==================== cfg_shift_reg
### Clock distribution, cfg_shift_reg

Bar = 20 um.
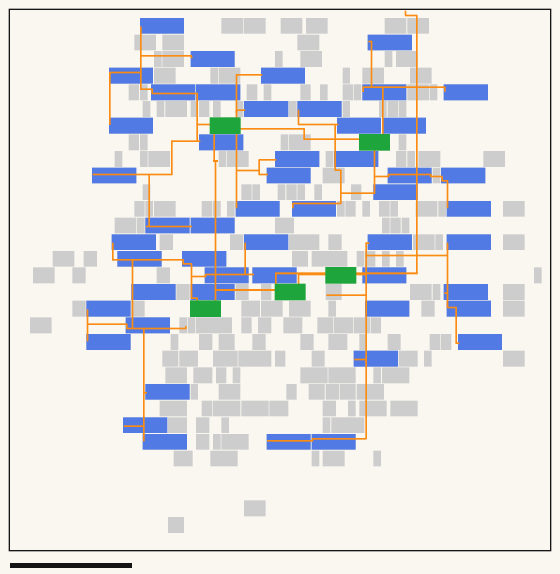

`src/rtl/cfg_shift_reg.sv`:
```
// Serial 3-wire (SCK/CSN/SDI) configuration register sampled on the core clock.
// Define CFG_READBACK_EN to enable SDO readback of the configuration word on read frames.
module cfg_shift_reg #(
    parameter int               WIDTH   = 16,
    parameter logic [WIDTH-1:0] RST_VAL = '0
) (
    input  logic             CK,
    input  logic             RST,
    input  logic             SCK,
    input  logic             CSN,
    input  logic             SDI,
    output logic             SDO,
    output logic [WIDTH-1:0] CFG,
    output logic             CFG_VLD,
    output logic             BUSY,
    output logic             ERR
);

    localparam int             CW       = $clog2(WIDTH + 2);
    localparam logic [CW-1:0]  CNT_FULL = CW'(WIDTH);
    localparam logic [CW-1:0]  CNT_MAX  = CW'(WIDTH + 1);

    typedef enum logic [1:0] {
        IDLE,
        CMD,
        DATA,
        DONE
    } state_t;

    state_t           state_q;
    logic [2:0]       sckSync_q;
    logic [2:0]       csnSync_q;
    logic [1:0]       sdiSync_q;
    logic [WIDTH-1:0] sr_q;
    logic [WIDTH-1:0] cfg_q;
    logic [CW-1:0]    cnt_q;
    logic [CW-1:0]    cnt_d;
    logic             isWrite_q;
    logic             cfgVld_q;
    logic             busy_q;
    logic             err_q;
    logic             sckRise;
    logic             csnFall;
    logic             csnRise;
`ifdef CFG_READBACK_EN
    logic             sckFall;
    logic             sdo_q;
`endif

    // Sync flops clear to 0 so a frame left open across reset never shows a CSN fall.
    always_ff @(posedge CK) begin
        if (RST) begin
            sckSync_q <= '0;
            csnSync_q <= '0;
            sdiSync_q <= '0;
        end else begin
            sckSync_q <= {sckSync_q[1:0], SCK};
            csnSync_q <= {csnSync_q[1:0], CSN};
            sdiSync_q <= {sdiSync_q[0], SDI};
        end
    end

    assign sckRise =  sckSync_q[1] & ~sckSync_q[2];
    assign csnFall = ~csnSync_q[1] &  csnSync_q[2];
    assign csnRise =  csnSync_q[1] & ~csnSync_q[2];
`ifdef CFG_READBACK_EN
    assign sckFall = ~sckSync_q[1] &  sckSync_q[2];
`endif

    always_comb begin
        cnt_d = cnt_q;
        if (cnt_q != CNT_MAX) begin
            cnt_d = cnt_q + CW'(1);
        end
    end

    // A CSN rise always takes priority over an SCK edge seen in the same cycle.
    always_ff @(posedge CK) begin
        if (RST) begin
            state_q   <= IDLE;
            sr_q      <= '0;
            cnt_q     <= '0;
            isWrite_q <= 1'b0;
            cfg_q     <= RST_VAL;
            cfgVld_q  <= 1'b0;
            busy_q    <= 1'b0;
            err_q     <= 1'b0;
`ifdef CFG_READBACK_EN
            sdo_q     <= 1'b0;
`endif
        end else begin
            cfgVld_q <= 1'b0;
            case (state_q)
                IDLE: begin
                    if (csnFall) begin
                        state_q   <= CMD;
                        busy_q    <= 1'b1;
                        cnt_q     <= '0;
                        isWrite_q <= 1'b0;
                    end
                end
                CMD: begin
                    if (csnRise) begin
                        state_q <= DONE;
                        err_q   <= 1'b1;
                    end else if (sckRise) begin
                        state_q   <= DATA;
                        isWrite_q <= sdiSync_q[1];
                        cnt_q     <= '0;
`ifdef CFG_READBACK_EN
                        if (!sdiSync_q[1]) begin
                            sr_q <= cfg_q;
                        end
`endif
                    end
                end
                DATA: begin
                    if (csnRise) begin
                        state_q <= DONE;
                        err_q   <= (cnt_q != CNT_FULL);
                        if (isWrite_q && (cnt_q == CNT_FULL)) begin
                            cfg_q    <= sr_q;
                            cfgVld_q <= 1'b1;
                        end
`ifdef CFG_READBACK_EN
                        sdo_q <= 1'b0;
`endif
                    end else if (sckRise) begin
                        cnt_q <= cnt_d;
                        if (isWrite_q) begin
                            sr_q <= {sr_q[WIDTH-2:0], sdiSync_q[1]};
                        end
                    end
`ifdef CFG_READBACK_EN
                    // Readback shifts on falls so the host sees each bit stable at its SCK rise.
                    else if (sckFall && !isWrite_q) begin
                        sdo_q <= sr_q[WIDTH-1];
                        sr_q  <= {sr_q[WIDTH-2:0], 1'b0};
                    end
`endif
                end
                DONE: begin
                    state_q <= IDLE;
                    busy_q  <= 1'b0;
                end
                default: begin
                    state_q <= IDLE;
                    busy_q  <= 1'b0;
                end
            endcase
        end
    end

    assign CFG     = cfg_q;
    assign CFG_VLD = cfgVld_q;
    assign BUSY    = busy_q;
    assign ERR     = err_q;
`ifdef CFG_READBACK_EN
    assign SDO     = sdo_q;
`else
    assign SDO     = 1'b0;
`endif

endmodule

```
`config.mk`:
```
export PLATFORM = sky130hd
export DESIGN_NAME = cfg_shift_reg
export DESIGN_NICKNAME = d
export VERILOG_FILES = /design/src/rtl/cfg_shift_reg.sv
export SDC_FILE = /design/constraint.sdc
export NUM_CORES = 1
export LEC_CHECK = 0
export CAP_MARGIN = 20
export CORE_UTILIZATION = 30
export CTS_CLUSTER_SIZE = 16
export DETAILED_ROUTE_END_ITERATION = 12
export GPL_ROUTABILITY_DRIVEN = 0
export PLACE_DENSITY_LB_ADDON = 0.3
export SLEW_MARGIN = 40
export SYNTH_ARGS = -nofsm -noshare
export SYNTH_HDL_FRONTEND = slang
export SYNTH_SLANG_ARGS = --single-unit
```
`constraint.sdc`:
```
create_clock -name CK -period 5.3 [get_ports CK]
set_input_delay 0.53 -clock CK [delete_from_list [all_inputs] [get_ports CK]]
set_output_delay 0.53 -clock CK [all_outputs]
set_load 0.01 [all_outputs]
```
==================== ultrasonic_array
File: src/rtl/ultrasonic_array.sv
// Round-robin controller for N HC-SR04-class ultrasonic sensors: fires one trigger
// at a time, times the echo pulse, flags timeouts and scales the width to millimetres.
module ultrasonic_array #(
    parameter int N_CH         = 4,
    parameter int CNT_W        = 24,
    parameter int TRIG_CYCLES  = 500,
    parameter int RISE_TIMEOUT = 1_500_000,
    parameter int MAX_ECHO     = 1_250_000,
    parameter int HOLDOFF      = 3_000_000,
    parameter int SCALE_Q16    = 225,
    parameter int DIST_W       = 16,
    localparam int AW          = (N_CH > 1) ? $clog2(N_CH) : 1
) (
    input  logic                     clk,
    input  logic                     reset,
    input  logic                     enable,
    input  logic                     start,
    input  logic [N_CH-1:0]          echo,
    output logic [N_CH-1:0]          trigger,
    output logic [N_CH*DIST_W-1:0]   dist_mm,
    output logic [N_CH-1:0]          valid,
    output logic [N_CH-1:0]          timeout,
    output logic [AW-1:0]            active_ch,
    output logic                     busy
);

    localparam int PW = CNT_W + 17;

    localparam logic [CNT_W-1:0] TRIG_LAST = CNT_W'(TRIG_CYCLES - 1);
    localparam logic [CNT_W-1:0] RISE_LAST = CNT_W'(RISE_TIMEOUT - 1);
    localparam logic [CNT_W-1:0] ECHO_LAST = CNT_W'(MAX_ECHO - 1);
    localparam logic [CNT_W-1:0] HOLD_LAST = CNT_W'(HOLDOFF - 1);
    localparam logic [AW-1:0]    LAST_CH   = AW'(N_CH - 1);
    localparam logic [PW-1:0]    SCALE     = PW'(SCALE_Q16);
    localparam logic [PW-1:0]    DIST_MAX  = PW'({DIST_W{1'b1}});

    typedef enum logic [2:0] {
        ST_IDLE,
        ST_TRIG,
        ST_WAIT_RISE,
        ST_MEASURE,
        ST_CONVERT,
        ST_HOLDOFF
    } state_e;

    state_e                 state_q, state_d;
    logic [CNT_W-1:0]       cnt_q, cnt_d;
    logic [AW-1:0]          ch_q, ch_d;
    logic [N_CH*DIST_W-1:0] dist_q, dist_d;
    logic [N_CH-1:0]        timeout_q, timeout_d;
    logic [N_CH-1:0]        valid_q, valid_d;

    logic [N_CH-1:0]        echo_s1_q, echo_s2_q, echo_s3_q;

    logic                   echo_cur;
    logic                   echo_rise;
    logic [CNT_W-1:0]       cnt_inc;
    logic [PW-1:0]          prod;
    logic [PW-1:0]          scaled;
    logic [DIST_W-1:0]      conv;

    // Two flops resynchronise the asynchronous echo lines; the third holds the
    // previous synchronised value for edge detection.
    always_ff @(posedge clk or negedge reset) begin
        if (!reset) begin
            echo_s1_q <= '0;
            echo_s2_q <= '0;
            echo_s3_q <= '0;
        end else begin
            // NOTE: non-blocking assignments make every flop sample the pre-edge value, so the chain shifts by exactly one stage per clock.
            echo_s1_q <= echo;
            echo_s2_q <= echo_s1_q;
            echo_s3_q <= echo_s2_q;
        end
    end

    // Only the served channel is looked at, which is what rejects crosstalk.
    assign echo_cur  = echo_s2_q[ch_q];
    assign echo_rise = echo_s2_q[ch_q] & ~echo_s3_q[ch_q];
    assign cnt_inc   = cnt_q + CNT_W'(1);

    always_comb begin
        prod   = PW'(cnt_q) * SCALE;
        scaled = prod >> 16;
        conv   = (scaled > DIST_MAX) ? {DIST_W{1'b1}} : scaled[DIST_W-1:0];
    end

    always_comb begin
        // NOTE: every variable gets a default before the case, so no path leaves one unassigned and no latch is inferred.
        state_d   = state_q;
        cnt_d     = cnt_q;
        ch_d      = ch_q;
        dist_d    = dist_q;
        timeout_d = timeout_q;
        valid_d   = '0;

        case (state_q)
            ST_IDLE: begin
                if (enable || start) begin
                    state_d = ST_TRIG;
                    ch_d    = '0;
                    cnt_d   = '0;
                end
            end

            ST_TRIG: begin
                if (cnt_q == TRIG_LAST) begin
                    state_d = ST_WAIT_RISE;
                    cnt_d   = '0;
                end else begin
                    cnt_d = cnt_inc;
                end
            end

            ST_WAIT_RISE: begin
                if (echo_rise) begin
                    state_d = ST_MEASURE;
                    cnt_d   = '0;
                end else if (cnt_q == RISE_LAST) begin
                    timeout_d[ch_q] = 1'b1;
                    valid_d[ch_q]   = 1'b1;
                    state_d         = ST_HOLDOFF;
                    cnt_d           = '0;
                end else begin
                    cnt_d = cnt_inc;
                end
            end

            ST_MEASURE: begin
                if (!echo_cur) begin
                    state_d = ST_CONVERT;
                end else if (cnt_q == ECHO_LAST) begin
                    timeout_d[ch_q] = 1'b1;
                    valid_d[ch_q]   = 1'b1;
                    state_d         = ST_HOLDOFF;
                    cnt_d           = '0;
                end else begin
                    cnt_d = cnt_inc;
                end
            end

            ST_CONVERT: begin
                dist_d[int'(ch_q)*DIST_W +: DIST_W] = conv;
                timeout_d[ch_q] = 1'b0;
                valid_d[ch_q]   = 1'b1;
                state_d         = ST_HOLDOFF;
                cnt_d           = '0;
            end

            ST_HOLDOFF: begin
                if (cnt_q == HOLD_LAST) begin
                    cnt_d = '0;
                    if (ch_q < LAST_CH) begin
                        ch_d    = ch_q + AW'(1);
                        state_d = ST_TRIG;
                    end else if (enable) begin
                        ch_d    = '0;
                        state_d = ST_TRIG;
                    end else begin
                        state_d = ST_IDLE;
                    end
                end else begin
                    cnt_d = cnt_inc;
                end
            end

            default: state_d = ST_IDLE;
        endcase
    end

    always_ff @(posedge clk or negedge reset) begin
        if (!reset) begin
            state_q   <= ST_IDLE;
            cnt_q     <= '0;
            ch_q      <= '0;
            dist_q    <= '0;
            timeout_q <= '0;
            valid_q   <= '0;
        end else begin
            state_q   <= state_d;
            cnt_q     <= cnt_d;
            ch_q      <= ch_d;
            dist_q    <= dist_d;
            timeout_q <= timeout_d;
            valid_q   <= valid_d;
        end
    end

    // Trigger is decoded straight from the state register so reset kills it at once.
    always_comb begin
        trigger = '0;
        if (state_q == ST_TRIG) begin
            trigger[ch_q] = 1'b1;
        end
    end

    assign dist_mm   = dist_q;
    assign valid     = valid_q;
    assign timeout   = timeout_q;
    assign active_ch = ch_q;
    assign busy      = (state_q != ST_IDLE);

endmodule

File: config.mk
export PLATFORM = sky130hd
export DESIGN_NAME = ultrasonic_array
export DESIGN_NICKNAME = d
export VERILOG_FILES = /design/src/rtl/ultrasonic_array.sv
export SDC_FILE = /design/constraint.sdc
export NUM_CORES = 1
export LEC_CHECK = 0
export ABC_AREA = 0
export CORE_UTILIZATION = 55
export CTS_BUF_LIST = sky130_fd_sc_hd__clkbuf_16
export DETAILED_ROUTE_END_ITERATION = 10
export DONT_BUFFER_PORTS = 1
export PLACE_DENSITY = 0.7
export SETUP_SLACK_MARGIN = 0.4
export SKIP_CTS_REPAIR_TIMING = 1
export SLEW_MARGIN = 30
export SYNTH_ARGS = -nofsm -noshare
export SYNTH_HDL_FRONTEND = slang
export SYNTH_SLANG_ARGS = --single-unit
File: constraint.sdc
create_clock -name clk -period 4.5 [get_ports clk]
set_input_delay 0.9 -clock clk [delete_from_list [all_inputs] [get_ports clk]]
set_output_delay 0.9 -clock clk [all_outputs]
set_load 0.01 [all_outputs]
==================== array_loader_n_m
`src/rtl/array_loader_n_m_pkg.sv`:
```
// Shared types and sizing helpers for the serial-to-parallel array loader.
package array_loader_n_m_pkg;

   typedef enum logic {
      IDLE = 1'b0,
      LOAD = 1'b1
   } state_t;

   // Bits needed to index slots 0..last, never less than one.
   function automatic int unsigned idx_width(input int unsigned last);
      return (last < 1) ? 1 : $clog2(last + 1);
   endfunction

endpackage

```
`src/rtl/array_loader_n_m_onehot_dec.sv`:
```
// One-hot slot write-enable decoder: asserts bit sel when en is high.
module onehot_dec_n #(
   parameter int unsigned n = 16,
   parameter int unsigned w = 4
) (
   input  logic [w-1:0] sel,
   input  logic         en,
   output logic [n-1:0] we_c
);

   always_comb begin
      we_c = '0;
      for (int unsigned i = 0; i < n; i++) begin
         if (en && (sel == w'(i))) we_c[i] = 1'b1;
      end
   end

endmodule

```
`src/rtl/array_loader_n_m.sv`:
```
// Fills an (m+1)-entry, n-bit register array from a valid/ready word stream
// and pulses done_o once the last slot has been written.
module array_loader_n_m
   import array_loader_n_m_pkg::*;
#(
   parameter int unsigned n     = 4,
   parameter int unsigned m     = 15,
   parameter int unsigned value = 0
) (
   input  logic                          clk_i,
   input  logic                          rst_i,
   input  logic                          clear_i,
   input  logic                          start_i,
   input  logic [n-1:0]                  data_i,
   input  logic                          valid_i,
   output logic                          ready_o,
   output logic [n-1:0]                  arr_o [0:m],
   output logic [idx_width(m)-1:0]       idx_o,
   output logic                          busy_o,
   output logic                          done_o
);

   localparam int unsigned IW       = idx_width(m);
   localparam logic [n-1:0] CLR_WORD = n'(value);

   state_t        state;
   logic          hs;
   logic [m:0]    we;

   // ready_o is a registered state decode, so the handshake has no valid->ready path.
   assign hs = valid_i && ready_o;

   onehot_dec_n #(
      .n (m + 1),
      .w (IW)
   ) u_dec (
      .sel  (idx_o),
      .en   (hs),
      .we_c (we)
   );

   // Control FSM with registered outputs.
   always_ff @(posedge clk_i or posedge rst_i) begin
      if (rst_i) begin
         state   <= IDLE;
         idx_o   <= '0;
         ready_o <= 1'b0;
         busy_o  <= 1'b0;
         done_o  <= 1'b0;
      end else begin
         done_o <= 1'b0;
         if (clear_i) begin
            state   <= IDLE;
            idx_o   <= '0;
            ready_o <= 1'b0;
            busy_o  <= 1'b0;
         end else begin
            case (state)
               IDLE: begin
                  if (start_i) begin
                     state   <= LOAD;
                     idx_o   <= '0;
                     ready_o <= 1'b1;
                     busy_o  <= 1'b1;
                  end
               end
               LOAD: begin
                  if (hs) begin
                     if (idx_o == IW'(m)) begin
                        state   <= IDLE;
                        idx_o   <= '0;
                        ready_o <= 1'b0;
                        busy_o  <= 1'b0;
                        done_o  <= 1'b1;
                     end else begin
                        idx_o <= idx_o + IW'(1);
                     end
                  end
               end
               default: begin
                  state   <= IDLE;
                  ready_o <= 1'b0;
                  busy_o  <= 1'b0;
               end
            endcase
         end
      end
   end

   // Per-slot enabled storage; clear discards any same-cycle write.
   always_ff @(posedge clk_i or posedge rst_i) begin
      if (rst_i) begin
         for (int unsigned i = 0; i <= m; i++) arr_o[i] <= CLR_WORD;
      end else if (clear_i) begin
         for (int unsigned i = 0; i <= m; i++) arr_o[i] <= CLR_WORD;
      end else begin
         for (int unsigned i = 0; i <= m; i++) begin
            if (we[i]) arr_o[i] <= data_i;
         end
      end
   end

endmodule

```
`config.mk`:
```
export PLATFORM = sky130hd
export DESIGN_NAME = array_loader_n_m
export DESIGN_NICKNAME = d
export VERILOG_FILES = /design/src/rtl/array_loader_n_m_pkg.sv /design/src/rtl/array_loader_n_m_onehot_dec.sv /design/src/rtl/array_loader_n_m.sv
export SDC_FILE = /design/constraint.sdc
export NUM_CORES = 1
export LEC_CHECK = 0
export CORE_MARGIN = 3
export CORE_UTILIZATION = 51
export CTS_BUF_LIST = sky130_fd_sc_hd__clkbuf_8
export DETAILED_ROUTE_END_ITERATION = 16
export PLACE_DENSITY = 0.81
export SLEW_MARGIN = 25
export SYNTH_ARGS = -nofsm -noshare
export SYNTH_HDL_FRONTEND = slang
export SYNTH_SLANG_ARGS = --single-unit
```
`constraint.sdc`:
```
create_clock -name clk_i -period 3.5 [get_ports clk_i]
set_clock_uncertainty 0.2 [all_clocks]
set_input_delay 0.7 -clock clk_i [delete_from_list [all_inputs] [get_ports clk_i]]
set_output_delay 0.7 -clock clk_i [all_outputs]
set_load 0.03 [all_outputs]
```
### Clock wiring as the flow saved it, array_loader_n_m

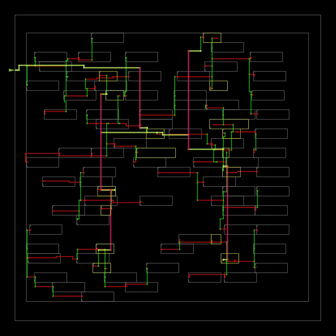
# clk buffers: 11
num sequential: 71
clock sinks: 71
CTS Buf Count: 9
clk latency late pin: 350 ps

==> out/qor.yml, array_loader_n_m <==
cellPowerDensity_nw_per_um2: 394
ys_ff: 71
startpoint: "busy_o$_DFFE_PP0P_"
numPortBuffers: 79
endpoint: "busy_o"
finalHoldViolCount: 0
cts_tree: "yes"
place_area_um2: 4050
yosys.area_share.xor_xnor: 0
grt_use_met1: 0.358
utilization: 0.702
fp_util: 0.545
status: "finished clean"
wl_met1_um: 3750
crit_cells: 1
openroad.warnings: 29
num-nonclk-buffers: 83
crit_fanout: 20
routabilityCongestion: 0.800
grt_max_degree: 71
core_um2: 6100
### Routed metal, one colour a layer, ultrasonic_array

Only two layers are drawn.
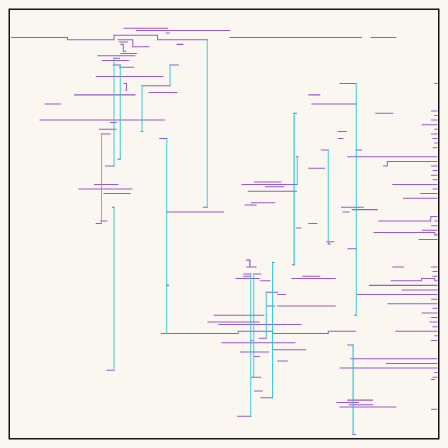
- M4: cyan (wire length 564 um)
- M3: purple (wire length 1100 um)
Total Routing Usage GR: 0.275
drt total wl: 22400 um
vias: 6807
drt wl/cell: 20.3 um

==> out/qor.yml, ultrasonic_array <==
switching_power_w: 0.00100
setup_tns_ps: 0
postSynth.asyncResetShare: 1.00
fin_crit_ps: 4070
yosys.area_share.xor_xnor: 0.0327
h-tree-depth: 4
tightest_slew_ps: 956
rsz0062_at_grt: "true"
wl_met1_um: 10000
grt_overflow: 0
comb_share: 0.576
cts_buffers: 17
status: "finished clean"
postSynthSeqShare: 0.330
worstPathRequired_ps: 4820
dp_cells: 1061
path_class: "register to register"
gr-max-usage-layer: "met2"
synth_area_um2: 8570
startpoint: "cnt_q[3]$_DFFE_PN0P_"
dpl.hpwl_um: 16400
grt_use_met2: 0.449
endpoint: "dist_mm[60]$_DFFE_PN0P_"
critPathCaptureType: "register"
drc: 0
### Placed cells, one colour a class, cfg_shift_reg

Bar = 20 um.
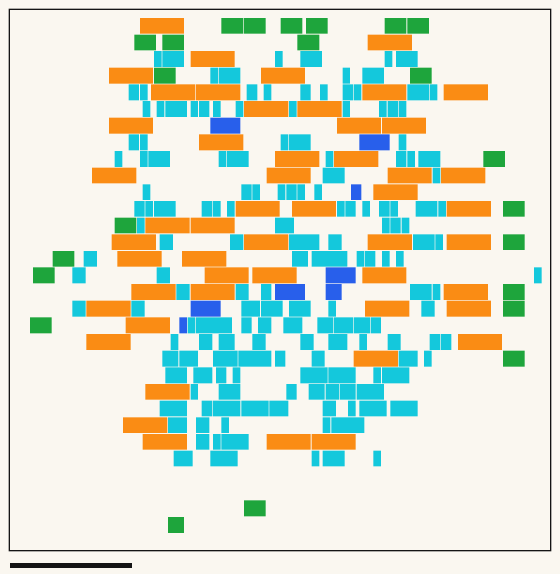
- sequential cells: orange (cells 51; share of their area 42%)
- remaining logic cells: cyan (cells 165; share of their area 45%)
- clock drivers and dummy loads: blue (cells 8; share of their area 3.5%)
- remaining buffers and delay cells: green (cells 23; share of their area 9.4%)
Row Count: 31
post-route cell area: 2530 um^2
Post-Route Utilization: 0.351
core area: 7210 um^2
sequential share of cell area: 0.403

### Routed metal, one colour a layer, cfg_shift_reg

Only two layers are drawn.
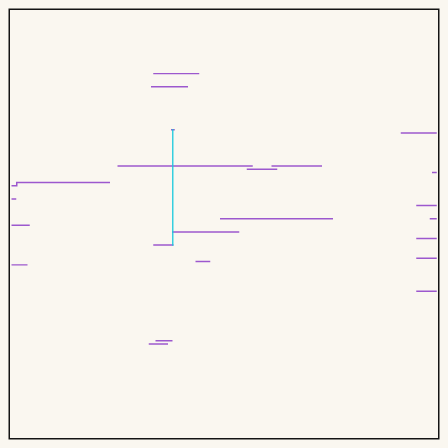
- M3: purple (wire length 163 um)
- M4: cyan (wire length 23.8 um)
drt total wl: 3940 um
drt wl/cell: 11.4 um
vias: 1550

Notes on 'Clock distribution' of cfg_shift_reg above:
- flip-flops: blue (count 51)
- clock-net drivers: green (count 5)
- clock wires: orange (length 570 um)
- routed clock nets: 6
clk latency late pin: 300 ps
clock share of power: 0.297
clock network power: 0.000213 W

==> out/qor.yml, cfg_shift_reg <==
clk_pin_slew_ps: 80
via_per_inst: 4.48
vdd_drop_max_mv: 0.125
cts_setup_buffers: 0
ys_ff: 51
die_w_um: 88.3
rr_startpoint: "state_q[0]$_SDFFE_PP0P_"
cts_buffer_depth: 2
yosys_warnings: 0
grt_max_degree: 50
area_leaders: "dfxtp_1 (46%), mux2i_1 (7.6%), nand2_1 (6.2%), ha_1 (5.0%), a21oi_1 (4.7%)"
wl_met3_um: 163
ant_nets: 0
cts_buffers: 5
postSynth.asyncResetShare: 0
maxSlewViolCount: 0
ys_sh_mux: 0.0762
fin_crit_ps: 2050
p_seq_frac: 0.553
finalHoldViolCount: 0
p_seq_w: 0.000397
die_area_um2: 7790
cts_hold_buffers: 0
instances_no_fill: 346
finalNetCount: 260
openroad.warnings: 33
inverters: 8
place_ws_ps: 3230
crit_top_cell: "nand2_1"
cts_sinks: 51
common_cells: "dfxtp_1 (51), nand2_1 (37), a21oi_1 (21)"
buf_share: 0.0898
finalCritPeriodShare: 0.387
ys_sh_adder: 0.0504
grt_pass1_vias: 1423
combPwrFrac: 0.151
switching_power_w: 0.000193
clock_area_frac: 0.0336
critPathTopFamily: "simple AND/OR/NAND/NOR gates"
status: "finished clean"

==================== alu_issue
### Clock distribution, alu_issue

Bar = 50 um.
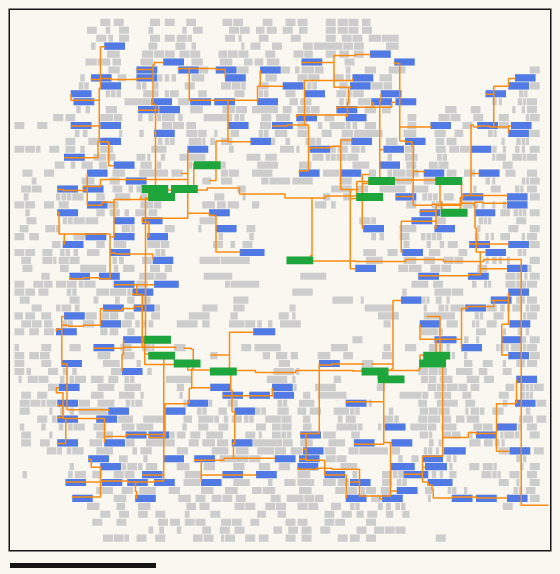

$ cat src/rtl/alu_pkg.sv
// alu_pkg: shared types and constants for the alu_issue front end.
// Holds XLEN, ALU funct encodings, the S1 payload struct and a source-match helper.
package alu_pkg;

  localparam int XLEN = 32;

  typedef enum logic [3:0] {
    ADD  = 4'd0,
    SLL  = 4'd1,
    SLT  = 4'd2,
    SLTU = 4'd3,
    XOR  = 4'd4,
    SRL  = 4'd5,
    OR   = 4'd6,
    AND  = 4'd7,
    SUB  = 4'd8,
    SRA  = 4'd13
  } alu_funct_e;

  typedef struct packed {
    logic [XLEN-1:0] op_a;
    logic [XLEN-1:0] op_b;
    logic [XLEN-1:0] rs1_val;
    logic [XLEN-1:0] rs2_val;
    logic [4:0]      rs1;
    logic [4:0]      rs2;
    logic [4:0]      rd;
    logic            use_rs1;
    logic            use_rs2;
    logic            a_pc;
    logic            b_imm;
    logic [3:0]      funct;
  } s1_t;

  // A used, non-x0 source produced by a valid in-flight rd.
  function automatic logic rd_match(
    input logic       use_src,
    input logic [4:0] src,
    input logic       cand_valid,
    input logic [4:0] cand_rd
  );
    return use_src && cand_valid &&
           (src != 5'd0) && (cand_rd == src);
  endfunction

endpackage

$ cat src/rtl/fwd_mux.sv
// fwd_mux: per-operand bypass compare and select.
// Ports: source idx/use/reg-select, reg and alt values, candidate rd/valid/data -> src_val, opnd.
module fwd_mux
  import alu_pkg::*;
(
  input  logic [4:0]      src,
  input  logic            use_src,
  input  logic            sel_reg,
  input  logic [XLEN-1:0] reg_val,
  input  logic [XLEN-1:0] alt_val,
  input  logic            cand_valid,
  input  logic [4:0]      cand_rd,
  input  logic [XLEN-1:0] cand_data,
  output logic [XLEN-1:0] src_val,
  output logic [XLEN-1:0] opnd
);

  logic hit;

  // PC/immediate operands never take a bypass.
  assign hit = sel_reg &&
               rd_match(use_src, src, cand_valid, cand_rd);

  always_comb begin
    src_val = hit ? cand_data : reg_val;
    opnd    = sel_reg ? src_val : alt_val;
  end

endmodule

$ cat src/rtl/alu_issue.sv
// alu_issue: two-stage operand issue (S1) and ALU result capture (S2).
// Ports: decode op in (in_valid/in_ready), alu_a/alu_b/alu_funct out, alu_o in,
// writeback out (wb_valid/wb_ready, wb_rd, wb_data). Sync active-high rst.
// ALU_ISSUE_FWD_EN: entry + ALU bypass; undefined -> decode interlock.
module alu_issue #(
  parameter int XLEN = 32
) (
  input  logic            clk,
  input  logic            rst,
  input  logic            in_valid,
  output logic            in_ready,
  input  logic [XLEN-1:0] in_pc,
  input  logic [XLEN-1:0] in_rs1_val,
  input  logic [XLEN-1:0] in_rs2_val,
  input  logic [XLEN-1:0] in_imm,
  input  logic [4:0]      in_rs1,
  input  logic [4:0]      in_rs2,
  input  logic [4:0]      in_rd,
  input  logic            in_use_rs1,
  input  logic            in_use_rs2,
  input  logic            in_a_pc,
  input  logic            in_b_imm,
  input  logic [3:0]      in_funct,
  output logic [XLEN-1:0] alu_a,
  output logic [XLEN-1:0] alu_b,
  output logic [3:0]      alu_funct,
  input  logic [XLEN-1:0] alu_o,
  output logic            wb_valid,
  input  logic            wb_ready,
  output logic [4:0]      wb_rd,
  output logic [XLEN-1:0] wb_data
);

  import alu_pkg::s1_t;
  import alu_pkg::rd_match;

  s1_t             s1_q, s1_d;
  logic            s1_valid_q, s1_valid_d;
  logic            s2_valid_q, s2_valid_d;
  logic [4:0]      s2_rd_q, s2_rd_d;
  logic [XLEN-1:0] s2_data_q, s2_data_d;

  logic            s1_adv;
  logic            wb_fire;
  logic            accept;
  logic            hazard;
  logic [XLEN-1:0] ent_a, ent_b;
  logic [XLEN-1:0] ent_rs1, ent_rs2;

  assign s1_adv   = s1_valid_q &&
                    (!s2_valid_q || wb_ready);
  assign wb_fire  = s2_valid_q && wb_ready;
  assign in_ready = (!s1_valid_q || s1_adv) && !hazard;
  assign accept   = in_valid && in_ready;

`ifdef ALU_ISSUE_FWD_EN
  logic [XLEN-1:0] alu_rs1_unused, alu_rs2_unused;

  assign hazard = 1'b0;

  // Entry bypass: result retiring on the accept edge.
  fwd_mux u_ent_a (
    .src        (in_rs1),
    .use_src    (in_use_rs1),
    .sel_reg    (!in_a_pc),
    .reg_val    (in_rs1_val),
    .alt_val    (in_pc),
    .cand_valid (wb_fire),
    .cand_rd    (s2_rd_q),
    .cand_data  (s2_data_q),
    .src_val    (ent_rs1),
    .opnd       (ent_a)
  );

  fwd_mux u_ent_b (
    .src        (in_rs2),
    .use_src    (in_use_rs2),
    .sel_reg    (!in_b_imm),
    .reg_val    (in_rs2_val),
    .alt_val    (in_imm),
    .cand_valid (wb_fire),
    .cand_rd    (s2_rd_q),
    .cand_data  (s2_data_q),
    .src_val    (ent_rs2),
    .opnd       (ent_b)
  );

  // ALU bypass: producer sitting in S2 while consumer is in S1.
  fwd_mux u_alu_a (
    .src        (s1_q.rs1),
    .use_src    (s1_q.use_rs1),
    .sel_reg    (!s1_q.a_pc),
    .reg_val    (s1_q.rs1_val),
    .alt_val    (s1_q.op_a),
    .cand_valid (s2_valid_q),
    .cand_rd    (s2_rd_q),
    .cand_data  (s2_data_q),
    .src_val    (alu_rs1_unused),
    .opnd       (alu_a)
  );

  fwd_mux u_alu_b (
    .src        (s1_q.rs2),
    .use_src    (s1_q.use_rs2),
    .sel_reg    (!s1_q.b_imm),
    .reg_val    (s1_q.rs2_val),
    .alt_val    (s1_q.op_b),
    .cand_valid (s2_valid_q),
    .cand_rd    (s2_rd_q),
    .cand_data  (s2_data_q),
    .src_val    (alu_rs2_unused),
    .opnd       (alu_b)
  );
`else
  logic [11:0] s1_src_unused;

  assign ent_rs1 = in_rs1_val;
  assign ent_rs2 = in_rs2_val;
  assign ent_a   = in_a_pc  ? in_pc  : in_rs1_val;
  assign ent_b   = in_b_imm ? in_imm : in_rs2_val;
  assign alu_a   = s1_q.a_pc  ? s1_q.op_a : s1_q.rs1_val;
  assign alu_b   = s1_q.b_imm ? s1_q.op_b : s1_q.rs2_val;

  // Hold decode while any in-flight writer (even one
  // retiring now) targets a used source: the register
  // file value is not yet current.
  assign hazard =
    rd_match(in_use_rs1, in_rs1, s1_valid_q, s1_q.rd) ||
    rd_match(in_use_rs1, in_rs1, s2_valid_q, s2_rd_q) ||
    rd_match(in_use_rs2, in_rs2, s1_valid_q, s1_q.rd) ||
    rd_match(in_use_rs2, in_rs2, s2_valid_q, s2_rd_q);

  assign s1_src_unused = {s1_q.rs1, s1_q.rs2,
                          s1_q.use_rs1, s1_q.use_rs2};
`endif

  assign alu_funct = s1_q.funct;
  assign wb_valid  = s2_valid_q;
  assign wb_rd     = s2_rd_q;
  assign wb_data   = s2_data_q;

  always_comb begin
    s1_d       = s1_q;
    s1_valid_d = s1_valid_q;
    if (accept) begin
      s1_valid_d   = 1'b1;
      s1_d.op_a    = ent_a;
      s1_d.op_b    = ent_b;
      s1_d.rs1_val = ent_rs1;
      s1_d.rs2_val = ent_rs2;
      s1_d.rs1     = in_rs1;
      s1_d.rs2     = in_rs2;
      s1_d.rd      = in_rd;
      s1_d.use_rs1 = in_use_rs1;
      s1_d.use_rs2 = in_use_rs2;
      s1_d.a_pc    = in_a_pc;
      s1_d.b_imm   = in_b_imm;
      s1_d.funct   = in_funct;
    end else if (s1_adv) begin
      s1_valid_d = 1'b0;
    end
  end

  always_comb begin
    s2_valid_d = s2_valid_q;
    s2_rd_d    = s2_rd_q;
    s2_data_d  = s2_data_q;
    if (s1_adv) begin
      s2_valid_d = 1'b1;
      s2_rd_d    = s1_q.rd;
      s2_data_d  = alu_o;
    end else if (wb_ready) begin
      s2_valid_d = 1'b0;
    end
  end

  always_ff @(posedge clk) begin
    if (rst) begin
      s1_valid_q <= 1'b0;
      s1_q       <= '0;
      s2_valid_q <= 1'b0;
      s2_rd_q    <= '0;
      s2_data_q  <= '0;
    end else begin
      s1_valid_q <= s1_valid_d;
      s1_q       <= s1_d;
      s2_valid_q <= s2_valid_d;
      s2_rd_q    <= s2_rd_d;
      s2_data_q  <= s2_data_d;
    end
  end

endmodule

$ cat config.mk
export PLATFORM = sky130hd
export DESIGN_NAME = alu_issue
export DESIGN_NICKNAME = d
export VERILOG_FILES = /design/src/rtl/alu_pkg.sv /design/src/rtl/fwd_mux.sv /design/src/rtl/alu_issue.sv
export SDC_FILE = /design/constraint.sdc
export NUM_CORES = 1
export LEC_CHECK = 0
export CORE_UTILIZATION = 25
export CTS_BUF_LIST = sky130_fd_sc_hd__clkbuf_16
export CTS_CLUSTER_DIAMETER = 200
export CTS_CLUSTER_SIZE = 25
export DETAILED_ROUTE_END_ITERATION = 10
export GPL_TIMING_DRIVEN = 0
export MAX_ROUTING_LAYER = met4
export PLACE_DENSITY_LB_ADDON = 0.2
export SLEW_MARGIN = 20
export SYNTH_ARGS = -nofsm -noshare
export SYNTH_HDL_FRONTEND = slang
export SYNTH_SLANG_ARGS = --single-unit
$ cat constraint.sdc
create_clock -name clk -period 2.4 [get_ports clk]
set_clock_uncertainty 0.2 [all_clocks]
set_input_delay 0.48 -clock clk [delete_from_list [all_inputs] [get_ports clk]]
set_output_delay 0.48 -clock clk [all_outputs]
set_load 0.02 [all_outputs]
==================== resp_collector_flat
===== config.mk =====
export PLATFORM = sky130hd
export DESIGN_NAME = resp_collector_flat
export DESIGN_NICKNAME = d
export VERILOG_FILES = /design/src/rtl/resp_collector_pkg.sv /design/src/rtl/resp_collector_if.sv /design/src/rtl/resp_ptr_find.sv /design/src/rtl/resp_collector.sv /design/src/flat_wrapper.sv
export SDC_FILE = /design/constraint.sdc
export NUM_CORES = 1
export LEC_CHECK = 0
export CORE_MARGIN = 1
export CORE_UTILIZATION = 30
export CTS_CLUSTER_SIZE = 28
export DETAILED_ROUTE_END_ITERATION = 8
export GPL_TIMING_DRIVEN = 0
export PLACE_DENSITY = 0.57
export SKIP_LAST_GASP = 1
export SYNTH_ARGS = -nofsm -noshare
export SYNTH_HDL_FRONTEND = slang
export SYNTH_SLANG_ARGS = --single-unit

===== constraint.sdc =====
create_clock -name clk -period 9.7 [get_ports clk]
set_input_delay 2.91 -clock clk [delete_from_list [all_inputs] [get_ports clk]]
set_output_delay 2.91 -clock clk [all_outputs]
set_load 0.02 [all_outputs]

===== src/rtl/resp_collector_pkg.sv =====
// resp_coll_pkg: shared definitions for the response collector ring.
//   DEF_DEPTH / DEF_DATA_W : default ring depth and payload width
//   MAX_DEPTH              : largest supported ring; slot vectors are sized to it
//   coll_state_t           : per-slot occupancy and fake bits
//   popcount()             : number of set bits in a slot vector
package resp_coll_pkg;

  localparam int DEF_DEPTH  = 8;
  localparam int DEF_DATA_W = 128;
  localparam int MAX_DEPTH  = 64;
  localparam int IDX_W      = 6;
  localparam int POP_W      = 7;

  typedef logic [MAX_DEPTH-1:0] slot_vec_t;

  // Bits above DEPTH are never set, so the ring logic can work on full-width
  // vectors without special-casing the configured depth.
  typedef struct packed {
    slot_vec_t occ;
    slot_vec_t fake;
  } coll_state_t;

  function automatic logic [POP_W-1:0] popcount(input slot_vec_t v);
    logic [POP_W-1:0] c;
    c = '0;
    for (int i = 0; i < MAX_DEPTH; i++) begin
      c = c + POP_W'(v[i]);
    end
    return c;
  endfunction

endpackage


===== src/rtl/resp_collector_if.sv =====
// resp_collector_if: handshake bundle between the response collector and its
// neighbours.
//   fake_set_valid/mask : multicast fake-slot preset (bit i = slot i)
//   resp_valid/ready/data : incoming responses
//   out_valid/ready/data/fake : in-order head of the ring
//   occ_cnt, err_sticky : status
// Modport slave is the collector's view, master is the surrounding logic's.
interface resp_collector_if #(
  parameter int DEPTH  = resp_coll_pkg::DEF_DEPTH,
  parameter int DATA_W = resp_coll_pkg::DEF_DATA_W
);

  localparam int CNT_W = $clog2(DEPTH) + 1;

  logic              fake_set_valid;
  logic [DEPTH-1:0]  fake_set_mask;
  logic              resp_valid;
  logic              resp_ready;
  logic [DATA_W-1:0] resp_data;
  logic              out_valid;
  logic              out_ready;
  logic [DATA_W-1:0] out_data;
  logic              out_fake;
  logic [CNT_W-1:0]  occ_cnt;
  logic              err_sticky;

  modport slave (
    input  fake_set_valid, fake_set_mask, resp_valid, resp_data, out_ready,
    output resp_ready, out_valid, out_data, out_fake, occ_cnt, err_sticky
  );

  modport master (
    output fake_set_valid, fake_set_mask, resp_valid, resp_data, out_ready,
    input  resp_ready, out_valid, out_data, out_fake, occ_cnt, err_sticky
  );

endinterface


===== src/rtl/resp_ptr_find.sv =====
// resp_ptr_find: finds the first free slot at or after a start pointer,
// wrapping around the ring.
//   occ   : per-slot occupancy
//   start : search origin
//   ptr   : first free slot in ring order from start (meaningless when full)
//   full  : every slot occupied
module resp_ptr_find #(
  parameter  int DEPTH = 8,
  localparam int PTR_W = $clog2(DEPTH)
) (
  input  logic [DEPTH-1:0] occ,
  input  logic [PTR_W-1:0] start,
  output logic [PTR_W-1:0] ptr,
  output logic             full
);

  logic [DEPTH-1:0] rot;
  logic [PTR_W-1:0] idx;
  logic [PTR_W-1:0] offs;

  // Rotate so that bit 0 of rot is the start slot, then take the lowest zero;
  // scanning downward leaves the nearest free slot as the final winner.
  always_comb begin
    rot  = '0;
    idx  = '0;
    offs = '0;
    for (int i = 0; i < DEPTH; i++) begin
      idx    = start + PTR_W'(i);
      rot[i] = occ[idx];
    end
    for (int k = DEPTH - 1; k >= 0; k--) begin
      if (!rot[k]) begin
        offs = PTR_W'(k);
      end
    end
    ptr  = start + offs;
    full = &occ;
  end

endmodule


===== src/rtl/resp_collector.sv =====
// resp_collector: in-order response collector ring with multicast fake slots.
// Responses fill the first empty slot at or after the expected pointer, so
// preset fake slots are skipped; entries retire in order from the head.
//   clk, rst_n : clock, asynchronous active-low reset
//   bus        : resp_collector_if.slave (push, fake preset, head, status)
// Build option RESP_COLL_FAKE_DROP_EN: fake head entries retire internally,
// one per cycle, and only real entries are shown downstream (out_fake = 0).
// Without it, fake entries are presented with out_fake = 1 and wait for
// out_ready like any other entry.
module resp_collector
  import resp_coll_pkg::*;
#(
  parameter int DEPTH  = DEF_DEPTH,
  parameter int DATA_W = DEF_DATA_W
) (
  input logic             clk,
  input logic             rst_n,
  resp_collector_if.slave bus
);

  localparam int PTR_W = $clog2(DEPTH);
  localparam int CNT_W = PTR_W + 1;

  coll_state_t       state_q;
  coll_state_t       state_d;
  logic [PTR_W-1:0]  exp_ptr;
  logic [PTR_W-1:0]  head_ptr;
  logic [PTR_W-1:0]  push_ptr;
  logic [CNT_W-1:0]  occ_cnt_q;
  logic              err_q;
  logic              full;
  logic              push;
  logic              pop;
  logic              head_occ;
  logic              head_fake;
  logic              collide;
  slot_vec_t         push_oh;
  slot_vec_t         pop_oh;
  slot_vec_t         mask_ext;
  slot_vec_t         fake_new;
  logic [POP_W-1:0]  fake_cnt;
  logic [DATA_W-1:0] data_q [DEPTH];

  resp_ptr_find #(.DEPTH(DEPTH)) u_find (
    .occ   (state_q.occ[DEPTH-1:0]),
    .start (exp_ptr),
    .ptr   (push_ptr),
    .full  (full)
  );

  assign head_occ  = state_q.occ[IDX_W'(head_ptr)];
  assign head_fake = state_q.fake[IDX_W'(head_ptr)];
  assign push      = bus.resp_valid & ~full;

`ifdef RESP_COLL_FAKE_DROP_EN
  assign pop           = head_occ & (head_fake | bus.out_ready);
  assign bus.out_valid = head_occ & ~head_fake;
  assign bus.out_fake  = 1'b0;
`else
  assign pop           = head_occ & bus.out_ready;
  assign bus.out_valid = head_occ;
  assign bus.out_fake  = head_occ & head_fake;
`endif

  assign bus.resp_ready = ~full;
  assign bus.out_data   = data_q[head_ptr];
  assign bus.occ_cnt    = occ_cnt_q;
  assign bus.err_sticky = err_q;

  // Next-state slot vectors. The pop clears first and new writes are OR'd in
  // afterwards. A fake bit landing on an occupied slot or on this cycle's
  // push target is dropped and flagged as a collision.
  always_comb begin
    push_oh      = '0;
    pop_oh       = '0;
    mask_ext     = '0;
    if (push) begin
      push_oh = slot_vec_t'(1) << push_ptr;
    end
    if (pop) begin
      pop_oh = slot_vec_t'(1) << head_ptr;
    end
    if (bus.fake_set_valid) begin
      mask_ext = slot_vec_t'(bus.fake_set_mask);
    end
    fake_new     = mask_ext & ~state_q.occ & ~push_oh;
    collide      = |(mask_ext & (state_q.occ | push_oh));
    state_d.occ  = (state_q.occ & ~pop_oh) | push_oh | fake_new;
    state_d.fake = (state_q.fake & ~pop_oh & ~push_oh) | fake_new;
    fake_cnt     = popcount(fake_new);
  end

  // Control state. occ_cnt is tracked incrementally rather than recounted so
  // it stays registered alongside occ.
  always_ff @(posedge clk or negedge rst_n) begin
    if (!rst_n) begin
      state_q   <= '0;
      exp_ptr   <= '0;
      head_ptr  <= '0;
      occ_cnt_q <= '0;
      err_q     <= 1'b0;
    end else begin
      state_q   <= state_d;
      occ_cnt_q <= occ_cnt_q + CNT_W'(push) + CNT_W'(fake_cnt) - CNT_W'(pop);
      if (push) begin
        exp_ptr <= push_ptr + 1'b1;
      end
      if (pop) begin
        head_ptr <= head_ptr + 1'b1;
      end
      if (collide) begin
        err_q <= 1'b1;
      end
    end
  end

  // Payload storage is not reset; a slot's data is only read once occ is set.
  always_ff @(posedge clk) begin
    if (push) begin
      data_q[push_ptr] <= bus.resp_data;
    end
  end

endmodule


===== src/flat_wrapper.sv =====
// flat-port wrapper written by rule: the top's interface ports become plain ports
module resp_collector_flat import resp_coll_pkg::*;
#(
  parameter int DEPTH  = DEF_DEPTH,
  parameter int DATA_W = DEF_DATA_W
)
  (clk, rst_n, bus_fake_set_valid, bus_fake_set_mask, bus_resp_valid, bus_resp_data, bus_out_ready, bus_resp_ready, bus_out_valid, bus_out_data, bus_out_fake, bus_occ_cnt, bus_err_sticky);
  resp_collector_if #(.DEPTH(DEPTH), .DATA_W(DATA_W)) bus_i ();
  input logic clk;
  input logic rst_n;
  input wire logic [$bits(bus_i.fake_set_valid)-1:0] bus_fake_set_valid;
  input wire logic [$bits(bus_i.fake_set_mask)-1:0] bus_fake_set_mask;
  input wire logic [$bits(bus_i.resp_valid)-1:0] bus_resp_valid;
  input wire logic [$bits(bus_i.resp_data)-1:0] bus_resp_data;
  input wire logic [$bits(bus_i.out_ready)-1:0] bus_out_ready;
  output wire logic [$bits(bus_i.resp_ready)-1:0] bus_resp_ready;
  output wire logic [$bits(bus_i.out_valid)-1:0] bus_out_valid;
  output wire logic [$bits(bus_i.out_data)-1:0] bus_out_data;
  output wire logic [$bits(bus_i.out_fake)-1:0] bus_out_fake;
  output wire logic [$bits(bus_i.occ_cnt)-1:0] bus_occ_cnt;
  output wire logic [$bits(bus_i.err_sticky)-1:0] bus_err_sticky;
  assign bus_i.fake_set_valid = bus_fake_set_valid;
  assign bus_i.fake_set_mask = bus_fake_set_mask;
  assign bus_i.resp_valid = bus_resp_valid;
  assign bus_i.resp_data = bus_resp_data;
  assign bus_i.out_ready = bus_out_ready;
  assign bus_resp_ready = bus_i.resp_ready;
  assign bus_out_valid = bus_i.out_valid;
  assign bus_out_data = bus_i.out_data;
  assign bus_out_fake = bus_i.out_fake;
  assign bus_occ_cnt = bus_i.occ_cnt;
  assign bus_err_sticky = bus_i.err_sticky;
  resp_collector #(.DEPTH(DEPTH), .DATA_W(DATA_W)) u_core (.clk(clk), .rst_n(rst_n), .bus(bus_i));
endmodule

==================== residual_add_aligner
===== src/rtl/residual_add_aligner.sv =====
// residual_add_aligner
//   Aligns a shortcut stream with a skewed main-path stream and emits their
//   saturated residual sum. Shortcut samples wait in a small skew FIFO until
//   the matching main-path sample arrives. A frame ends after TOTAL_ELEMS
//   outputs. The FIFO and the output counter clear at that point.
//
// Ports
//   clk, rst_n                           clock, async active-low reset
//   en                                   global enable (low = freeze)
//   sc_data/sc_channel/sc_valid          shortcut stream (pushed to FIFO)
//   main_data/main_channel/main_valid    main stream (pops FIFO, triggers sum)
//   data_out/channel_out/valid_out       registered residual sum, 1-cycle latency
//   done                                 one-cycle end-of-frame pulse
//   overflow/underflow/ch_mismatch       sticky error flags
module residual_add_aligner #(
    parameter int N           = 16,
    parameter int Q           = 8,
    parameter int CHANNELS    = 4,
    parameter int TOTAL_ELEMS = 64,
    parameter int FIFO_DEPTH  = 8,
    localparam int CW         = (CHANNELS > 1) ? $clog2(CHANNELS) : 1
) (
    input  logic          clk,
    input  logic          rst_n,
    input  logic          en,
    input  logic [N-1:0]  sc_data,
    input  logic [CW-1:0] sc_channel,
    input  logic          sc_valid,
    input  logic [N-1:0]  main_data,
    input  logic [CW-1:0] main_channel,
    input  logic          main_valid,
    output logic [N-1:0]  data_out,
    output logic [CW-1:0] channel_out,
    output logic          valid_out,
    output logic          done,
    output logic          overflow,
    output logic          underflow,
    output logic          ch_mismatch
);

    localparam int AW   = $clog2(FIFO_DEPTH);
    localparam int OCW  = $clog2(FIFO_DEPTH + 1);
    localparam int OUTW = $clog2(TOTAL_ELEMS + 1);

    // Both operands share the same Q-format, so the sum needs no rescale; the
    // clamp limits are the largest/smallest values of that format.
    localparam logic signed [N:0] SAT_MAX = (N+1)'((2 ** (N - 1 - Q)) * (2 ** Q) - 1);
    localparam logic signed [N:0] SAT_MIN = -SAT_MAX - 1;

    typedef enum logic [1:0] {IDLE, RUN, DONE_ST} state_t;

    typedef struct packed {
        logic [N-1:0]  data;
        logic [CW-1:0] ch;
    } sc_ent_t;

    state_t            state, state_nxt;
    sc_ent_t           mem [FIFO_DEPTH];
    logic [AW-1:0]     wr_ptr, rd_ptr;
    logic [OCW-1:0]    occ;
    logic [OUTW-1:0]   out_count;

    logic              active, push, pop;
    logic              fifo_empty, fifo_full;
    logic              wr_thru, mem_rd, mem_wr, have_sc, drop;
    sc_ent_t           sc_in, sc_op;
    logic signed [N:0] sum;
    logic [N-1:0]      sat;

    // Next state; 'active' marks cycles where the streams are accepted.
    // The terminal RUN cycle (count reached) accepts nothing so the frame
    // never emits more than TOTAL_ELEMS results.
    always_comb begin
        state_nxt = state;
        active    = 1'b0;
        if (en) begin
            case (state)
                IDLE: begin
                    active = 1'b1;
                    if (sc_valid || main_valid) state_nxt = RUN;
                end
                RUN: begin
                    if (out_count == OUTW'(TOTAL_ELEMS)) state_nxt = DONE_ST;
                    else                                 active    = 1'b1;
                end
                DONE_ST: state_nxt = IDLE;
                default: state_nxt = IDLE;
            endcase
        end
    end

    always_comb begin
        fifo_empty = (occ == '0);
        fifo_full  = (occ == OCW'(FIFO_DEPTH));
        push       = active && sc_valid;
        pop        = active && main_valid;
        sc_in      = '{data: sc_data, ch: sc_channel};
        // Empty FIFO with both streams present: bypass the storage entirely.
        wr_thru    = pop && push && fifo_empty;
        mem_rd     = pop && !fifo_empty;
        // A full FIFO still accepts a push when a pop frees a slot this cycle.
        mem_wr     = push && !wr_thru && (!fifo_full || mem_rd);
        drop       = push && !wr_thru && fifo_full && !mem_rd;
        have_sc    = mem_rd || wr_thru;
        sc_op      = mem_rd ? mem[rd_ptr] : (wr_thru ? sc_in : '0);
        sum        = {main_data[N-1], main_data} + {sc_op.data[N-1], sc_op.data};
        if (sum > SAT_MAX)      sat = SAT_MAX[N-1:0];
        else if (sum < SAT_MIN) sat = SAT_MIN[N-1:0];
        else                    sat = sum[N-1:0];
    end

    always_ff @(posedge clk or negedge rst_n) begin
        if (!rst_n) begin
            state       <= IDLE;
            wr_ptr      <= '0;
            rd_ptr      <= '0;
            occ         <= '0;
            out_count   <= '0;
            data_out    <= '0;
            channel_out <= '0;
            valid_out   <= 1'b0;
            overflow    <= 1'b0;
            underflow   <= 1'b0;
            ch_mismatch <= 1'b0;
        end else begin
            state     <= state_nxt;
            valid_out <= pop;
            if (en && state == DONE_ST) begin
                // Frame boundary: leftover shortcut entries are discarded.
                wr_ptr    <= '0;
                rd_ptr    <= '0;
                occ       <= '0;
                out_count <= '0;
            end else begin
                if (mem_wr) wr_ptr <= wr_ptr + 1'b1;
                if (mem_rd) rd_ptr <= rd_ptr + 1'b1;
                if (mem_wr && !mem_rd)      occ <= occ + 1'b1;
                else if (mem_rd && !mem_wr) occ <= occ - 1'b1;
                if (pop) out_count <= out_count + 1'b1;
            end
            if (pop) begin
                data_out    <= sat;
                channel_out <= main_channel;
            end
            if (drop)                                  overflow    <= 1'b1;
            if (pop && !have_sc)                       underflow   <= 1'b1;
            if (have_sc && sc_op.ch != main_channel)   ch_mismatch <= 1'b1;
        end
    end

    // Storage holds no control state, so it needs no reset.
    always_ff @(posedge clk) begin
        if (mem_wr) mem[wr_ptr] <= sc_in;
    end

    assign done = (state == DONE_ST);

endmodule


===== config.mk =====
export PLATFORM = sky130hd
export DESIGN_NAME = residual_add_aligner
export DESIGN_NICKNAME = d
export VERILOG_FILES = /design/src/rtl/residual_add_aligner.sv
export SDC_FILE = /design/constraint.sdc
export NUM_CORES = 1
export LEC_CHECK = 0
export CAP_MARGIN = 40
export CORE_ASPECT_RATIO = 0.9
export CORE_MARGIN = 2
export CORE_UTILIZATION = 50
export DETAILED_ROUTE_END_ITERATION = 8
export HOLD_SLACK_MARGIN = 0.1
export PLACE_DENSITY_LB_ADDON = 0.25
export REMOVE_ABC_BUFFERS = 1
export SYNTH_ARGS = -nofsm -noshare
export SYNTH_HDL_FRONTEND = slang
export SYNTH_SLANG_ARGS = --single-unit
export TNS_END_PERCENT = 20

===== constraint.sdc =====
create_clock -name clk -period 5.1 [get_ports clk]
set_input_delay 1.53 -clock clk [delete_from_list [all_inputs] [get_ports clk]]
set_output_delay 1.53 -clock clk [all_outputs]
set_load 0.05 [all_outputs]

==================== game_sequencer
## config.mk

```make
export PLATFORM = sky130hd
export DESIGN_NAME = game_sequencer
export DESIGN_NICKNAME = d
export VERILOG_FILES = /design/src/rtl/game_sequencer_pkg.sv /design/src/rtl/game_sequencer_frame_timer.sv /design/src/rtl/game_sequencer.sv
export SDC_FILE = /design/constraint.sdc
export NUM_CORES = 1
export LEC_CHECK = 0
export CORE_MARGIN = 8
export CORE_UTILIZATION = 35
export CTS_CLUSTER_SIZE = 16
export DETAILED_ROUTE_END_ITERATION = 6
export PLACE_DENSITY_LB_ADDON = 0.25
export SYNTH_ARGS = -nofsm -noshare
export SYNTH_HDL_FRONTEND = slang
export SYNTH_SLANG_ARGS = --single-unit
```

## constraint.sdc

```tcl
create_clock -name clk -period 2.85 [get_ports clk]
set_clock_uncertainty 0.2 [all_clocks]
set_input_delay 0.4275 -clock clk [delete_from_list [all_inputs] [get_ports clk]]
set_output_delay 0.4275 -clock clk [all_outputs]
set_load 0.03 [all_outputs]
```

## src/rtl/game_sequencer_pkg.sv

```systemverilog
// Shared game-phase encodings and default timing/geometry constants
// for the game sequencer and its frame timer.
package game_sequencer_pkg;

   typedef enum logic [2:0] {
      ST_ATTRACT = 3'd0,
      ST_START   = 3'd1,
      ST_PLAY    = 3'd2,
      ST_HIT     = 3'd3,
      ST_CLEAR   = 3'd4,
      ST_OVER    = 3'd5
   } state_t;

   localparam int         TIMER_W        = 8;
   localparam int         START_FRAMES_D = 120;
   localparam int         HIT_FRAMES_D   = 90;
   localparam int         CLEAR_FRAMES_D = 120;
   localparam int         OVER_FRAMES_D  = 180;
   localparam logic [9:0] INVASION_Y_D   = 10'd400;
   localparam logic [9:0] BLOCK_H_D      = 10'd80;
   localparam int         MAX_WAVE_D     = 15;

   // Phases that show the text overlay.
   function automatic logic is_banner(input state_t s);
      return (s == ST_ATTRACT) || (s == ST_START) || (s == ST_CLEAR) || (s == ST_OVER);
   endfunction

   // Phases in which the frame counter advances.
   function automatic logic is_timed(input state_t s);
      return (s == ST_START) || (s == ST_HIT) || (s == ST_CLEAR) || (s == ST_OVER);
   endfunction

endpackage

```

## src/rtl/game_sequencer_frame_timer.sv

```systemverilog
// Frame-gated saturating counter, cleared on load, with a
// "reached limit" compare on the current (pre-increment) count.
module frame_timer
   import game_sequencer_pkg::*;
#(
   parameter int W = TIMER_W
) (
   input  logic         clk,
   input  logic         rst,
   input  logic         load,
   input  logic         count_en,
   input  logic         frame,
   input  logic [W-1:0] limit,
   output logic         done
);

   logic [W-1:0] count_reg;

   always_ff @(posedge clk) begin
      if (rst || load) begin
         count_reg <= '0;
      end else if (count_en && frame && (count_reg != '1)) begin
         count_reg <= count_reg + 1'b1;
      end
   end

   assign done = (count_reg >= limit);

endmodule

```

## src/rtl/game_sequencer.sv

```systemverilog
// Game-phase controller: attract, start countdown, play, hit freeze,
// wave clear and game over, with registered run enable and restart pulses.
module game_sequencer
   import game_sequencer_pkg::*;
#(
   parameter int         START_FRAMES = START_FRAMES_D,
   parameter int         HIT_FRAMES   = HIT_FRAMES_D,
   parameter int         CLEAR_FRAMES = CLEAR_FRAMES_D,
   parameter int         OVER_FRAMES  = OVER_FRAMES_D,
   parameter logic [9:0] INVASION_Y   = INVASION_Y_D,
   parameter logic [9:0] BLOCK_H      = BLOCK_H_D,
   parameter int         MAX_WAVE     = MAX_WAVE_D
) (
   input  logic        clk,
   input  logic        rst,
   input  logic        arst,
   input  logic        frame,
   input  logic        start,
   input  logic        player_collision,
   input  logic [1:0]  lives,
   input  logic [54:0] invaders,
   input  logic [9:0]  invaders_y,
   output logic [2:0]  state,
   output logic        run_en,
   output logic        wave_rst,
   output logic        game_rst,
   output logic [3:0]  wave,
   output logic        banner
);

   state_t       state_reg, state_next;
   logic         run_en_reg, run_en_next;
   logic         wave_rst_reg, wave_rst_next;
   logic         game_rst_reg, game_rst_next;
   logic         banner_reg, banner_next;
   logic [3:0]   wave_reg, wave_next;

   logic         restart;
   logic [10:0]  block_bottom;
   logic         invaded;
   logic         cleared;
   logic [TIMER_W-1:0] timer_limit;
   logic         timer_done;
   logic         frame_done;
   logic         new_game;
   logic         next_wave;

   assign restart      = rst || arst;
   // Widened so the bottom-row sum cannot wrap near the screen edge.
   assign block_bottom = {1'b0, invaders_y} + {1'b0, BLOCK_H};
   assign invaded      = (|invaders) && (block_bottom >= {1'b0, INVASION_Y});
   assign cleared      = (invaders == '0);
   assign frame_done   = timer_done && frame;

   always_comb begin
      timer_limit = '1;
      case (state_reg)
         ST_START: timer_limit = TIMER_W'(START_FRAMES - 1);
         ST_HIT:   timer_limit = TIMER_W'(HIT_FRAMES - 1);
         ST_CLEAR: timer_limit = TIMER_W'(CLEAR_FRAMES - 1);
         ST_OVER:  timer_limit = TIMER_W'(OVER_FRAMES - 1);
         default:  timer_limit = '1;
      endcase
   end

   frame_timer #(.W(TIMER_W)) u_frame_timer (
      .clk      (clk),
      .rst      (restart),
      .load     (state_next != state_reg),
      .count_en (is_timed(state_reg)),
      .frame    (frame),
      .limit    (timer_limit),
      .done     (timer_done)
   );

   always_ff @(posedge clk) begin
      if (restart) begin
         state_reg    <= ST_ATTRACT;
         run_en_reg   <= 1'b0;
         wave_rst_reg <= 1'b0;
         game_rst_reg <= 1'b0;
         banner_reg   <= 1'b1;
         wave_reg     <= 4'd1;
      end else begin
         state_reg    <= state_next;
         run_en_reg   <= run_en_next;
         wave_rst_reg <= wave_rst_next;
         game_rst_reg <= game_rst_next;
         banner_reg   <= banner_next;
         wave_reg     <= wave_next;
      end
   end

   always_comb begin
      state_next = state_reg;
      case (state_reg)
         ST_ATTRACT: if (start) state_next = ST_START;
         ST_START:   if (frame_done) state_next = ST_PLAY;
         ST_PLAY: begin
            if (invaded)               state_next = ST_OVER;
            else if (player_collision) state_next = ST_HIT;
            else if (cleared)          state_next = ST_CLEAR;
         end
         // Lives are read at exit because the score block decrements after the hit.
         ST_HIT:     if (frame_done) state_next = (lives != 2'd0) ? ST_PLAY : ST_OVER;
         ST_CLEAR:   if (frame_done) state_next = ST_START;
         ST_OVER:    if (start && timer_done) state_next = ST_START;
         default:    state_next = ST_ATTRACT;
      endcase
   end

   always_comb begin
      new_game      = ((state_reg == ST_ATTRACT) || (state_reg == ST_OVER)) &&
                      (state_next == ST_START);
      next_wave     = (state_reg == ST_CLEAR) && (state_next == ST_START);
      run_en_next   = (state_next == ST_PLAY);
      banner_next   = is_banner(state_next);
      game_rst_next = new_game;
      wave_rst_next = new_game || next_wave;
      wave_next     = wave_reg;
      if (new_game) begin
         wave_next = 4'd1;
      end else if (next_wave && (wave_reg < 4'(MAX_WAVE))) begin
         wave_next = wave_reg + 4'd1;
      end
   end

   assign state    = state_reg;
   assign run_en   = run_en_reg;
   assign wave_rst = wave_rst_reg;
   assign game_rst = game_rst_reg;
   assign banner   = banner_reg;
   assign wave     = wave_reg;

endmodule

```


==> screenshots <==
Clock wiring as the flow saved it.
image #1
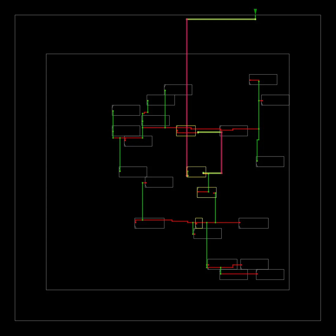
image #2
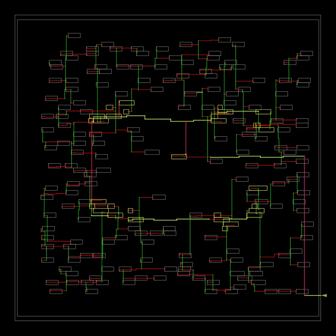
image #3
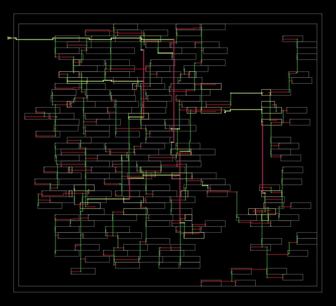
image #4
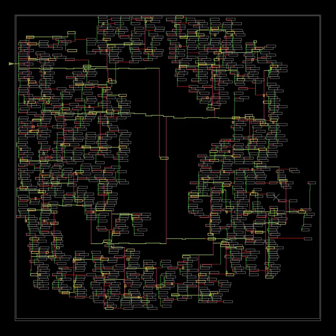
- most sequential cells: image #4
game_sequencer is image #1.
residual_add_aligner is image #3.
resp_collector_flat is image #4.
alu_issue is image #2.

### Supply network, resp_collector_flat

Pins as bars on the die edge.
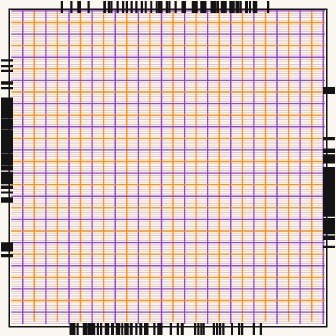
- VSS: purple
- VDD: orange
- signal pins: 277
- rows: 135
- met1 rails: 136
- met5 straps: 27
- met4 straps: 27
Die Y: 371 um
die width: 371 um

==> out/qor.yml, resp_collector_flat <==
status: "finished with violations"
violations: "design-rule violations"
layout_setup_ws_ps: 1750
yosys.area_share.aoi: 0.0100
top_area_frac: 0.753
vias: 20700
rsz0062_at_grt: "false"
buf_share: 0.0843
finalCritPeriodShare: 0.820
yosys.area_share.xor_xnor: 0.00282
crit_fanout: 10
sh_seq_area: 0.623
synth-main-ff-cell: "edfxtp_1"
dpl.hpwl_um: 68300
yosys_cells: 2025
drc: 1
areaGrowthSynthToFinish_pct: 23.5
fin_crit_ps: 7950
rows: 135
cts_buffers: 109
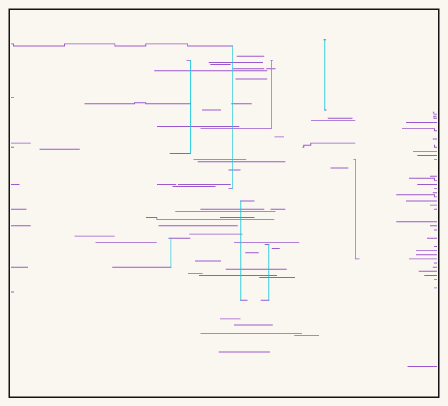
*Routed metal, one colour a layer, residual_add_aligner*
Only two layers are drawn.
- M3: purple (wire length 1000 um)
- M4: cyan (wire length 216 um)
drt total wl: 17700 um
drt wl/cell: 19.6 um

==> out/qor.yml, residual_add_aligner <==
status: "finished clean"
skew_ps: 11.9
dpl.hpwl_um: 11900
syn_area_per_cell_um2: 14.7
grt_max_degree: 39
n_clock_buffer: 18
maxSlewViolCount: 0
synth.largest_area_cell: "edfxtp_1"
highest_layer: "met4"
h-tree-depth: 4
edf_count: 144
holdCritStartpoint: "overflow$_DFFE_PN0P_"
finalHoldViolCount: 0
vias: 5171
ff2ff_path_depth: 16
wl_met3_um: 1000
crit_arrival_ps: 5150
met2_length_um: 8470
ys_sh_adder: 0.0375
yosys.area_share.aoi: 0.0895
fp_util: 0.516
drc: 0
via_per_inst: 5.73
flop-count: 185
yosys_cells: 574
cts_tree: "yes"
rows: 44
nMultiInputCombCells: 354
drtPass1Iterations: 5
min_path_type: "register to register"
path_class: "primary input to register"
numPortBuffers: 63
grt_use_total: 0.210
die_area_um2: 17900
utilization: 0.627
top_area_frac: 0.514
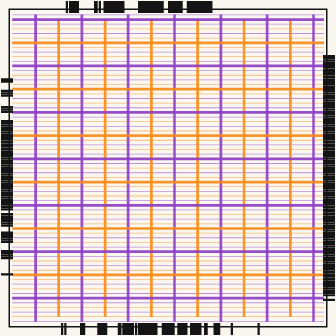
*Supply network, alu_issue*
Pins as bars on the die edge.
- VDD: orange
- VSS: purple
- met1 rails: 67
- signal pins: 294
- rows: 66
Die Y: 185 um
core area: 32800 um^2

### Placed cells, one colour a class, alu_issue

Bar = 50 um.
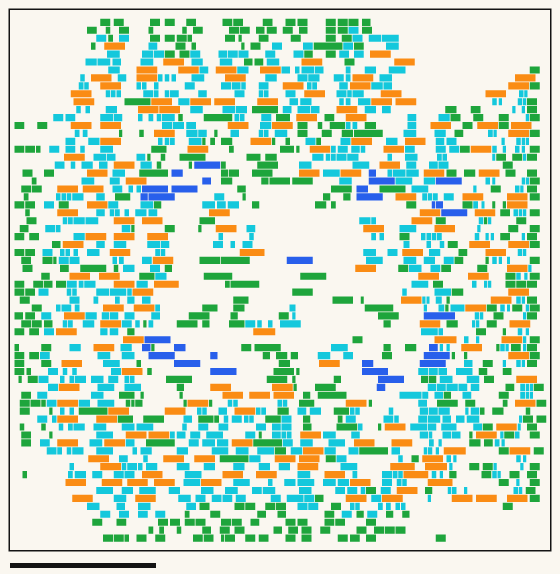
- clock drivers and dummy loads: blue (cells 31; share of their area 4.1%)
- remaining buffers and delay cells: green (cells 440; share of their area 32%)
- sequential cells: orange (cells 178; share of their area 26%)
- remaining logic cells: cyan (cells 639; share of their area 38%)
Row Count: 66
Post-Route Utilization: 0.442
post-route cell area: 14500 um^2

About 'Clock distribution' of alu_issue:
- clock-net drivers: green (count 17)
- flip-flops: blue (count 178)
- clock wires: orange (length 2750 um)
- flops lie: all over the die
- routed clock nets: 18
clk latency late pin: 430 ps

==> out/qor.yml, alu_issue <==
status: "finished with violations"
violations: "negative setup slack"
max_freq_mhz: 332
fin_crit_ps: 3010
largest_reg_flops: 135
instances_no_fill: 1733
hold_end: "wb_data[21]$_SDFFE_PP0P_"
wl_met1_um: 15000
flop-count: 178
setup_viol: 141
layout_setup_ws_ps: -609
path_class: "register to output pin"
maxCapViolations: 0
ys_sh_adder: 0
area_leaders: "dfxtp_1 (43%), a21oi_1 (11%), mux2_2 (8.6%), mux2i_1 (7.6%), o21ai_0 (4.6%)"
routabilityCongestion: 0.793
yosys_warnings: 0
crit_cells: 9
areaGrowthSynthToFinish_pct: 73.0
nMultiInputCombCells: 639
combGateArea_um2: 5320
grt_use_total: 0.196
top_area_frac: 0.425
startpoint: "wb_rd[2]$_SDFFE_PP0P_"
place_area_um2: 11900
cts-root-buf: "clkbuf_16"
antenna_found_initial: 2
seq_area_um2: 3590
### Supply network, game_sequencer

Pins as bars on the die edge.
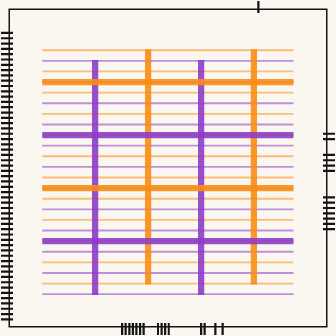
- VSS: purple
- VDD: orange
- met5 straps: 4
- met1 rails: 24
- met4 straps: 4
Die Y: 81.0 um
die width: 81.0 um
core area: 4030 um^2

### Placed cells, one colour a class, game_sequencer

Bar = 20 um.
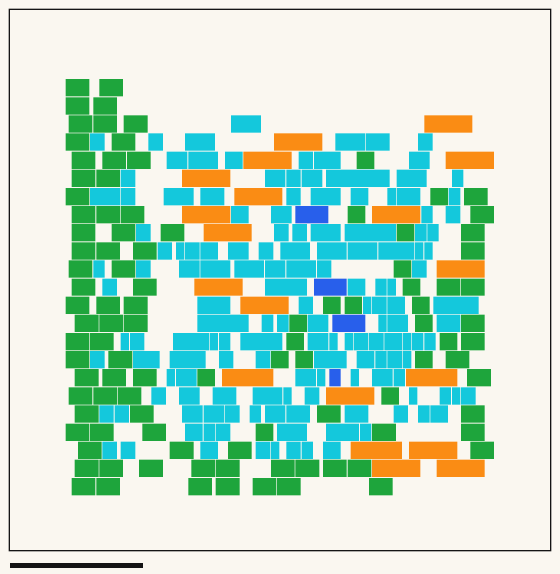
- remaining logic cells: cyan (cells 148; share of their area 46%)
- remaining buffers and delay cells: green (cells 102; share of their area 38%)
- sequential cells: orange (cells 19; share of their area 15%)
- clock drivers and dummy loads: blue (cells 4; share of their area 1.8%)
Row Count: 23
Post-Route Utilization: 0.659
post-route cell area: 2650 um^2

==> out/qor.yml, game_sequencer <==
yosys_warnings: 0
combGateArea_um2: 1170
status: "finished clean"
synth.distinct_cells: 49
cts-root-buf: "clkbuf_8"
nMultiInputCombCells: 143
hold_end: "wave[3]$_SDFFE_PP0P_"
min_path_type: "register to register"
endpoint: "u_frame_timer.count_reg[6]$_SDFFE_PP0P_"
start_kind: "register"
io_pins: 84
largest_class: "combinational gates"
antenna_found_initial: 0
met3_usage: 0.0695
instances_no_fill: 323
maxCapViolations: 0
postSynthSeqShare: 0.257
worstPathRequired_ps: 2830
path_cells: "buf_4 > nand2b_1 > a21oi_2 > ha_1 > and3_1 > o211ai_4 > a21oi_2 > o211a_1 > a211o_4 > a211oi_1"
drt-initial-drc-count: 168
highest_layer: "met4"

==================== oam_dma_ctrl
### Routed metal, one colour a layer, oam_dma_ctrl

Only two layers are drawn.
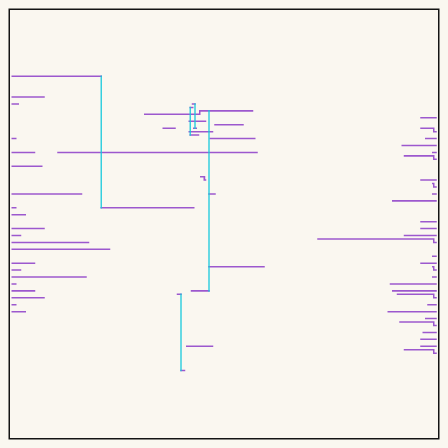

==> src/rtl/oam_dma_ctrl.sv <==
// OAM DMA sequencer: a write to FF46 copies LEN bytes from {page,8'h00} into OAM at one byte per STEP_CYCLES clocks.
// Optional build macro OAM_DMA_ECHO_MAP_EN folds echo pages E0..FF onto work RAM C0..DF.
module oam_dma_ctrl #(
   parameter int LEN         = 160,
   parameter int START_DELAY = 2,
   parameter int STEP_CYCLES = 4
) (
   input  logic        i_clk,
   input  logic        i_rst_n,
   input  logic        i_reg_write,
   input  logic [7:0]  i_d_wr,
   output logic [7:0]  o_reg_d_rd,
   output logic [15:0] o_src_addr,
   output logic        o_src_rd,
   input  logic [7:0]  i_src_data,
   output logic [7:0]  o_oam_addr,
   output logic [7:0]  o_oam_d_wr,
   output logic        o_oam_write,
   output logic        o_active,
   output logic        o_cpu_bus_block
);
   typedef enum logic [2:0] {S_IDLE, S_DELAY, S_READ, S_LATCH, S_WRITE, S_HOLD} state_t;

   localparam int CMAX = (START_DELAY > STEP_CYCLES) ? START_DELAY : STEP_CYCLES;
   localparam int CW   = $clog2(CMAX + 1);
   localparam logic [7:0]    LAST     = 8'(LEN - 1);
   localparam logic [CW-1:0] DLY_END  = CW'(START_DELAY - 1);
   localparam logic [CW-1:0] STEP_END = CW'(STEP_CYCLES - 1);

   state_t        r_state;
   logic [CW-1:0] r_cnt;
   logic [7:0]    r_idx;
   logic [7:0]    r_page;
   logic [7:0]    r_reg_d_rd;
   logic [15:0]   r_src_addr;
   logic [7:0]    r_oam_addr;
   logic [7:0]    r_oam_d_wr;
   logic [7:0]    w_idx_nxt;

   function automatic logic [7:0] map_page(input logic [7:0] p);
`ifdef OAM_DMA_ECHO_MAP_EN
      return (p[7:5] == 3'b111) ? p - 8'h20 : p;
`else
      return p;
`endif
   endfunction

   assign w_idx_nxt = r_idx + 8'd1;

   // Source address is loaded on entry to READ so it is valid during the strobe and holds afterwards.
   always_ff @(posedge i_clk or negedge i_rst_n) begin
      if (!i_rst_n) begin
         r_state    <= S_IDLE;
         r_cnt      <= '0;
         r_idx      <= 8'h00;
         r_page     <= 8'h00;
         r_reg_d_rd <= 8'h00;
         r_src_addr <= 16'h0000;
         r_oam_addr <= 8'h00;
         r_oam_d_wr <= 8'h00;
      end else if (i_reg_write) begin
         r_page     <= i_d_wr;
         r_reg_d_rd <= i_d_wr;
         r_idx      <= 8'h00;
         r_cnt      <= '0;
         r_state    <= S_DELAY;
      end else begin
         unique case (r_state)
            S_IDLE: ;
            S_DELAY: begin
               if (r_cnt == DLY_END) begin
                  r_cnt      <= '0;
                  r_src_addr <= {map_page(r_page), r_idx};
                  r_state    <= S_READ;
               end else begin
                  r_cnt <= r_cnt + 1'b1;
               end
            end
            S_READ: begin
               r_cnt   <= r_cnt + 1'b1;
               r_state <= S_LATCH;
            end
            S_LATCH: begin
               r_cnt      <= r_cnt + 1'b1;
               r_oam_addr <= r_idx;
               r_oam_d_wr <= i_src_data;
               r_state    <= S_WRITE;
            end
            S_WRITE, S_HOLD: begin
               if (r_cnt == STEP_END) begin
                  r_cnt <= '0;
                  if (r_idx == LAST) begin
                     r_state <= S_IDLE;
                  end else begin
                     r_idx      <= w_idx_nxt;
                     r_src_addr <= {map_page(r_page), w_idx_nxt};
                     r_state    <= S_READ;
                  end
               end else begin
                  r_cnt   <= r_cnt + 1'b1;
                  r_state <= S_HOLD;
               end
            end
            default: r_state <= S_IDLE;
         endcase
      end
   end

   // A restart accepted in the WRITE clock abandons that byte.
   assign o_src_rd        = (r_state == S_READ);
   assign o_oam_write     = (r_state == S_WRITE) && !i_reg_write;
   assign o_active        = (r_state != S_IDLE);
   assign o_cpu_bus_block = o_active;
   assign o_reg_d_rd      = r_reg_d_rd;
   assign o_src_addr      = r_src_addr;
   assign o_oam_addr      = r_oam_addr;
   assign o_oam_d_wr      = r_oam_d_wr;
endmodule
==> config.mk <==
export PLATFORM = sky130hd
export DESIGN_NAME = oam_dma_ctrl
export DESIGN_NICKNAME = d
export VERILOG_FILES = /design/src/rtl/oam_dma_ctrl.sv
export SDC_FILE = /design/constraint.sdc
export NUM_CORES = 1
export LEC_CHECK = 0
export ABC_CLOCK_PERIOD_IN_PS = 2100
export CORE_MARGIN = 1
export CORE_UTILIZATION = 38
export CTS_CLUSTER_SIZE = 16
export DETAILED_ROUTE_END_ITERATION = 6
export PLACE_DENSITY = 0.62
export SETUP_SLACK_MARGIN = 0.3
export SLEW_MARGIN = 25
export SYNTH_ARGS = -nofsm -noshare
export SYNTH_HDL_FRONTEND = slang
export SYNTH_SLANG_ARGS = --single-unit
export TNS_END_PERCENT = 10
==> constraint.sdc <==
create_clock -name i_clk -period 2.1 [get_ports i_clk]
set_input_delay 0.525 -clock i_clk [delete_from_list [all_inputs] [get_ports i_clk]]
set_output_delay 0.525 -clock i_clk [all_outputs]
set_load 0.02 [all_outputs]
==================== ast_ctrl
--- src/rtl/ast_ctrl.sv ---
// Burst pulse controller: fires a one-cycle command to the pulse sender a programmed
// number of times (or continuously) at a microsecond-timed interval.
//
// state  | meaning
// S_IDLE | waiting for start; shadows and stat_cnt hold last burst
// S_FIRE | one cycle: bump pulse count, clear us counter
// S_WAIT | count us strobes until eff_period reached
// S_NEXT | decide: another fire or end of burst
// S_DONE | one cycle: stat_done strobe
module ast_ctrl (
  input  logic        clk_sys,
  input  logic        rst_n,
  input  logic        pluse_us,
  input  logic [7:0]  cmd_start,
  input  logic [7:0]  cmd_stop,
  input  logic [15:0] cfg_period,
  input  logic [7:0]  cfg_num,
  input  logic [7:0]  cfg_width,
  output logic [7:0]  cmd_ast,
  output logic        stat_busy,
  output logic [7:0]  stat_cnt,
  output logic        stat_done
);

  typedef enum logic [2:0] {
    S_IDLE = 3'd0,
    S_FIRE = 3'd1,
    S_WAIT = 3'd2,
    S_NEXT = 3'd3,
    S_DONE = 3'd4
  } state_t;

  state_t      state, state_nxt;
  logic [15:0] sh_period;
  logic [7:0]  sh_num;
  logic [7:0]  sh_width;
  logic [15:0] us_cnt;
  logic        stop_pend;
  logic [15:0] width_min;
  logic [15:0] eff_period;
  logic        start_ok;
  logic        stop_req;

  assign start_ok   = (cmd_start == 8'h01) && (cmd_stop != 8'h01);
  assign stop_req   = (cmd_stop == 8'h01);
  // interval never shorter than the sender's pulse plus its return-to-idle margin
  assign width_min  = {8'h00, sh_width} + 16'd2;
  assign eff_period = (sh_period > width_min) ? sh_period : width_min;

  assign stat_busy  = (state != S_IDLE);
  assign stat_done  = (state == S_DONE);

  always_ff @(posedge clk_sys or negedge rst_n) begin
    if (!rst_n) state <= S_IDLE;
    else        state <= state_nxt;
  end

  always_comb begin
    state_nxt = state;
    case (state)
      S_IDLE: if (start_ok) state_nxt = S_FIRE;
      S_FIRE: state_nxt = S_WAIT;
      S_WAIT: if (us_cnt == eff_period) state_nxt = S_NEXT;
      S_NEXT: begin
        if (stop_pend || ((sh_num != 8'h00) && (stat_cnt == sh_num))) state_nxt = S_DONE;
        else                                                          state_nxt = S_FIRE;
      end
      S_DONE: state_nxt = S_IDLE;
      default: state_nxt = S_IDLE;
    endcase
  end

  always_ff @(posedge clk_sys or negedge rst_n) begin
    if (!rst_n) begin
      sh_period <= 16'h0000;
      sh_num    <= 8'h00;
      sh_width  <= 8'h00;
      us_cnt    <= 16'h0000;
      stop_pend <= 1'b0;
      stat_cnt  <= 8'h00;
      cmd_ast   <= 8'h00;
    end else begin
      if (state == S_IDLE) begin
        if (start_ok) begin
          sh_period <= cfg_period;
          sh_num    <= cfg_num;
          sh_width  <= cfg_width;
          stat_cnt  <= 8'h00;
          stop_pend <= 1'b0;
        end
      end else if (stop_req) begin
        stop_pend <= 1'b1;
      end

      if (state == S_FIRE) begin
        stat_cnt <= stat_cnt + 8'h01;
        us_cnt   <= 16'h0000;
      end else if ((state == S_WAIT) && pluse_us) begin
        us_cnt <= us_cnt + 16'h0001;
      end

      cmd_ast <= (state == S_FIRE) ? 8'h01 : 8'h00;
    end
  end

endmodule

--- config.mk ---
export PLATFORM = sky130hd
export DESIGN_NAME = ast_ctrl
export DESIGN_NICKNAME = d
export VERILOG_FILES = /design/src/rtl/ast_ctrl.sv
export SDC_FILE = /design/constraint.sdc
export NUM_CORES = 1
export LEC_CHECK = 0
export ABC_AREA = 1
export CORE_MARGIN = 1.5
export CORE_UTILIZATION = 55
export DETAILED_ROUTE_END_ITERATION = 16
export PLACE_DENSITY_LB_ADDON = 0.1
export SLEW_MARGIN = 20
export SYNTH_ARGS = -nofsm -noshare
export SYNTH_HDL_FRONTEND = slang
export SYNTH_SLANG_ARGS = --single-unit
--- constraint.sdc ---
create_clock -name clk_sys -period 4.6 [get_ports clk_sys]
set_input_delay 0.92 -clock clk_sys [delete_from_list [all_inputs] [get_ports clk_sys]]
set_output_delay 0.92 -clock clk_sys [all_outputs]
set_load 0.005 [all_outputs]
==================== fetch_predecode
**config.mk**
```make
export PLATFORM = sky130hd
export DESIGN_NAME = fetch_predecode
export DESIGN_NICKNAME = d
export VERILOG_FILES = /design/src/rtl/fetch_predecode.sv
export SDC_FILE = /design/constraint.sdc
export NUM_CORES = 1
export LEC_CHECK = 0
export ABC_AREA = 1
export CORE_ASPECT_RATIO = 1.75
export CORE_UTILIZATION = 42
export CTS_BUF_LIST = sky130_fd_sc_hd__clkbuf_16
export DETAILED_ROUTE_END_ITERATION = 16
export MAX_ROUTING_LAYER = met4
export PLACE_DENSITY = 0.72
export SLEW_MARGIN = 20
export SYNTH_ARGS = -nofsm -noshare
export SYNTH_HDL_FRONTEND = slang
export SYNTH_SLANG_ARGS = --single-unit
```
**constraint.sdc**
```tcl
create_clock -name clk -period 6.1 [get_ports clk]
set_input_delay 1.22 -clock clk [delete_from_list [all_inputs] [get_ports clk]]
set_output_delay 1.22 -clock clk [all_outputs]
set_load 0.01 [all_outputs]
```
**src/rtl/fetch_predecode.sv**
```systemverilog
// Instruction fetch + pre-decode: owns the PC, fetches over imem req/ack, presents decoded IR fields.
// Optional build macro FETCH_ILLEGAL_DET_EN enables unsupported-opcode detection and flag masking.
//
// state   | meaning
// --------+-------------------------------------------------------------
// S_IDLE  | out of reset, no request yet; moves to S_REQ on next clock
// S_REQ   | imem_req high on fetch_addr, waiting for imem_ack
// S_VALID | IR holds a live instruction, waiting for id_ready
module fetch_predecode #(
  parameter int              XLEN     = 32,
  parameter logic [XLEN-1:0] RESET_PC = '0,
  parameter logic [31:0]     NOP_INSN = 32'h0000_0013
) (
  input  logic            clk,
  input  logic            rst,
  output logic            imem_req,
  output logic [XLEN-1:0] imem_addr,
  input  logic            imem_ack,
  input  logic [31:0]     imem_rdata,
  input  logic            redirect_valid,
  input  logic [XLEN-1:0] redirect_pc,
  output logic            id_valid,
  input  logic            id_ready,
  output logic [XLEN-1:0] id_pc,
  output logic [6:0]      OP,
  output logic [2:0]      funct3,
  output logic [6:0]      funct7,
  output logic [4:0]      rd,
  output logic [4:0]      rs1,
  output logic [4:0]      rs2,
  output logic [XLEN-1:0] imm,
  output logic            LOAD,
  output logic            STORE,
  output logic            BType,
  output logic            illegal
);

  typedef enum logic [1:0] {S_IDLE, S_REQ, S_VALID} state_t;

  state_t          state;
  logic [XLEN-1:0] pc;
  logic [XLEN-1:0] fetch_addr;
  logic [31:0]     ir;
  logic            redir_pend;
  logic [XLEN-1:0] redir_tgt;
  logic            unused_redir_lsb;

  assign redir_tgt        = {redirect_pc[XLEN-1:2], 2'b00};
  assign unused_redir_lsb = ^redirect_pc[1:0];
  assign imem_addr        = fetch_addr;

  // fetch_addr is separate from pc so the bus address holds while a redirect is pending
  always_ff @(posedge clk or posedge rst) begin
    if (rst) begin
      state      <= S_IDLE;
      pc         <= RESET_PC;
      fetch_addr <= RESET_PC;
      ir         <= NOP_INSN;
      id_pc      <= RESET_PC;
      redir_pend <= 1'b0;
      imem_req   <= 1'b0;
      id_valid   <= 1'b0;
    end else begin
      case (state)
        S_IDLE: begin
          state    <= S_REQ;
          imem_req <= 1'b1;
          if (redirect_valid) begin
            pc         <= redir_tgt;
            fetch_addr <= redir_tgt;
          end else begin
            fetch_addr <= pc;
          end
        end
        S_REQ: begin
          if (redirect_valid) begin
            pc <= redir_tgt;
            if (imem_ack) begin
              redir_pend <= 1'b0;
              fetch_addr <= redir_tgt;
            end else begin
              redir_pend <= 1'b1;
            end
          end else if (imem_ack) begin
            if (redir_pend) begin
              redir_pend <= 1'b0;
              fetch_addr <= pc;
            end else begin
              ir       <= imem_rdata;
              id_pc    <= fetch_addr;
              pc       <= pc + XLEN'(4);
              imem_req <= 1'b0;
              id_valid <= 1'b1;
              state    <= S_VALID;
            end
          end
        end
        S_VALID: begin
          if (redirect_valid) begin
            pc         <= redir_tgt;
            fetch_addr <= redir_tgt;
            ir         <= NOP_INSN;
            id_valid   <= 1'b0;
            imem_req   <= 1'b1;
            state      <= S_REQ;
          end else if (id_ready) begin
            fetch_addr <= pc;
            id_valid   <= 1'b0;
            imem_req   <= 1'b1;
            state      <= S_REQ;
          end
        end
        default: begin
          state    <= S_IDLE;
          imem_req <= 1'b0;
          id_valid <= 1'b0;
        end
      endcase
    end
  end

  assign OP     = ir[6:0];
  assign funct3 = ir[14:12];
  assign funct7 = ir[31:25];
  assign rd     = ir[11:7];
  assign rs1    = ir[19:15];
  assign rs2    = ir[24:20];

  always_comb begin
    imm = '0;
    case (OP)
      7'b0010011, 7'b0000011, 7'b1100111:
        imm = {{(XLEN-12){ir[31]}}, ir[31:20]};
      7'b0100011:
        imm = {{(XLEN-12){ir[31]}}, ir[31:25], ir[11:7]};
      7'b1100011:
        imm = {{(XLEN-13){ir[31]}}, ir[31], ir[7], ir[30:25], ir[11:8], 1'b0};
      7'b1101111:
        imm = {{(XLEN-21){ir[31]}}, ir[31], ir[19:12], ir[20], ir[30:21], 1'b0};
      default: imm = '0;
    endcase
  end

`ifdef FETCH_ILLEGAL_DET_EN
  logic legal_op;

  always_comb begin
    legal_op = 1'b0;
    case (OP)
      7'b0110011, 7'b0010011, 7'b0000011, 7'b0100011,
      7'b1100011, 7'b1101111, 7'b1100111: legal_op = 1'b1;
      default: legal_op = 1'b0;
    endcase
  end

  assign illegal = id_valid & ~legal_op;
`else
  assign illegal = 1'b0;
`endif

  assign LOAD  = (OP == 7'b0000011) & ~illegal;
  assign STORE = (OP == 7'b0100011) & ~illegal;
  assign BType = (OP == 7'b1100011) & ~illegal;

endmodule

```

==> notes/layouts.md <==
Pictures saved along the way, in no particular order.

Clock wiring as the flow saved it.
shot_01.png
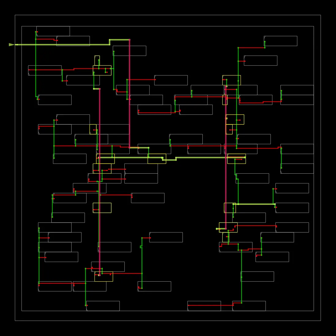
shot_02.png
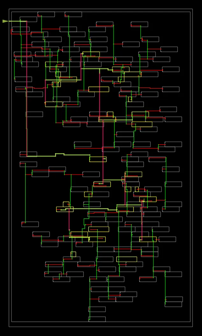
shot_03.png
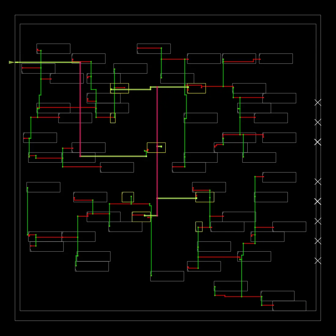
The one with the most clock buffers is shot_02.png.
| picture | from |
|---|---|
| shot_02.png | fetch_predecode |
| shot_01.png | ast_ctrl |
| shot_03.png | oam_dma_ctrl |

### Supply network, ast_ctrl

Pins as bars on the die edge.
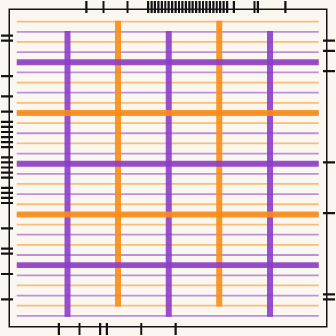
- VDD: orange
- VSS: purple
- rows: 29
- met4 straps: 5
- signal pins: 69
- met1 rails: 30
core area: 6390 um^2
Max rail drop VDD: 0.287 mV
die width: 84.7 um
Die Y: 84.7 um

==> out/qor.yml, ast_ctrl <==
nMultiInputCombCells: 334
grt_use_met1: 0.347
power-top-group: "registers"
dp_cells: 608
inverters: 72
num-nonclk-buffers: 64
p_seq_w: 0.000737
buf_share: 0.141
worstPathRequired_ps: 4880
ff2ff_path_depth: 20
status: "finished clean"
lay_top_cells: "nand2_1 (138), inv_1 (64), dfrtp_1 (61)"
cts_buffer_depth: 2
lay_top_count: "nand2_1"
cts_resized: 0
clk_pin_slew_ps: 70
h-tree-depth: 3
areaGrowthSynthToFinish_pct: 21.2
wl_met3_um: 411
synth-main-ff-cell: "dfrtp_1"
finalNetCount: 605
yosys_warnings: 0
numPortBuffers: 61
n_clock_buffer: 12
routabilityCongestion: 0.879
combGateArea_um2: 1760
crit_slowest_cell: "dfrtp_1"
ant_nets: 0
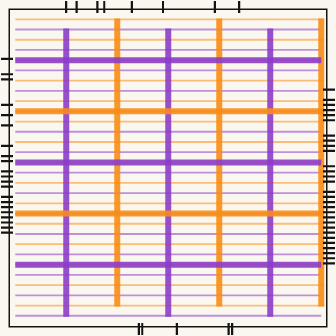
*Supply network, oam_dma_ctrl*
Pins as bars on the die edge.
- VSS: purple
- VDD: orange
- rows: 29
- signal pins: 63
- met5 straps: 5
Max rail drop VDD: 0.509 mV
core area: 6420 um^2

## Picture notes: 'Routed metal, one colour a layer' of oam_dma_ctrl
- M3: purple (wire length 398 um)
- M4: cyan (wire length 86.4 um)
vias: 1850
Total Routing Usage GR: 0.163
drt wl/cell: 15.0 um
drt total wl: 5460 um

==> out/qor.yml, oam_dma_ctrl <==
status: "finished with violations"
violations: "design-rule violations"
lay_top_cells: "clkdlybuf4s50_1 (55), dfrtp_1 (54), mux2_2 (31)"
num-nonclk-buffers: 88
die_w_um: 84.1
path_cells: "ha_2 > ha_4 > nand3b_1 > a21oi_1 > o22ai_1 > a211oi_1"
sh_seq_area: 0.376
combPwrFrac: 0.463
ys_sh_simple: 0.104
inverters: 4
syn_area_per_cell_um2: 12.5
powerComb_w: 0.00171
ys_sh_mux: 0.205
rsz0062_at_grt: "true"
path_class: "register to register"
nMultiInputCombCells: 132
worstPathRequired_ps: 2310
drc: 18
yosysMostFrequentCell: "dfrtp_1"
largest_reg_flops: 16
synth.distinct_cells: 39
p_seq_frac: 0.382
die_area_um2: 7070
critical_path_buf_inv_count: 0
io_pins: 63
### Placed cells, one colour a class, fetch_predecode

Bar = 20 um.
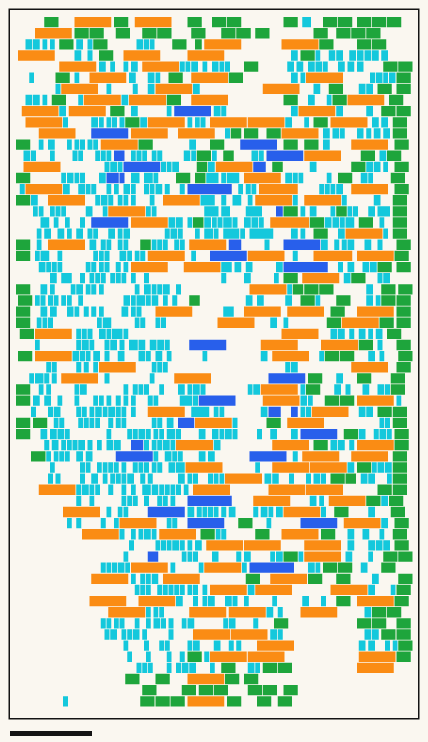
- remaining buffers and delay cells: green (cells 210; share of their area 22%)
- clock drivers and dummy loads: blue (cells 32; share of their area 6.7%)
- remaining logic cells: cyan (cells 790; share of their area 36%)
- sequential cells: orange (cells 132; share of their area 35%)
post-route cell area: 9690 um^2
sequential share of cell area: 0.341
Row Count: 62
core area: 16400 um^2

### Clock distribution, fetch_predecode

Bar = 20 um.
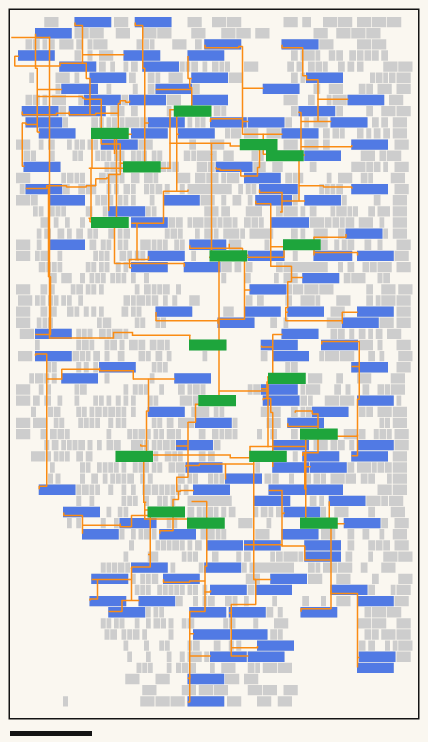
- clock-net drivers: green (count 17)
- flip-flops: blue (count 132)
- clock wires: orange (length 1880 um)
- routed clock nets: 18
clock share of power: 0.229
Final Skew: 10.4 ps
clock network power: 0.00110 W
clk latency late pin: 420 ps

==> out/qor.yml, fetch_predecode <==
seq_area_um2: 3310
top_area_frac: 0.460
syn_area_per_cell_um2: 7.16
avgRoutedWirePerCell_um: 14.6
rr_startpoint: "state[0]$_DFFE_PP0P_"
setup_viol: 0
logic_family: "simple AND/OR/NAND/NOR gates"
combGateArea_um2: 3000
lay_top_cells: "nand2_1 (309), clkdlybuf4s50_1 (198), dfrtp_1 (129)"
maxCapViolations: 0
place_area_um2: 9060
p_seq_frac: 0.330
endpoint: "imm[26]"
ys_sh_adder: 0.00178
vias: 6884
fillerInstances: 1516
ys_chip_area_um2: 7010
timing.hold.ws_ps: 483
power-top-group: "combinational logic"
cts_sinks: 132
status: "finished clean"
min_path_type: "register to register"
yosys.area_share.xor_xnor: 0
routabilityCongestion: 0.950
cpPeakStageDelay_ps: 850
path_class: "register to output pin"
ff2ff_path_depth: 7
cts_buffers: 17

==================== p3_bank_sequencer
### Placed cells, one colour a class, p3_bank_sequencer

Bar = 20 um.
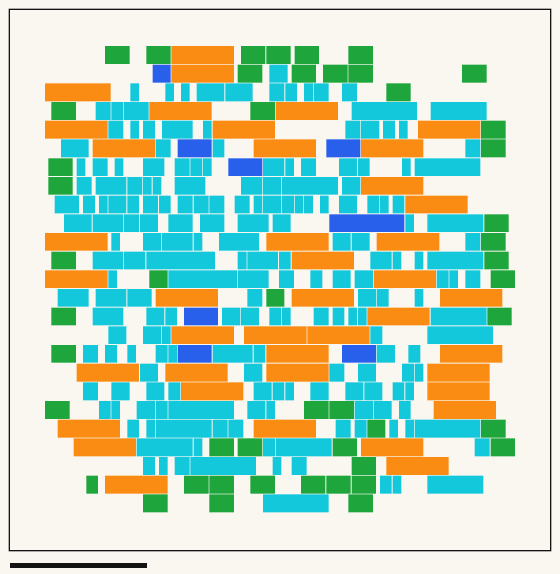

`src/rtl/p3_bank_sequencer.sv`:
```
// Sequences one shared bank of p3to3 cells across LAYERS logical layers:
// a forward sweep, an optional backward sweep with control write-back, then a done pulse.
module p3_bank_sequencer #(
   parameter  int unsigned UNITS  = 8,
   parameter  int unsigned LAYERS = 4,
   localparam int unsigned LW     = (LAYERS > 1) ? $clog2(LAYERS) : 1
) (
   input  logic             clk_in,
   input  logic             rst_n,
   input  logic             start_in,
   input  logic             train_in,
   input  logic             abort_in,
   input  logic             cfg_we_in,
   input  logic [LW-1:0]    cfg_layer_in,
   input  logic [UNITS-1:0] cfg_data_in,
   output logic [UNITS-1:0] cfg_data_out,
   output logic             ready_out,
   output logic             step_out,
   output logic             dir_out,
   output logic [LW-1:0]    layer_out,
   output logic [UNITS-1:0] fcontrol_out,
   input  logic [UNITS-1:0] bcontrol_in,
   output logic             done_out
);

   typedef enum logic [1:0] {
      S_IDLE,
      S_FWD,
      S_BWD,
      S_DONE
   } state_t;

   localparam logic [LW-1:0] LAST_LAYER = LW'(LAYERS - 1);

   state_t           state_q;
   logic [UNITS-1:0] ctrl_q [LAYERS];
   logic             train_q;
   logic             ready_q;
   logic             step_q;
   logic             dir_q;
   logic             done_q;
   logic [LW-1:0]    layer_q;
   logic             cfg_in_range;

   assign cfg_in_range = (32'(cfg_layer_in) < LAYERS);

   always_comb begin
      cfg_data_out = '0;
      if (cfg_in_range) cfg_data_out = ctrl_q[cfg_layer_in];
   end

   // layer_q is held at 0 outside steps, so gating on step_q alone keeps fcontrol quiet.
   assign fcontrol_out = step_q ? ctrl_q[layer_q] : '0;
   assign ready_out    = ready_q;
   assign step_out     = step_q;
   assign dir_out      = dir_q;
   assign layer_out    = layer_q;
   assign done_out     = done_q;

   always_ff @(posedge clk_in or negedge rst_n) begin
      if (!rst_n) begin
         state_q <= S_IDLE;
         train_q <= 1'b0;
         ready_q <= 1'b1;
         step_q  <= 1'b0;
         dir_q   <= 1'b0;
         done_q  <= 1'b0;
         layer_q <= '0;
         for (int unsigned i = 0; i < LAYERS; i++) ctrl_q[i] <= '0;
      end else begin
         done_q <= 1'b0;
         unique case (state_q)
            S_IDLE: begin
               if (cfg_we_in && cfg_in_range) ctrl_q[cfg_layer_in] <= cfg_data_in;
               if (start_in) begin
                  train_q <= train_in;
                  layer_q <= '0;
                  step_q  <= 1'b1;
                  dir_q   <= 1'b0;
                  ready_q <= 1'b0;
                  state_q <= S_FWD;
               end
            end

            S_FWD: begin
               if (abort_in) begin
                  state_q <= S_IDLE;
                  ready_q <= 1'b1;
                  step_q  <= 1'b0;
                  dir_q   <= 1'b0;
                  layer_q <= '0;
               end else if (layer_q == LAST_LAYER) begin
                  if (train_q) begin
                     state_q <= S_BWD;
                     dir_q   <= 1'b1;
                  end else begin
                     state_q <= S_DONE;
                     step_q  <= 1'b0;
                     layer_q <= '0;
                     done_q  <= 1'b1;
                  end
               end else begin
                  layer_q <= layer_q + 1'b1;
               end
            end

            S_BWD: begin
               // Write-back happens even on the aborting cycle.
               ctrl_q[layer_q] <= bcontrol_in;
               if (abort_in) begin
                  state_q <= S_IDLE;
                  ready_q <= 1'b1;
                  step_q  <= 1'b0;
                  dir_q   <= 1'b0;
                  layer_q <= '0;
               end else if (layer_q == '0) begin
                  state_q <= S_DONE;
                  step_q  <= 1'b0;
                  dir_q   <= 1'b0;
                  done_q  <= 1'b1;
               end else begin
                  layer_q <= layer_q - 1'b1;
               end
            end

            S_DONE: begin
               state_q <= S_IDLE;
               ready_q <= 1'b1;
            end

            default: begin
               state_q <= S_IDLE;
               ready_q <= 1'b1;
               step_q  <= 1'b0;
               dir_q   <= 1'b0;
               layer_q <= '0;
            end
         endcase
      end
   end

endmodule

```
`config.mk`:
```
export PLATFORM = sky130hd
export DESIGN_NAME = p3_bank_sequencer
export DESIGN_NICKNAME = d
export VERILOG_FILES = /design/src/rtl/p3_bank_sequencer.sv
export SDC_FILE = /design/constraint.sdc
export NUM_CORES = 1
export LEC_CHECK = 0
export CAP_MARGIN = 20
export CORE_MARGIN = 5
export CORE_UTILIZATION = 58
export DETAILED_ROUTE_END_ITERATION = 6
export PLACE_DENSITY_LB_ADDON = 0.3
export SKIP_CTS_REPAIR_TIMING = 1
export SLEW_MARGIN = 20
export SYNTH_ARGS = -nofsm -noshare
export SYNTH_HDL_FRONTEND = slang
export SYNTH_SLANG_ARGS = --single-unit
```
`constraint.sdc`:
```
create_clock -name clk_in -period 3.9 [get_ports clk_in]
set_clock_uncertainty 0.05 [all_clocks]
set_input_delay 0.78 -clock clk_in [delete_from_list [all_inputs] [get_ports clk_in]]
set_output_delay 0.78 -clock clk_in [all_outputs]
set_load 0.01 [all_outputs]
```
==================== line_draw_engine
==> config.mk <==
export PLATFORM = sky130hd
export DESIGN_NAME = line_draw_engine
export DESIGN_NICKNAME = d
export VERILOG_FILES = /design/src/rtl/vga_pkg.sv /design/src/rtl/line_stepper.sv /design/src/rtl/line_draw_engine.sv
export SDC_FILE = /design/constraint.sdc
export NUM_CORES = 1
export LEC_CHECK = 0
export ABC_AREA = 1
export CAP_MARGIN = 20
export CORE_ASPECT_RATIO = 1.5
export CORE_MARGIN = 2
export CORE_UTILIZATION = 40
export CTS_CLUSTER_DIAMETER = 50
export DETAILED_ROUTE_END_ITERATION = 6
export SYNTH_ARGS = -nofsm -noshare
export SYNTH_HDL_FRONTEND = slang
export SYNTH_HIERARCHICAL = 1
export SYNTH_SLANG_ARGS = --single-unit
==> constraint.sdc <==
create_clock -name CLK -period 5.35 [get_ports CLK]
set_clock_uncertainty 0.05 [all_clocks]
set_input_delay 0.8025 -clock CLK [delete_from_list [all_inputs] [get_ports CLK]]
set_output_delay 0.8025 -clock CLK [all_outputs]
set_load 0.01 [all_outputs]
==> src/rtl/vga_pkg.sv <==
// Shared definitions for the VGA framebuffer path.
//   - default framebuffer geometry (160x120, 3-bit colour)
//   - register window addresses used by line_draw_engine
//   - command codes accepted on the CMD register
//   - line_draw_engine FSM state encoding
package vga_pkg;

  localparam int unsigned FB_W_DEFAULT = 160;
  localparam int unsigned FB_H_DEFAULT = 120;

  localparam logic [2:0] REG_X0    = 3'd0;
  localparam logic [2:0] REG_Y0    = 3'd1;
  localparam logic [2:0] REG_X1    = 3'd2;
  localparam logic [2:0] REG_Y1    = 3'd3;
  localparam logic [2:0] REG_COLOR = 3'd4;
  localparam logic [2:0] REG_CMD   = 3'd5;

  localparam logic [7:0] CMD_LINE = 8'h01;
  localparam logic [7:0] CMD_PLOT = 8'h02;

  typedef enum logic [1:0] {
    IDLE,
    SETUP,
    EMIT
  } state_e;

endpackage

==> src/rtl/line_stepper.sv <==
// Bresenham stepping datapath for line_draw_engine.
// Ports:
//   clk, rst          rising-edge clock, synchronous active-high reset
//   load              capture endpoints and initialise dx/dy/err/cur
//   advance           take one Bresenham step from cur
//   x0, y0, x1, y1    start and end point (sampled on load)
//   cur_x, cur_y      current point
//   done              cur equals the end point
module line_stepper (
  input  logic       clk,
  input  logic       rst,
  input  logic       load,
  input  logic       advance,
  input  logic [7:0] x0,
  input  logic [7:0] y0,
  input  logic [7:0] x1,
  input  logic [7:0] y1,
  output logic [7:0] cur_x,
  output logic [7:0] cur_y,
  output logic       done
);

  logic [7:0]         cur_x_q, cur_x_d, cur_y_q, cur_y_d;
  logic [7:0]         end_x_q, end_x_d, end_y_q, end_y_d;
  logic               sx_neg_q, sx_neg_d, sy_neg_q, sy_neg_d;
  logic signed [8:0]  dx_q, dx_d, dy_q, dy_d;
  logic signed [10:0] err_q, err_d;

  logic [7:0]         adx, ady;
  logic signed [8:0]  dx_n, dy_n;
  logic signed [10:0] dx_n11, dy_n11, dx11, dy11, add_x, add_y;
  logic signed [11:0] e2, dx12, dy12;
  logic               step_x, step_y;

  always_comb begin
    adx    = (x1 >= x0) ? (x1 - x0) : (x0 - x1);
    ady    = (y1 >= y0) ? (y1 - y0) : (y0 - y1);
    dx_n   = $signed({1'b0, adx});
    dy_n   = 9'sd0 - $signed({1'b0, ady});
    dx_n11 = {{2{dx_n[8]}}, dx_n};
    dy_n11 = {{2{dy_n[8]}}, dy_n};

    // Both step decisions look at the pre-update err.
    e2     = {err_q, 1'b0};
    dx12   = {{3{dx_q[8]}}, dx_q};
    dy12   = {{3{dy_q[8]}}, dy_q};
    dx11   = {{2{dx_q[8]}}, dx_q};
    dy11   = {{2{dy_q[8]}}, dy_q};
    step_x = (e2 >= dy12);
    step_y = (e2 <= dx12);
    add_x  = step_x ? dy11 : '0;
    add_y  = step_y ? dx11 : '0;

    cur_x_d  = cur_x_q;
    cur_y_d  = cur_y_q;
    end_x_d  = end_x_q;
    end_y_d  = end_y_q;
    sx_neg_d = sx_neg_q;
    sy_neg_d = sy_neg_q;
    dx_d     = dx_q;
    dy_d     = dy_q;
    err_d    = err_q;

    if (load) begin
      cur_x_d  = x0;
      cur_y_d  = y0;
      end_x_d  = x1;
      end_y_d  = y1;
      sx_neg_d = (x1 < x0);
      sy_neg_d = (y1 < y0);
      dx_d     = dx_n;
      dy_d     = dy_n;
      err_d    = dx_n11 + dy_n11;
    end else if (advance) begin
      err_d = err_q + add_x + add_y;
      if (step_x) cur_x_d = sx_neg_q ? (cur_x_q - 8'd1) : (cur_x_q + 8'd1);
      if (step_y) cur_y_d = sy_neg_q ? (cur_y_q - 8'd1) : (cur_y_q + 8'd1);
    end
  end

  always_ff @(posedge clk) begin
    if (rst) begin
      cur_x_q  <= '0;
      cur_y_q  <= '0;
      end_x_q  <= '0;
      end_y_q  <= '0;
      sx_neg_q <= 1'b0;
      sy_neg_q <= 1'b0;
      dx_q     <= '0;
      dy_q     <= '0;
      err_q    <= '0;
    end else begin
      cur_x_q  <= cur_x_d;
      cur_y_q  <= cur_y_d;
      end_x_q  <= end_x_d;
      end_y_q  <= end_y_d;
      sx_neg_q <= sx_neg_d;
      sy_neg_q <= sy_neg_d;
      dx_q     <= dx_d;
      dy_q     <= dy_d;
      err_q    <= err_d;
    end
  end

  assign cur_x = cur_x_q;
  assign cur_y = cur_y_q;
  assign done  = (cur_x_q == end_x_q) && (cur_y_q == end_y_q);

endmodule

==> src/rtl/line_draw_engine.sv <==
// Command-driven Bresenham line rasteriser feeding the framebuffer controller.
// Ports:
//   CLK, RST            rising-edge clock, synchronous active-high reset
//   WE, ADDR, DATA      register window (X0,Y0,X1,Y1,COLOR,CMD)
//   BUSY                a command is executing
//   PX_VALID/PX_READY   plot request handshake
//   PX_X, PX_Y, PX_COLOR plot request payload
// Build option: LINE_CLIP_EN suppresses points outside FB_W x FB_H while the
// stepper keeps walking through them.
module line_draw_engine
  import vga_pkg::*;
#(
  parameter int unsigned FB_W = FB_W_DEFAULT,
  parameter int unsigned FB_H = FB_H_DEFAULT
) (
  input  logic       CLK,
  input  logic       RST,
  input  logic       WE,
  input  logic [2:0] ADDR,
  input  logic [7:0] DATA,
  output logic       BUSY,
  output logic       PX_VALID,
  input  logic       PX_READY,
  output logic [7:0] PX_X,
  output logic [7:0] PX_Y,
  output logic [2:0] PX_COLOR
);

  state_e     state_q, state_d;
  logic [7:0] x0_q, x0_d, y0_q, y0_d, x1_q, x1_d, y1_q, y1_d;
  logic [2:0] color_q, color_d, px_color_q, px_color_d;
  logic       plot_q, plot_d;

  logic       cmd_go, load, advance, step, done, on_screen, show;
  logic [7:0] cur_x, cur_y;

  line_stepper u_stepper (
    .clk     (CLK),
    .rst     (RST),
    .load    (load),
    .advance (advance),
    .x0      (x0_q),
    .y0      (y0_q),
    .x1      (plot_q ? x0_q : x1_q),
    .y1      (plot_q ? y0_q : y1_q),
    .cur_x   (cur_x),
    .cur_y   (cur_y),
    .done    (done)
  );

  assign on_screen = (32'(cur_x) < FB_W) && (32'(cur_y) < FB_H);

`ifdef LINE_CLIP_EN
  assign show = on_screen;
`else
  assign show = 1'b1;
  logic unused_clip;
  assign unused_clip = on_screen;
`endif

  always_comb begin
    x0_d    = x0_q;
    y0_d    = y0_q;
    x1_d    = x1_q;
    y1_d    = y1_q;
    color_d = color_q;
    if (WE) begin
      case (ADDR)
        REG_X0:    x0_d    = DATA;
        REG_Y0:    y0_d    = DATA;
        REG_X1:    x1_d    = DATA;
        REG_Y1:    y1_d    = DATA;
        REG_COLOR: color_d = DATA[2:0];
        default:   ;
      endcase
    end
  end

  always_comb begin
    cmd_go = WE && (ADDR == REG_CMD) && (state_q == IDLE) &&
             ((DATA == CMD_LINE) || (DATA == CMD_PLOT));
    // Off-screen points are walked through without waiting for a handshake.
    step       = (state_q == EMIT) && (PX_READY || !show);
    load       = (state_q == SETUP);
    advance    = step && !done;
    state_d    = state_q;
    plot_d     = plot_q;
    px_color_d = px_color_q;
    case (state_q)
      IDLE: begin
        if (cmd_go) begin
          state_d = SETUP;
          plot_d  = (DATA == CMD_PLOT);
        end
      end
      SETUP: begin
        state_d    = EMIT;
        px_color_d = color_q;
      end
      EMIT: begin
        if (step && done) state_d = IDLE;
      end
      default: state_d = IDLE;
    endcase
  end

  always_ff @(posedge CLK) begin
    if (RST) begin
      state_q    <= IDLE;
      x0_q       <= '0;
      y0_q       <= '0;
      x1_q       <= '0;
      y1_q       <= '0;
      color_q    <= '0;
      px_color_q <= '0;
      plot_q     <= 1'b0;
    end else begin
      state_q    <= state_d;
      x0_q       <= x0_d;
      y0_q       <= y0_d;
      x1_q       <= x1_d;
      y1_q       <= y1_d;
      color_q    <= color_d;
      px_color_q <= px_color_d;
      plot_q     <= plot_d;
    end
  end

  assign BUSY     = (state_q != IDLE);
  assign PX_VALID = (state_q == EMIT) && show;
  assign PX_X     = cur_x;
  assign PX_Y     = cur_y;
  assign PX_COLOR = px_color_q;

endmodule

==================== pcie_lane_scrambler
### config.mk
export PLATFORM = sky130hd
export DESIGN_NAME = pcie_lane_scrambler
export DESIGN_NICKNAME = d
export VERILOG_FILES = /design/src/rtl/pcie_lane_scrambler.sv
export SDC_FILE = /design/constraint.sdc
export NUM_CORES = 1
export LEC_CHECK = 0
export ABC_AREA = 1
export CORE_MARGIN = 4
export CORE_UTILIZATION = 28
export CTS_BUF_LIST = sky130_fd_sc_hd__clkbuf_8
export CTS_CLUSTER_DIAMETER = 100
export DETAILED_ROUTE_END_ITERATION = 8
export HOLD_SLACK_MARGIN = 0.06
export SLEW_MARGIN = 20
export SYNTH_ARGS = -nofsm -noshare
export SYNTH_HDL_FRONTEND = slang
export SYNTH_HIERARCHICAL = 1
export SYNTH_SLANG_ARGS = --single-unit
export TNS_END_PERCENT = 5
### constraint.sdc
create_clock -name clk -period 2.65 [get_ports clk]
set_input_delay 0.3975 -clock clk [delete_from_list [all_inputs] [get_ports clk]]
set_output_delay 0.3975 -clock clk [all_outputs]
set_load 0.01 [all_outputs]
### src/rtl/pcie_lane_scrambler.sv
// Per-lane PCIe Gen1/Gen2 TX scrambler: 16-bit Galois LFSR chained across the
// symbols of one lane word, with COM reseed, SKP hold and K-symbol passthrough.

module pcie_scr_sym (
  input  logic [15:0] lfsr_i,
  input  logic [7:0]  sym_i,
  input  logic        k_i,
  input  logic        scr_en_i,
  output logic [7:0]  sym_o,
  output logic [15:0] lfsr_o
);
  logic [15:0] lfsr_adv;
  logic [7:0]  ks;
  logic        is_com, is_skp;

  // One byte of keystream: bit i of the symbol pairs with the out bit of step i
  always_comb begin
    lfsr_adv = lfsr_i;
    ks       = 8'h00;
    for (int i = 0; i < 8; i++) begin
      ks[i]    = lfsr_adv[15];
      lfsr_adv = {lfsr_adv[14:0], 1'b0} ^ (lfsr_adv[15] ? 16'h0039 : 16'h0000);
    end
  end

  assign is_com = k_i && (sym_i == 8'hBC);
  assign is_skp = k_i && (sym_i == 8'h1C);

  // LFSR advances regardless of scramble_en so the receiver stays in step
  assign lfsr_o = is_com ? 16'hFFFF : (is_skp ? lfsr_i : lfsr_adv);
  assign sym_o  = (!k_i && scr_en_i) ? (sym_i ^ ks) : sym_i;
endmodule

module pcie_lane_scrambler #(
  parameter int LANE_WIDTH = 32
) (
  input  logic                    clk,
  input  logic                    reset,
  input  logic [LANE_WIDTH-1:0]   data_in,
  input  logic [LANE_WIDTH/8-1:0] k_in,
  input  logic                    valid_in,
  input  logic                    scramble_en,
  output logic [LANE_WIDTH-1:0]   data_out,
  output logic [LANE_WIDTH/8-1:0] k_out,
  output logic                    valid_out
);
  localparam int NSYM = LANE_WIDTH / 8;

  logic [NSYM:0][15:0]  lfsr_chain;
  logic [NSYM-1:0][7:0] sym_in, sym_out;
  logic [15:0]          lfsr_q;
  logic [LANE_WIDTH-1:0] data_q;
  logic [NSYM-1:0]      k_q;
  logic                 valid_q;

  assign sym_in        = data_in;
  assign lfsr_chain[0] = lfsr_q;

  // Symbol 0 is first in time, so the LFSR ripples upward through the word
  for (genvar g = 0; g < NSYM; g++) begin : g_sym
    pcie_scr_sym u_sym (
      .lfsr_i   (lfsr_chain[g]),
      .sym_i    (sym_in[g]),
      .k_i      (k_in[g]),
      .scr_en_i (scramble_en),
      .sym_o    (sym_out[g]),
      .lfsr_o   (lfsr_chain[g+1])
    );
  end

  always_ff @(posedge clk or posedge reset) begin
    if (reset) begin
      lfsr_q  <= 16'hFFFF;
      data_q  <= '0;
      k_q     <= '0;
      valid_q <= 1'b0;
    end else begin
      valid_q <= valid_in;
      if (valid_in) begin
        lfsr_q <= lfsr_chain[NSYM];
        data_q <= sym_out;
        k_q    <= k_in;
      end
    end
  end

  assign data_out  = data_q;
  assign k_out     = k_q;
  assign valid_out = valid_q;
endmodule


==> gallery <==
Supply network.
Pins as bars on the die edge.
picture 1
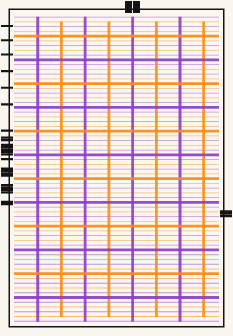
picture 2
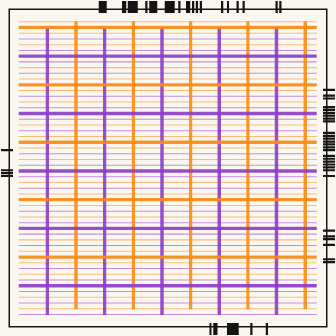
picture 3
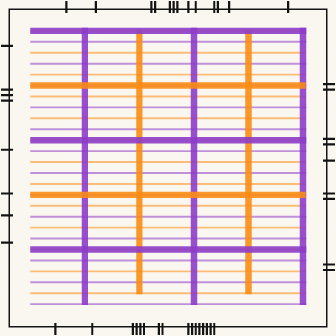
For p3_bank_sequencer, see picture 3.
For pcie_lane_scrambler, see picture 2.
For line_draw_engine, see picture 1.
- fewest pins: picture 1

Key to picture 2:
- VDD: orange
- VSS: purple
- met4 straps: 10
- rows: 51
- met5 straps: 10

### Routed metal, one colour a layer, p3_bank_sequencer

Only two layers are drawn.
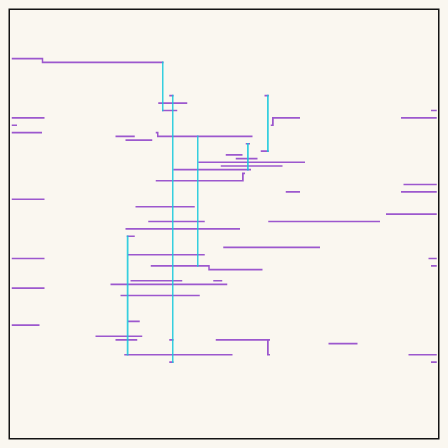
- M4: cyan (wire length 118 um)
- M3: purple (wire length 422 um)
Total Routing Usage GR: 0.238
drt wl/cell: 19.7 um
drt total wl: 6860 um
vias: 2224

Notes on 'Placed cells, one colour a class' of p3_bank_sequencer above:
- sequential cells: orange (cells 41; share of their area 32%)
- remaining logic cells: cyan (cells 198; share of their area 50%)
- remaining buffers and delay cells: green (cells 48; share of their area 15%)
- clock drivers and dummy loads: blue (cells 8; share of their area 3.7%)
Row Count: 25
core area: 4660 um^2

==> out/qor.yml, p3_bank_sequencer <==
highest_layer: "met4"
synth.distinct_cells: 40
common_cells: "dfrtp_1 (40), nand2_1 (36), a22oi_1 (32)"
wl_met1_um: 2710
maxCapViolations: 0
reg2reg_to: "layer_out[1]$_DFFE_PN0P_"
endpoint: "cfg_data_out[1]"
edf_count: 0
start_kind: "primary input"
finalCritPeriodShare: 0.873
status: "finished clean"
area_leaders: "dfrtp_1 (37%), a22oi_1 (8.8%), mux4_2 (7.4%), mux4_1 (6.7%), ha_1 (5.0%)"
logic_family: "AND-OR/OR-AND gates"
setup_tns_ps: 0
cpPeakStageDelay_ps: 590
drtPass1Iterations: 5
openroad.warnings: 35
crit_slowest_cell: "mux4_1"
ff2ff_path_depth: 5
grt_overflow: 0
met2_length_um: 3620
ys_chip_area_um2: 2730
synth.largest_area_cell: "dfrtp_1"
place_area_um2: 3160
critical_path_buf_inv_count: 3
largest_class: "combinational gates"
instances_no_fill: 349
fillerInstances: 350
finalNetCount: 329
ys_sh_adder: 0.0504
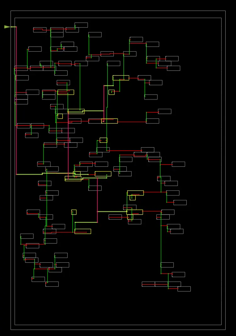
*Clock wiring as the flow saved it, line_draw_engine*
CTS Buf Count: 9

==> out/qor.yml, line_draw_engine <==
highest_layer: "met4"
clk_pin_slew_ps: 80
die_area_um2: 22000
dp_cells: 1485
fin_area_um2: 9200
cts_sinks: 103
cts_hold_buffers: 0
wl_met1_um: 9370
fillerInstances: 2172
seq_area_um2: 2060
status: "finished clean"
rrSetupSlack_ps: 860
rsz0062_at_grt: "false"
synth_area_um2: 8340
buf_share: 0.0424
grt_max_degree: 63
drt-initial-drc-count: 387
met2_length_um: 12000
top_regs: "u_stepper/err_q x11, u_stepper/dy_q x9"
comb_share: 0.583
die_w_um: 122
synth.largest_area_cell: "dfxtp_1"
cpPeakStageDelay_ps: 710
largest_reg_flops: 11
### Clock wiring as the flow saved it, pcie_lane_scrambler

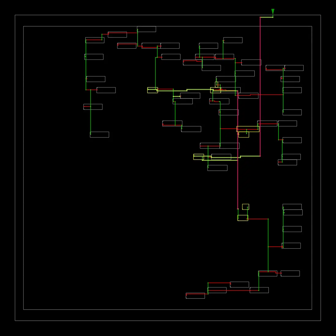
num sequential: 53
CTS Buf Count: 5
clock sinks: 53

==> out/qor.yml, pcie_lane_scrambler <==
path_cells: "buf_6 > or2_4 > nand2_2 > nand2_1 > nand2_1 > nand2_1 > nand3_2 > xor2_2 > nand2_2 > nand3_4 > buf_6 > or2_4 > nand3b_1 > nand2_1 > nand2_1 > nand3_2 > xor2_2 > nand2_2 > nand3_2 > nand2_1 > nand2_1"
ff2ff_path_depth: 21
holdCritStartpoint: "valid_in"
status: "finished with violations"
via_per_inst: 4.42
yosysMostFrequentCell: "nand2_1"
finalHoldViolCount: 0
ys_chip_area_um2: 5620
cts_setup_buffers: 17
clk_pin_slew_ps: 100
met2_length_um: 9040
place_ws_ps: -976
maxCapViolations: 0
place_area_um2: 7530
diodes: 0
setup_viol: 20
edf_count: 0
wl_met1_um: 7830
violations: "negative setup slack"
cts-root-buf: "clkbuf_8"
reg2reg_to: "lfsr_q[12]$_DFFE_PP1P_"
hold_depth: 1
postSynth.asyncResetShare: 1.00
crit_fanout: 7
n_clock_buffer: 5
largest_class: "combinational gates"
cts_resized: 97
grt_use_met1: 0.209
skew_ps: 16.9
rrSetupSlack_ps: -260
layout_setup_ws_ps: -264
yosys.area_share.aoi: 0.00712
vias: 5940
tap_cells: 265
inverters: 94
syn_inst: 878


==> notes/layouts.md <==
Pictures saved along the way, in no particular order.

Placed cells, one colour a class.
(a)
Bar = 100 um.
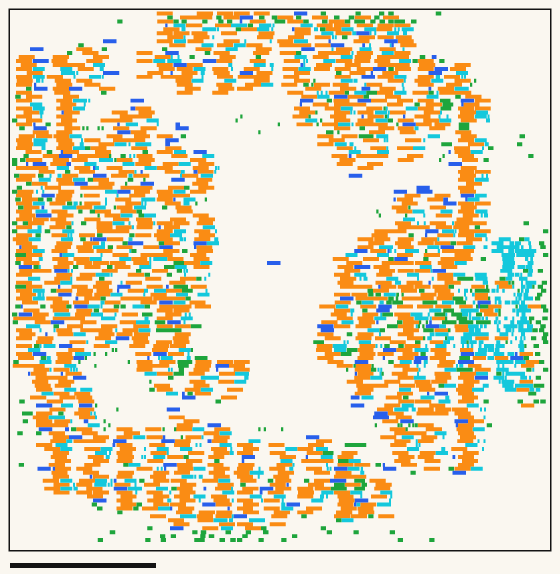
(b)
Bar = 20 um.
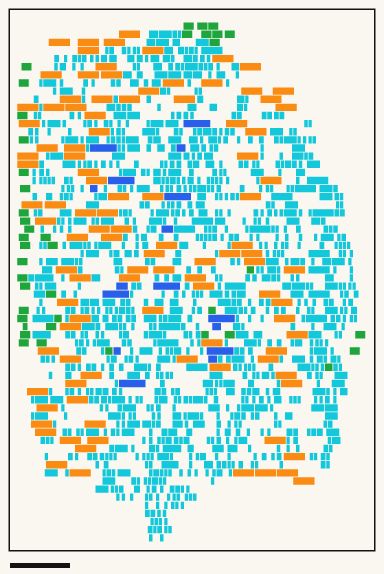
(c)
Bar = 50 um.
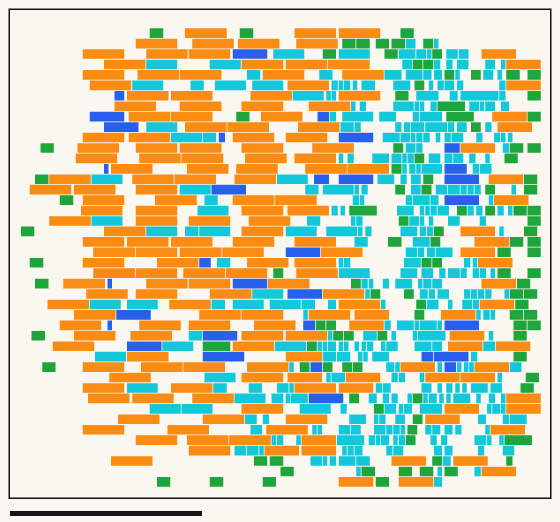
(d)
Bar = 50 um.
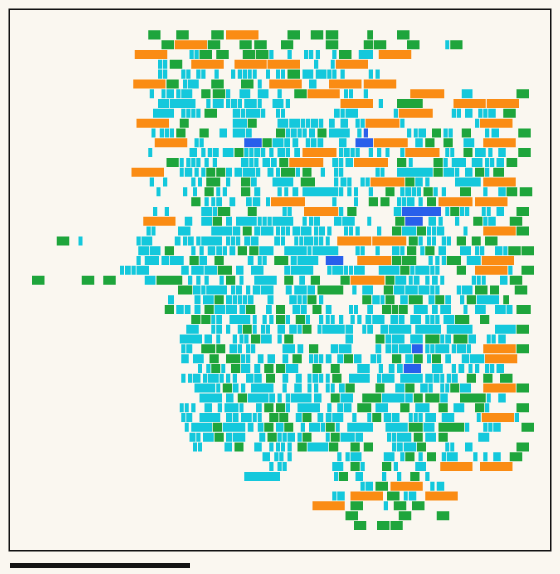
(e)
Bar = 20 um.
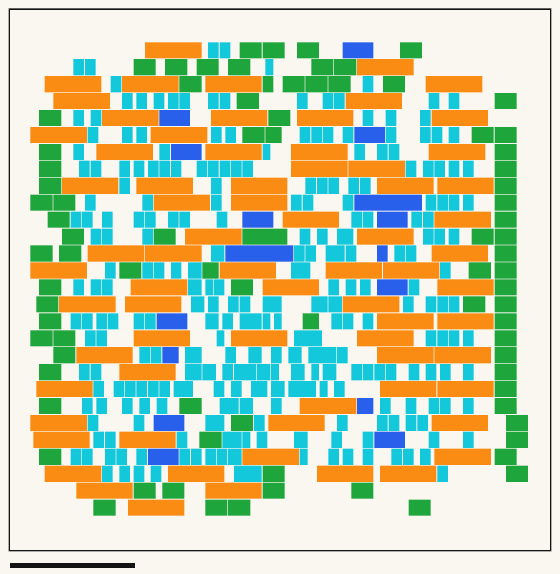
(f)
Bar = 20 um.
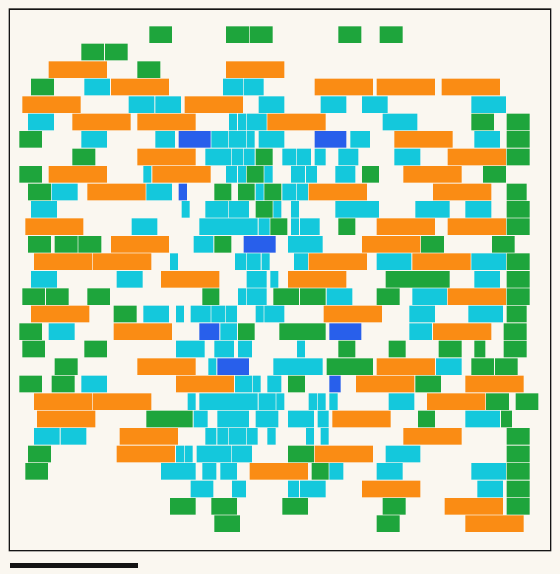
oam_dma_ctrl: (f)
line_draw_engine: (b)
pcie_lane_scrambler: (d)
resp_collector_flat: (a)
residual_add_aligner: (c)
array_loader_n_m: (e)
- largest die: (a)
- most sequential cells: (a)

Key to (f):
- remaining buffers and delay cells: green (cells 88; share of their area 25%)
- sequential cells: orange (cells 54; share of their area 39%)
- clock drivers and dummy loads: blue (cells 8; share of their area 2.5%)
- remaining logic cells: cyan (cells 136; share of their area 34%)


==> notes/layouts.md <==
Pictures saved along the way, in no particular order.

Routed metal, one colour a layer.
Only two layers are drawn.
Plate I
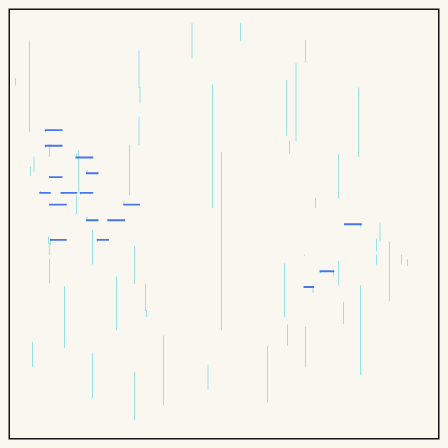
Plate II
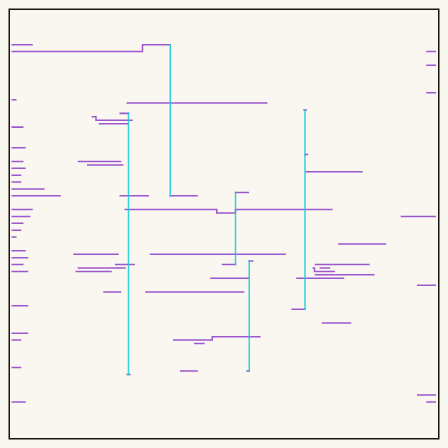
Plate III
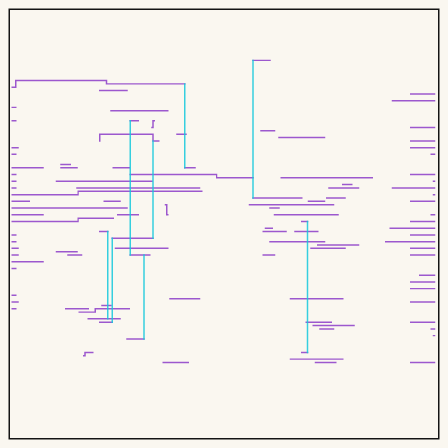
Plate IV
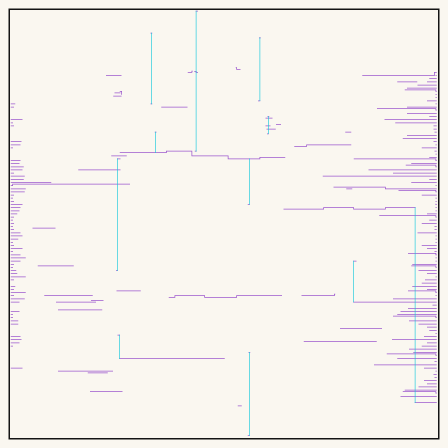
Plate V
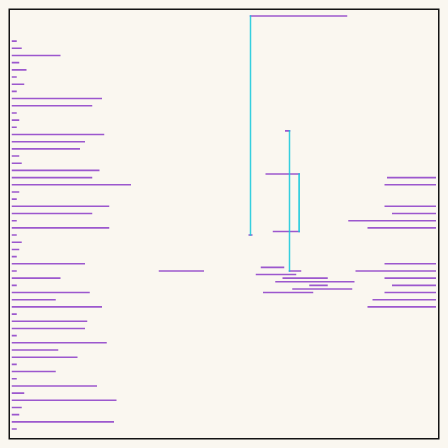
Plate VI
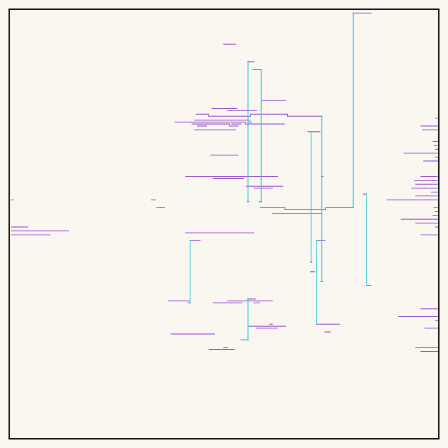
Plate VI comes from pcie_lane_scrambler.
Plate III comes from array_loader_n_m.
Plate V comes from game_sequencer.
Plate II comes from ast_ctrl.
Plate I comes from resp_collector_flat.
Plate IV comes from alu_issue.
- most wire: Plate I
- least wire: Plate V

Key to Plate VI:
- M3: purple (wire length 647 um)
- M4: cyan (wire length 364 um)

Power and IR drop assume default switching activity.
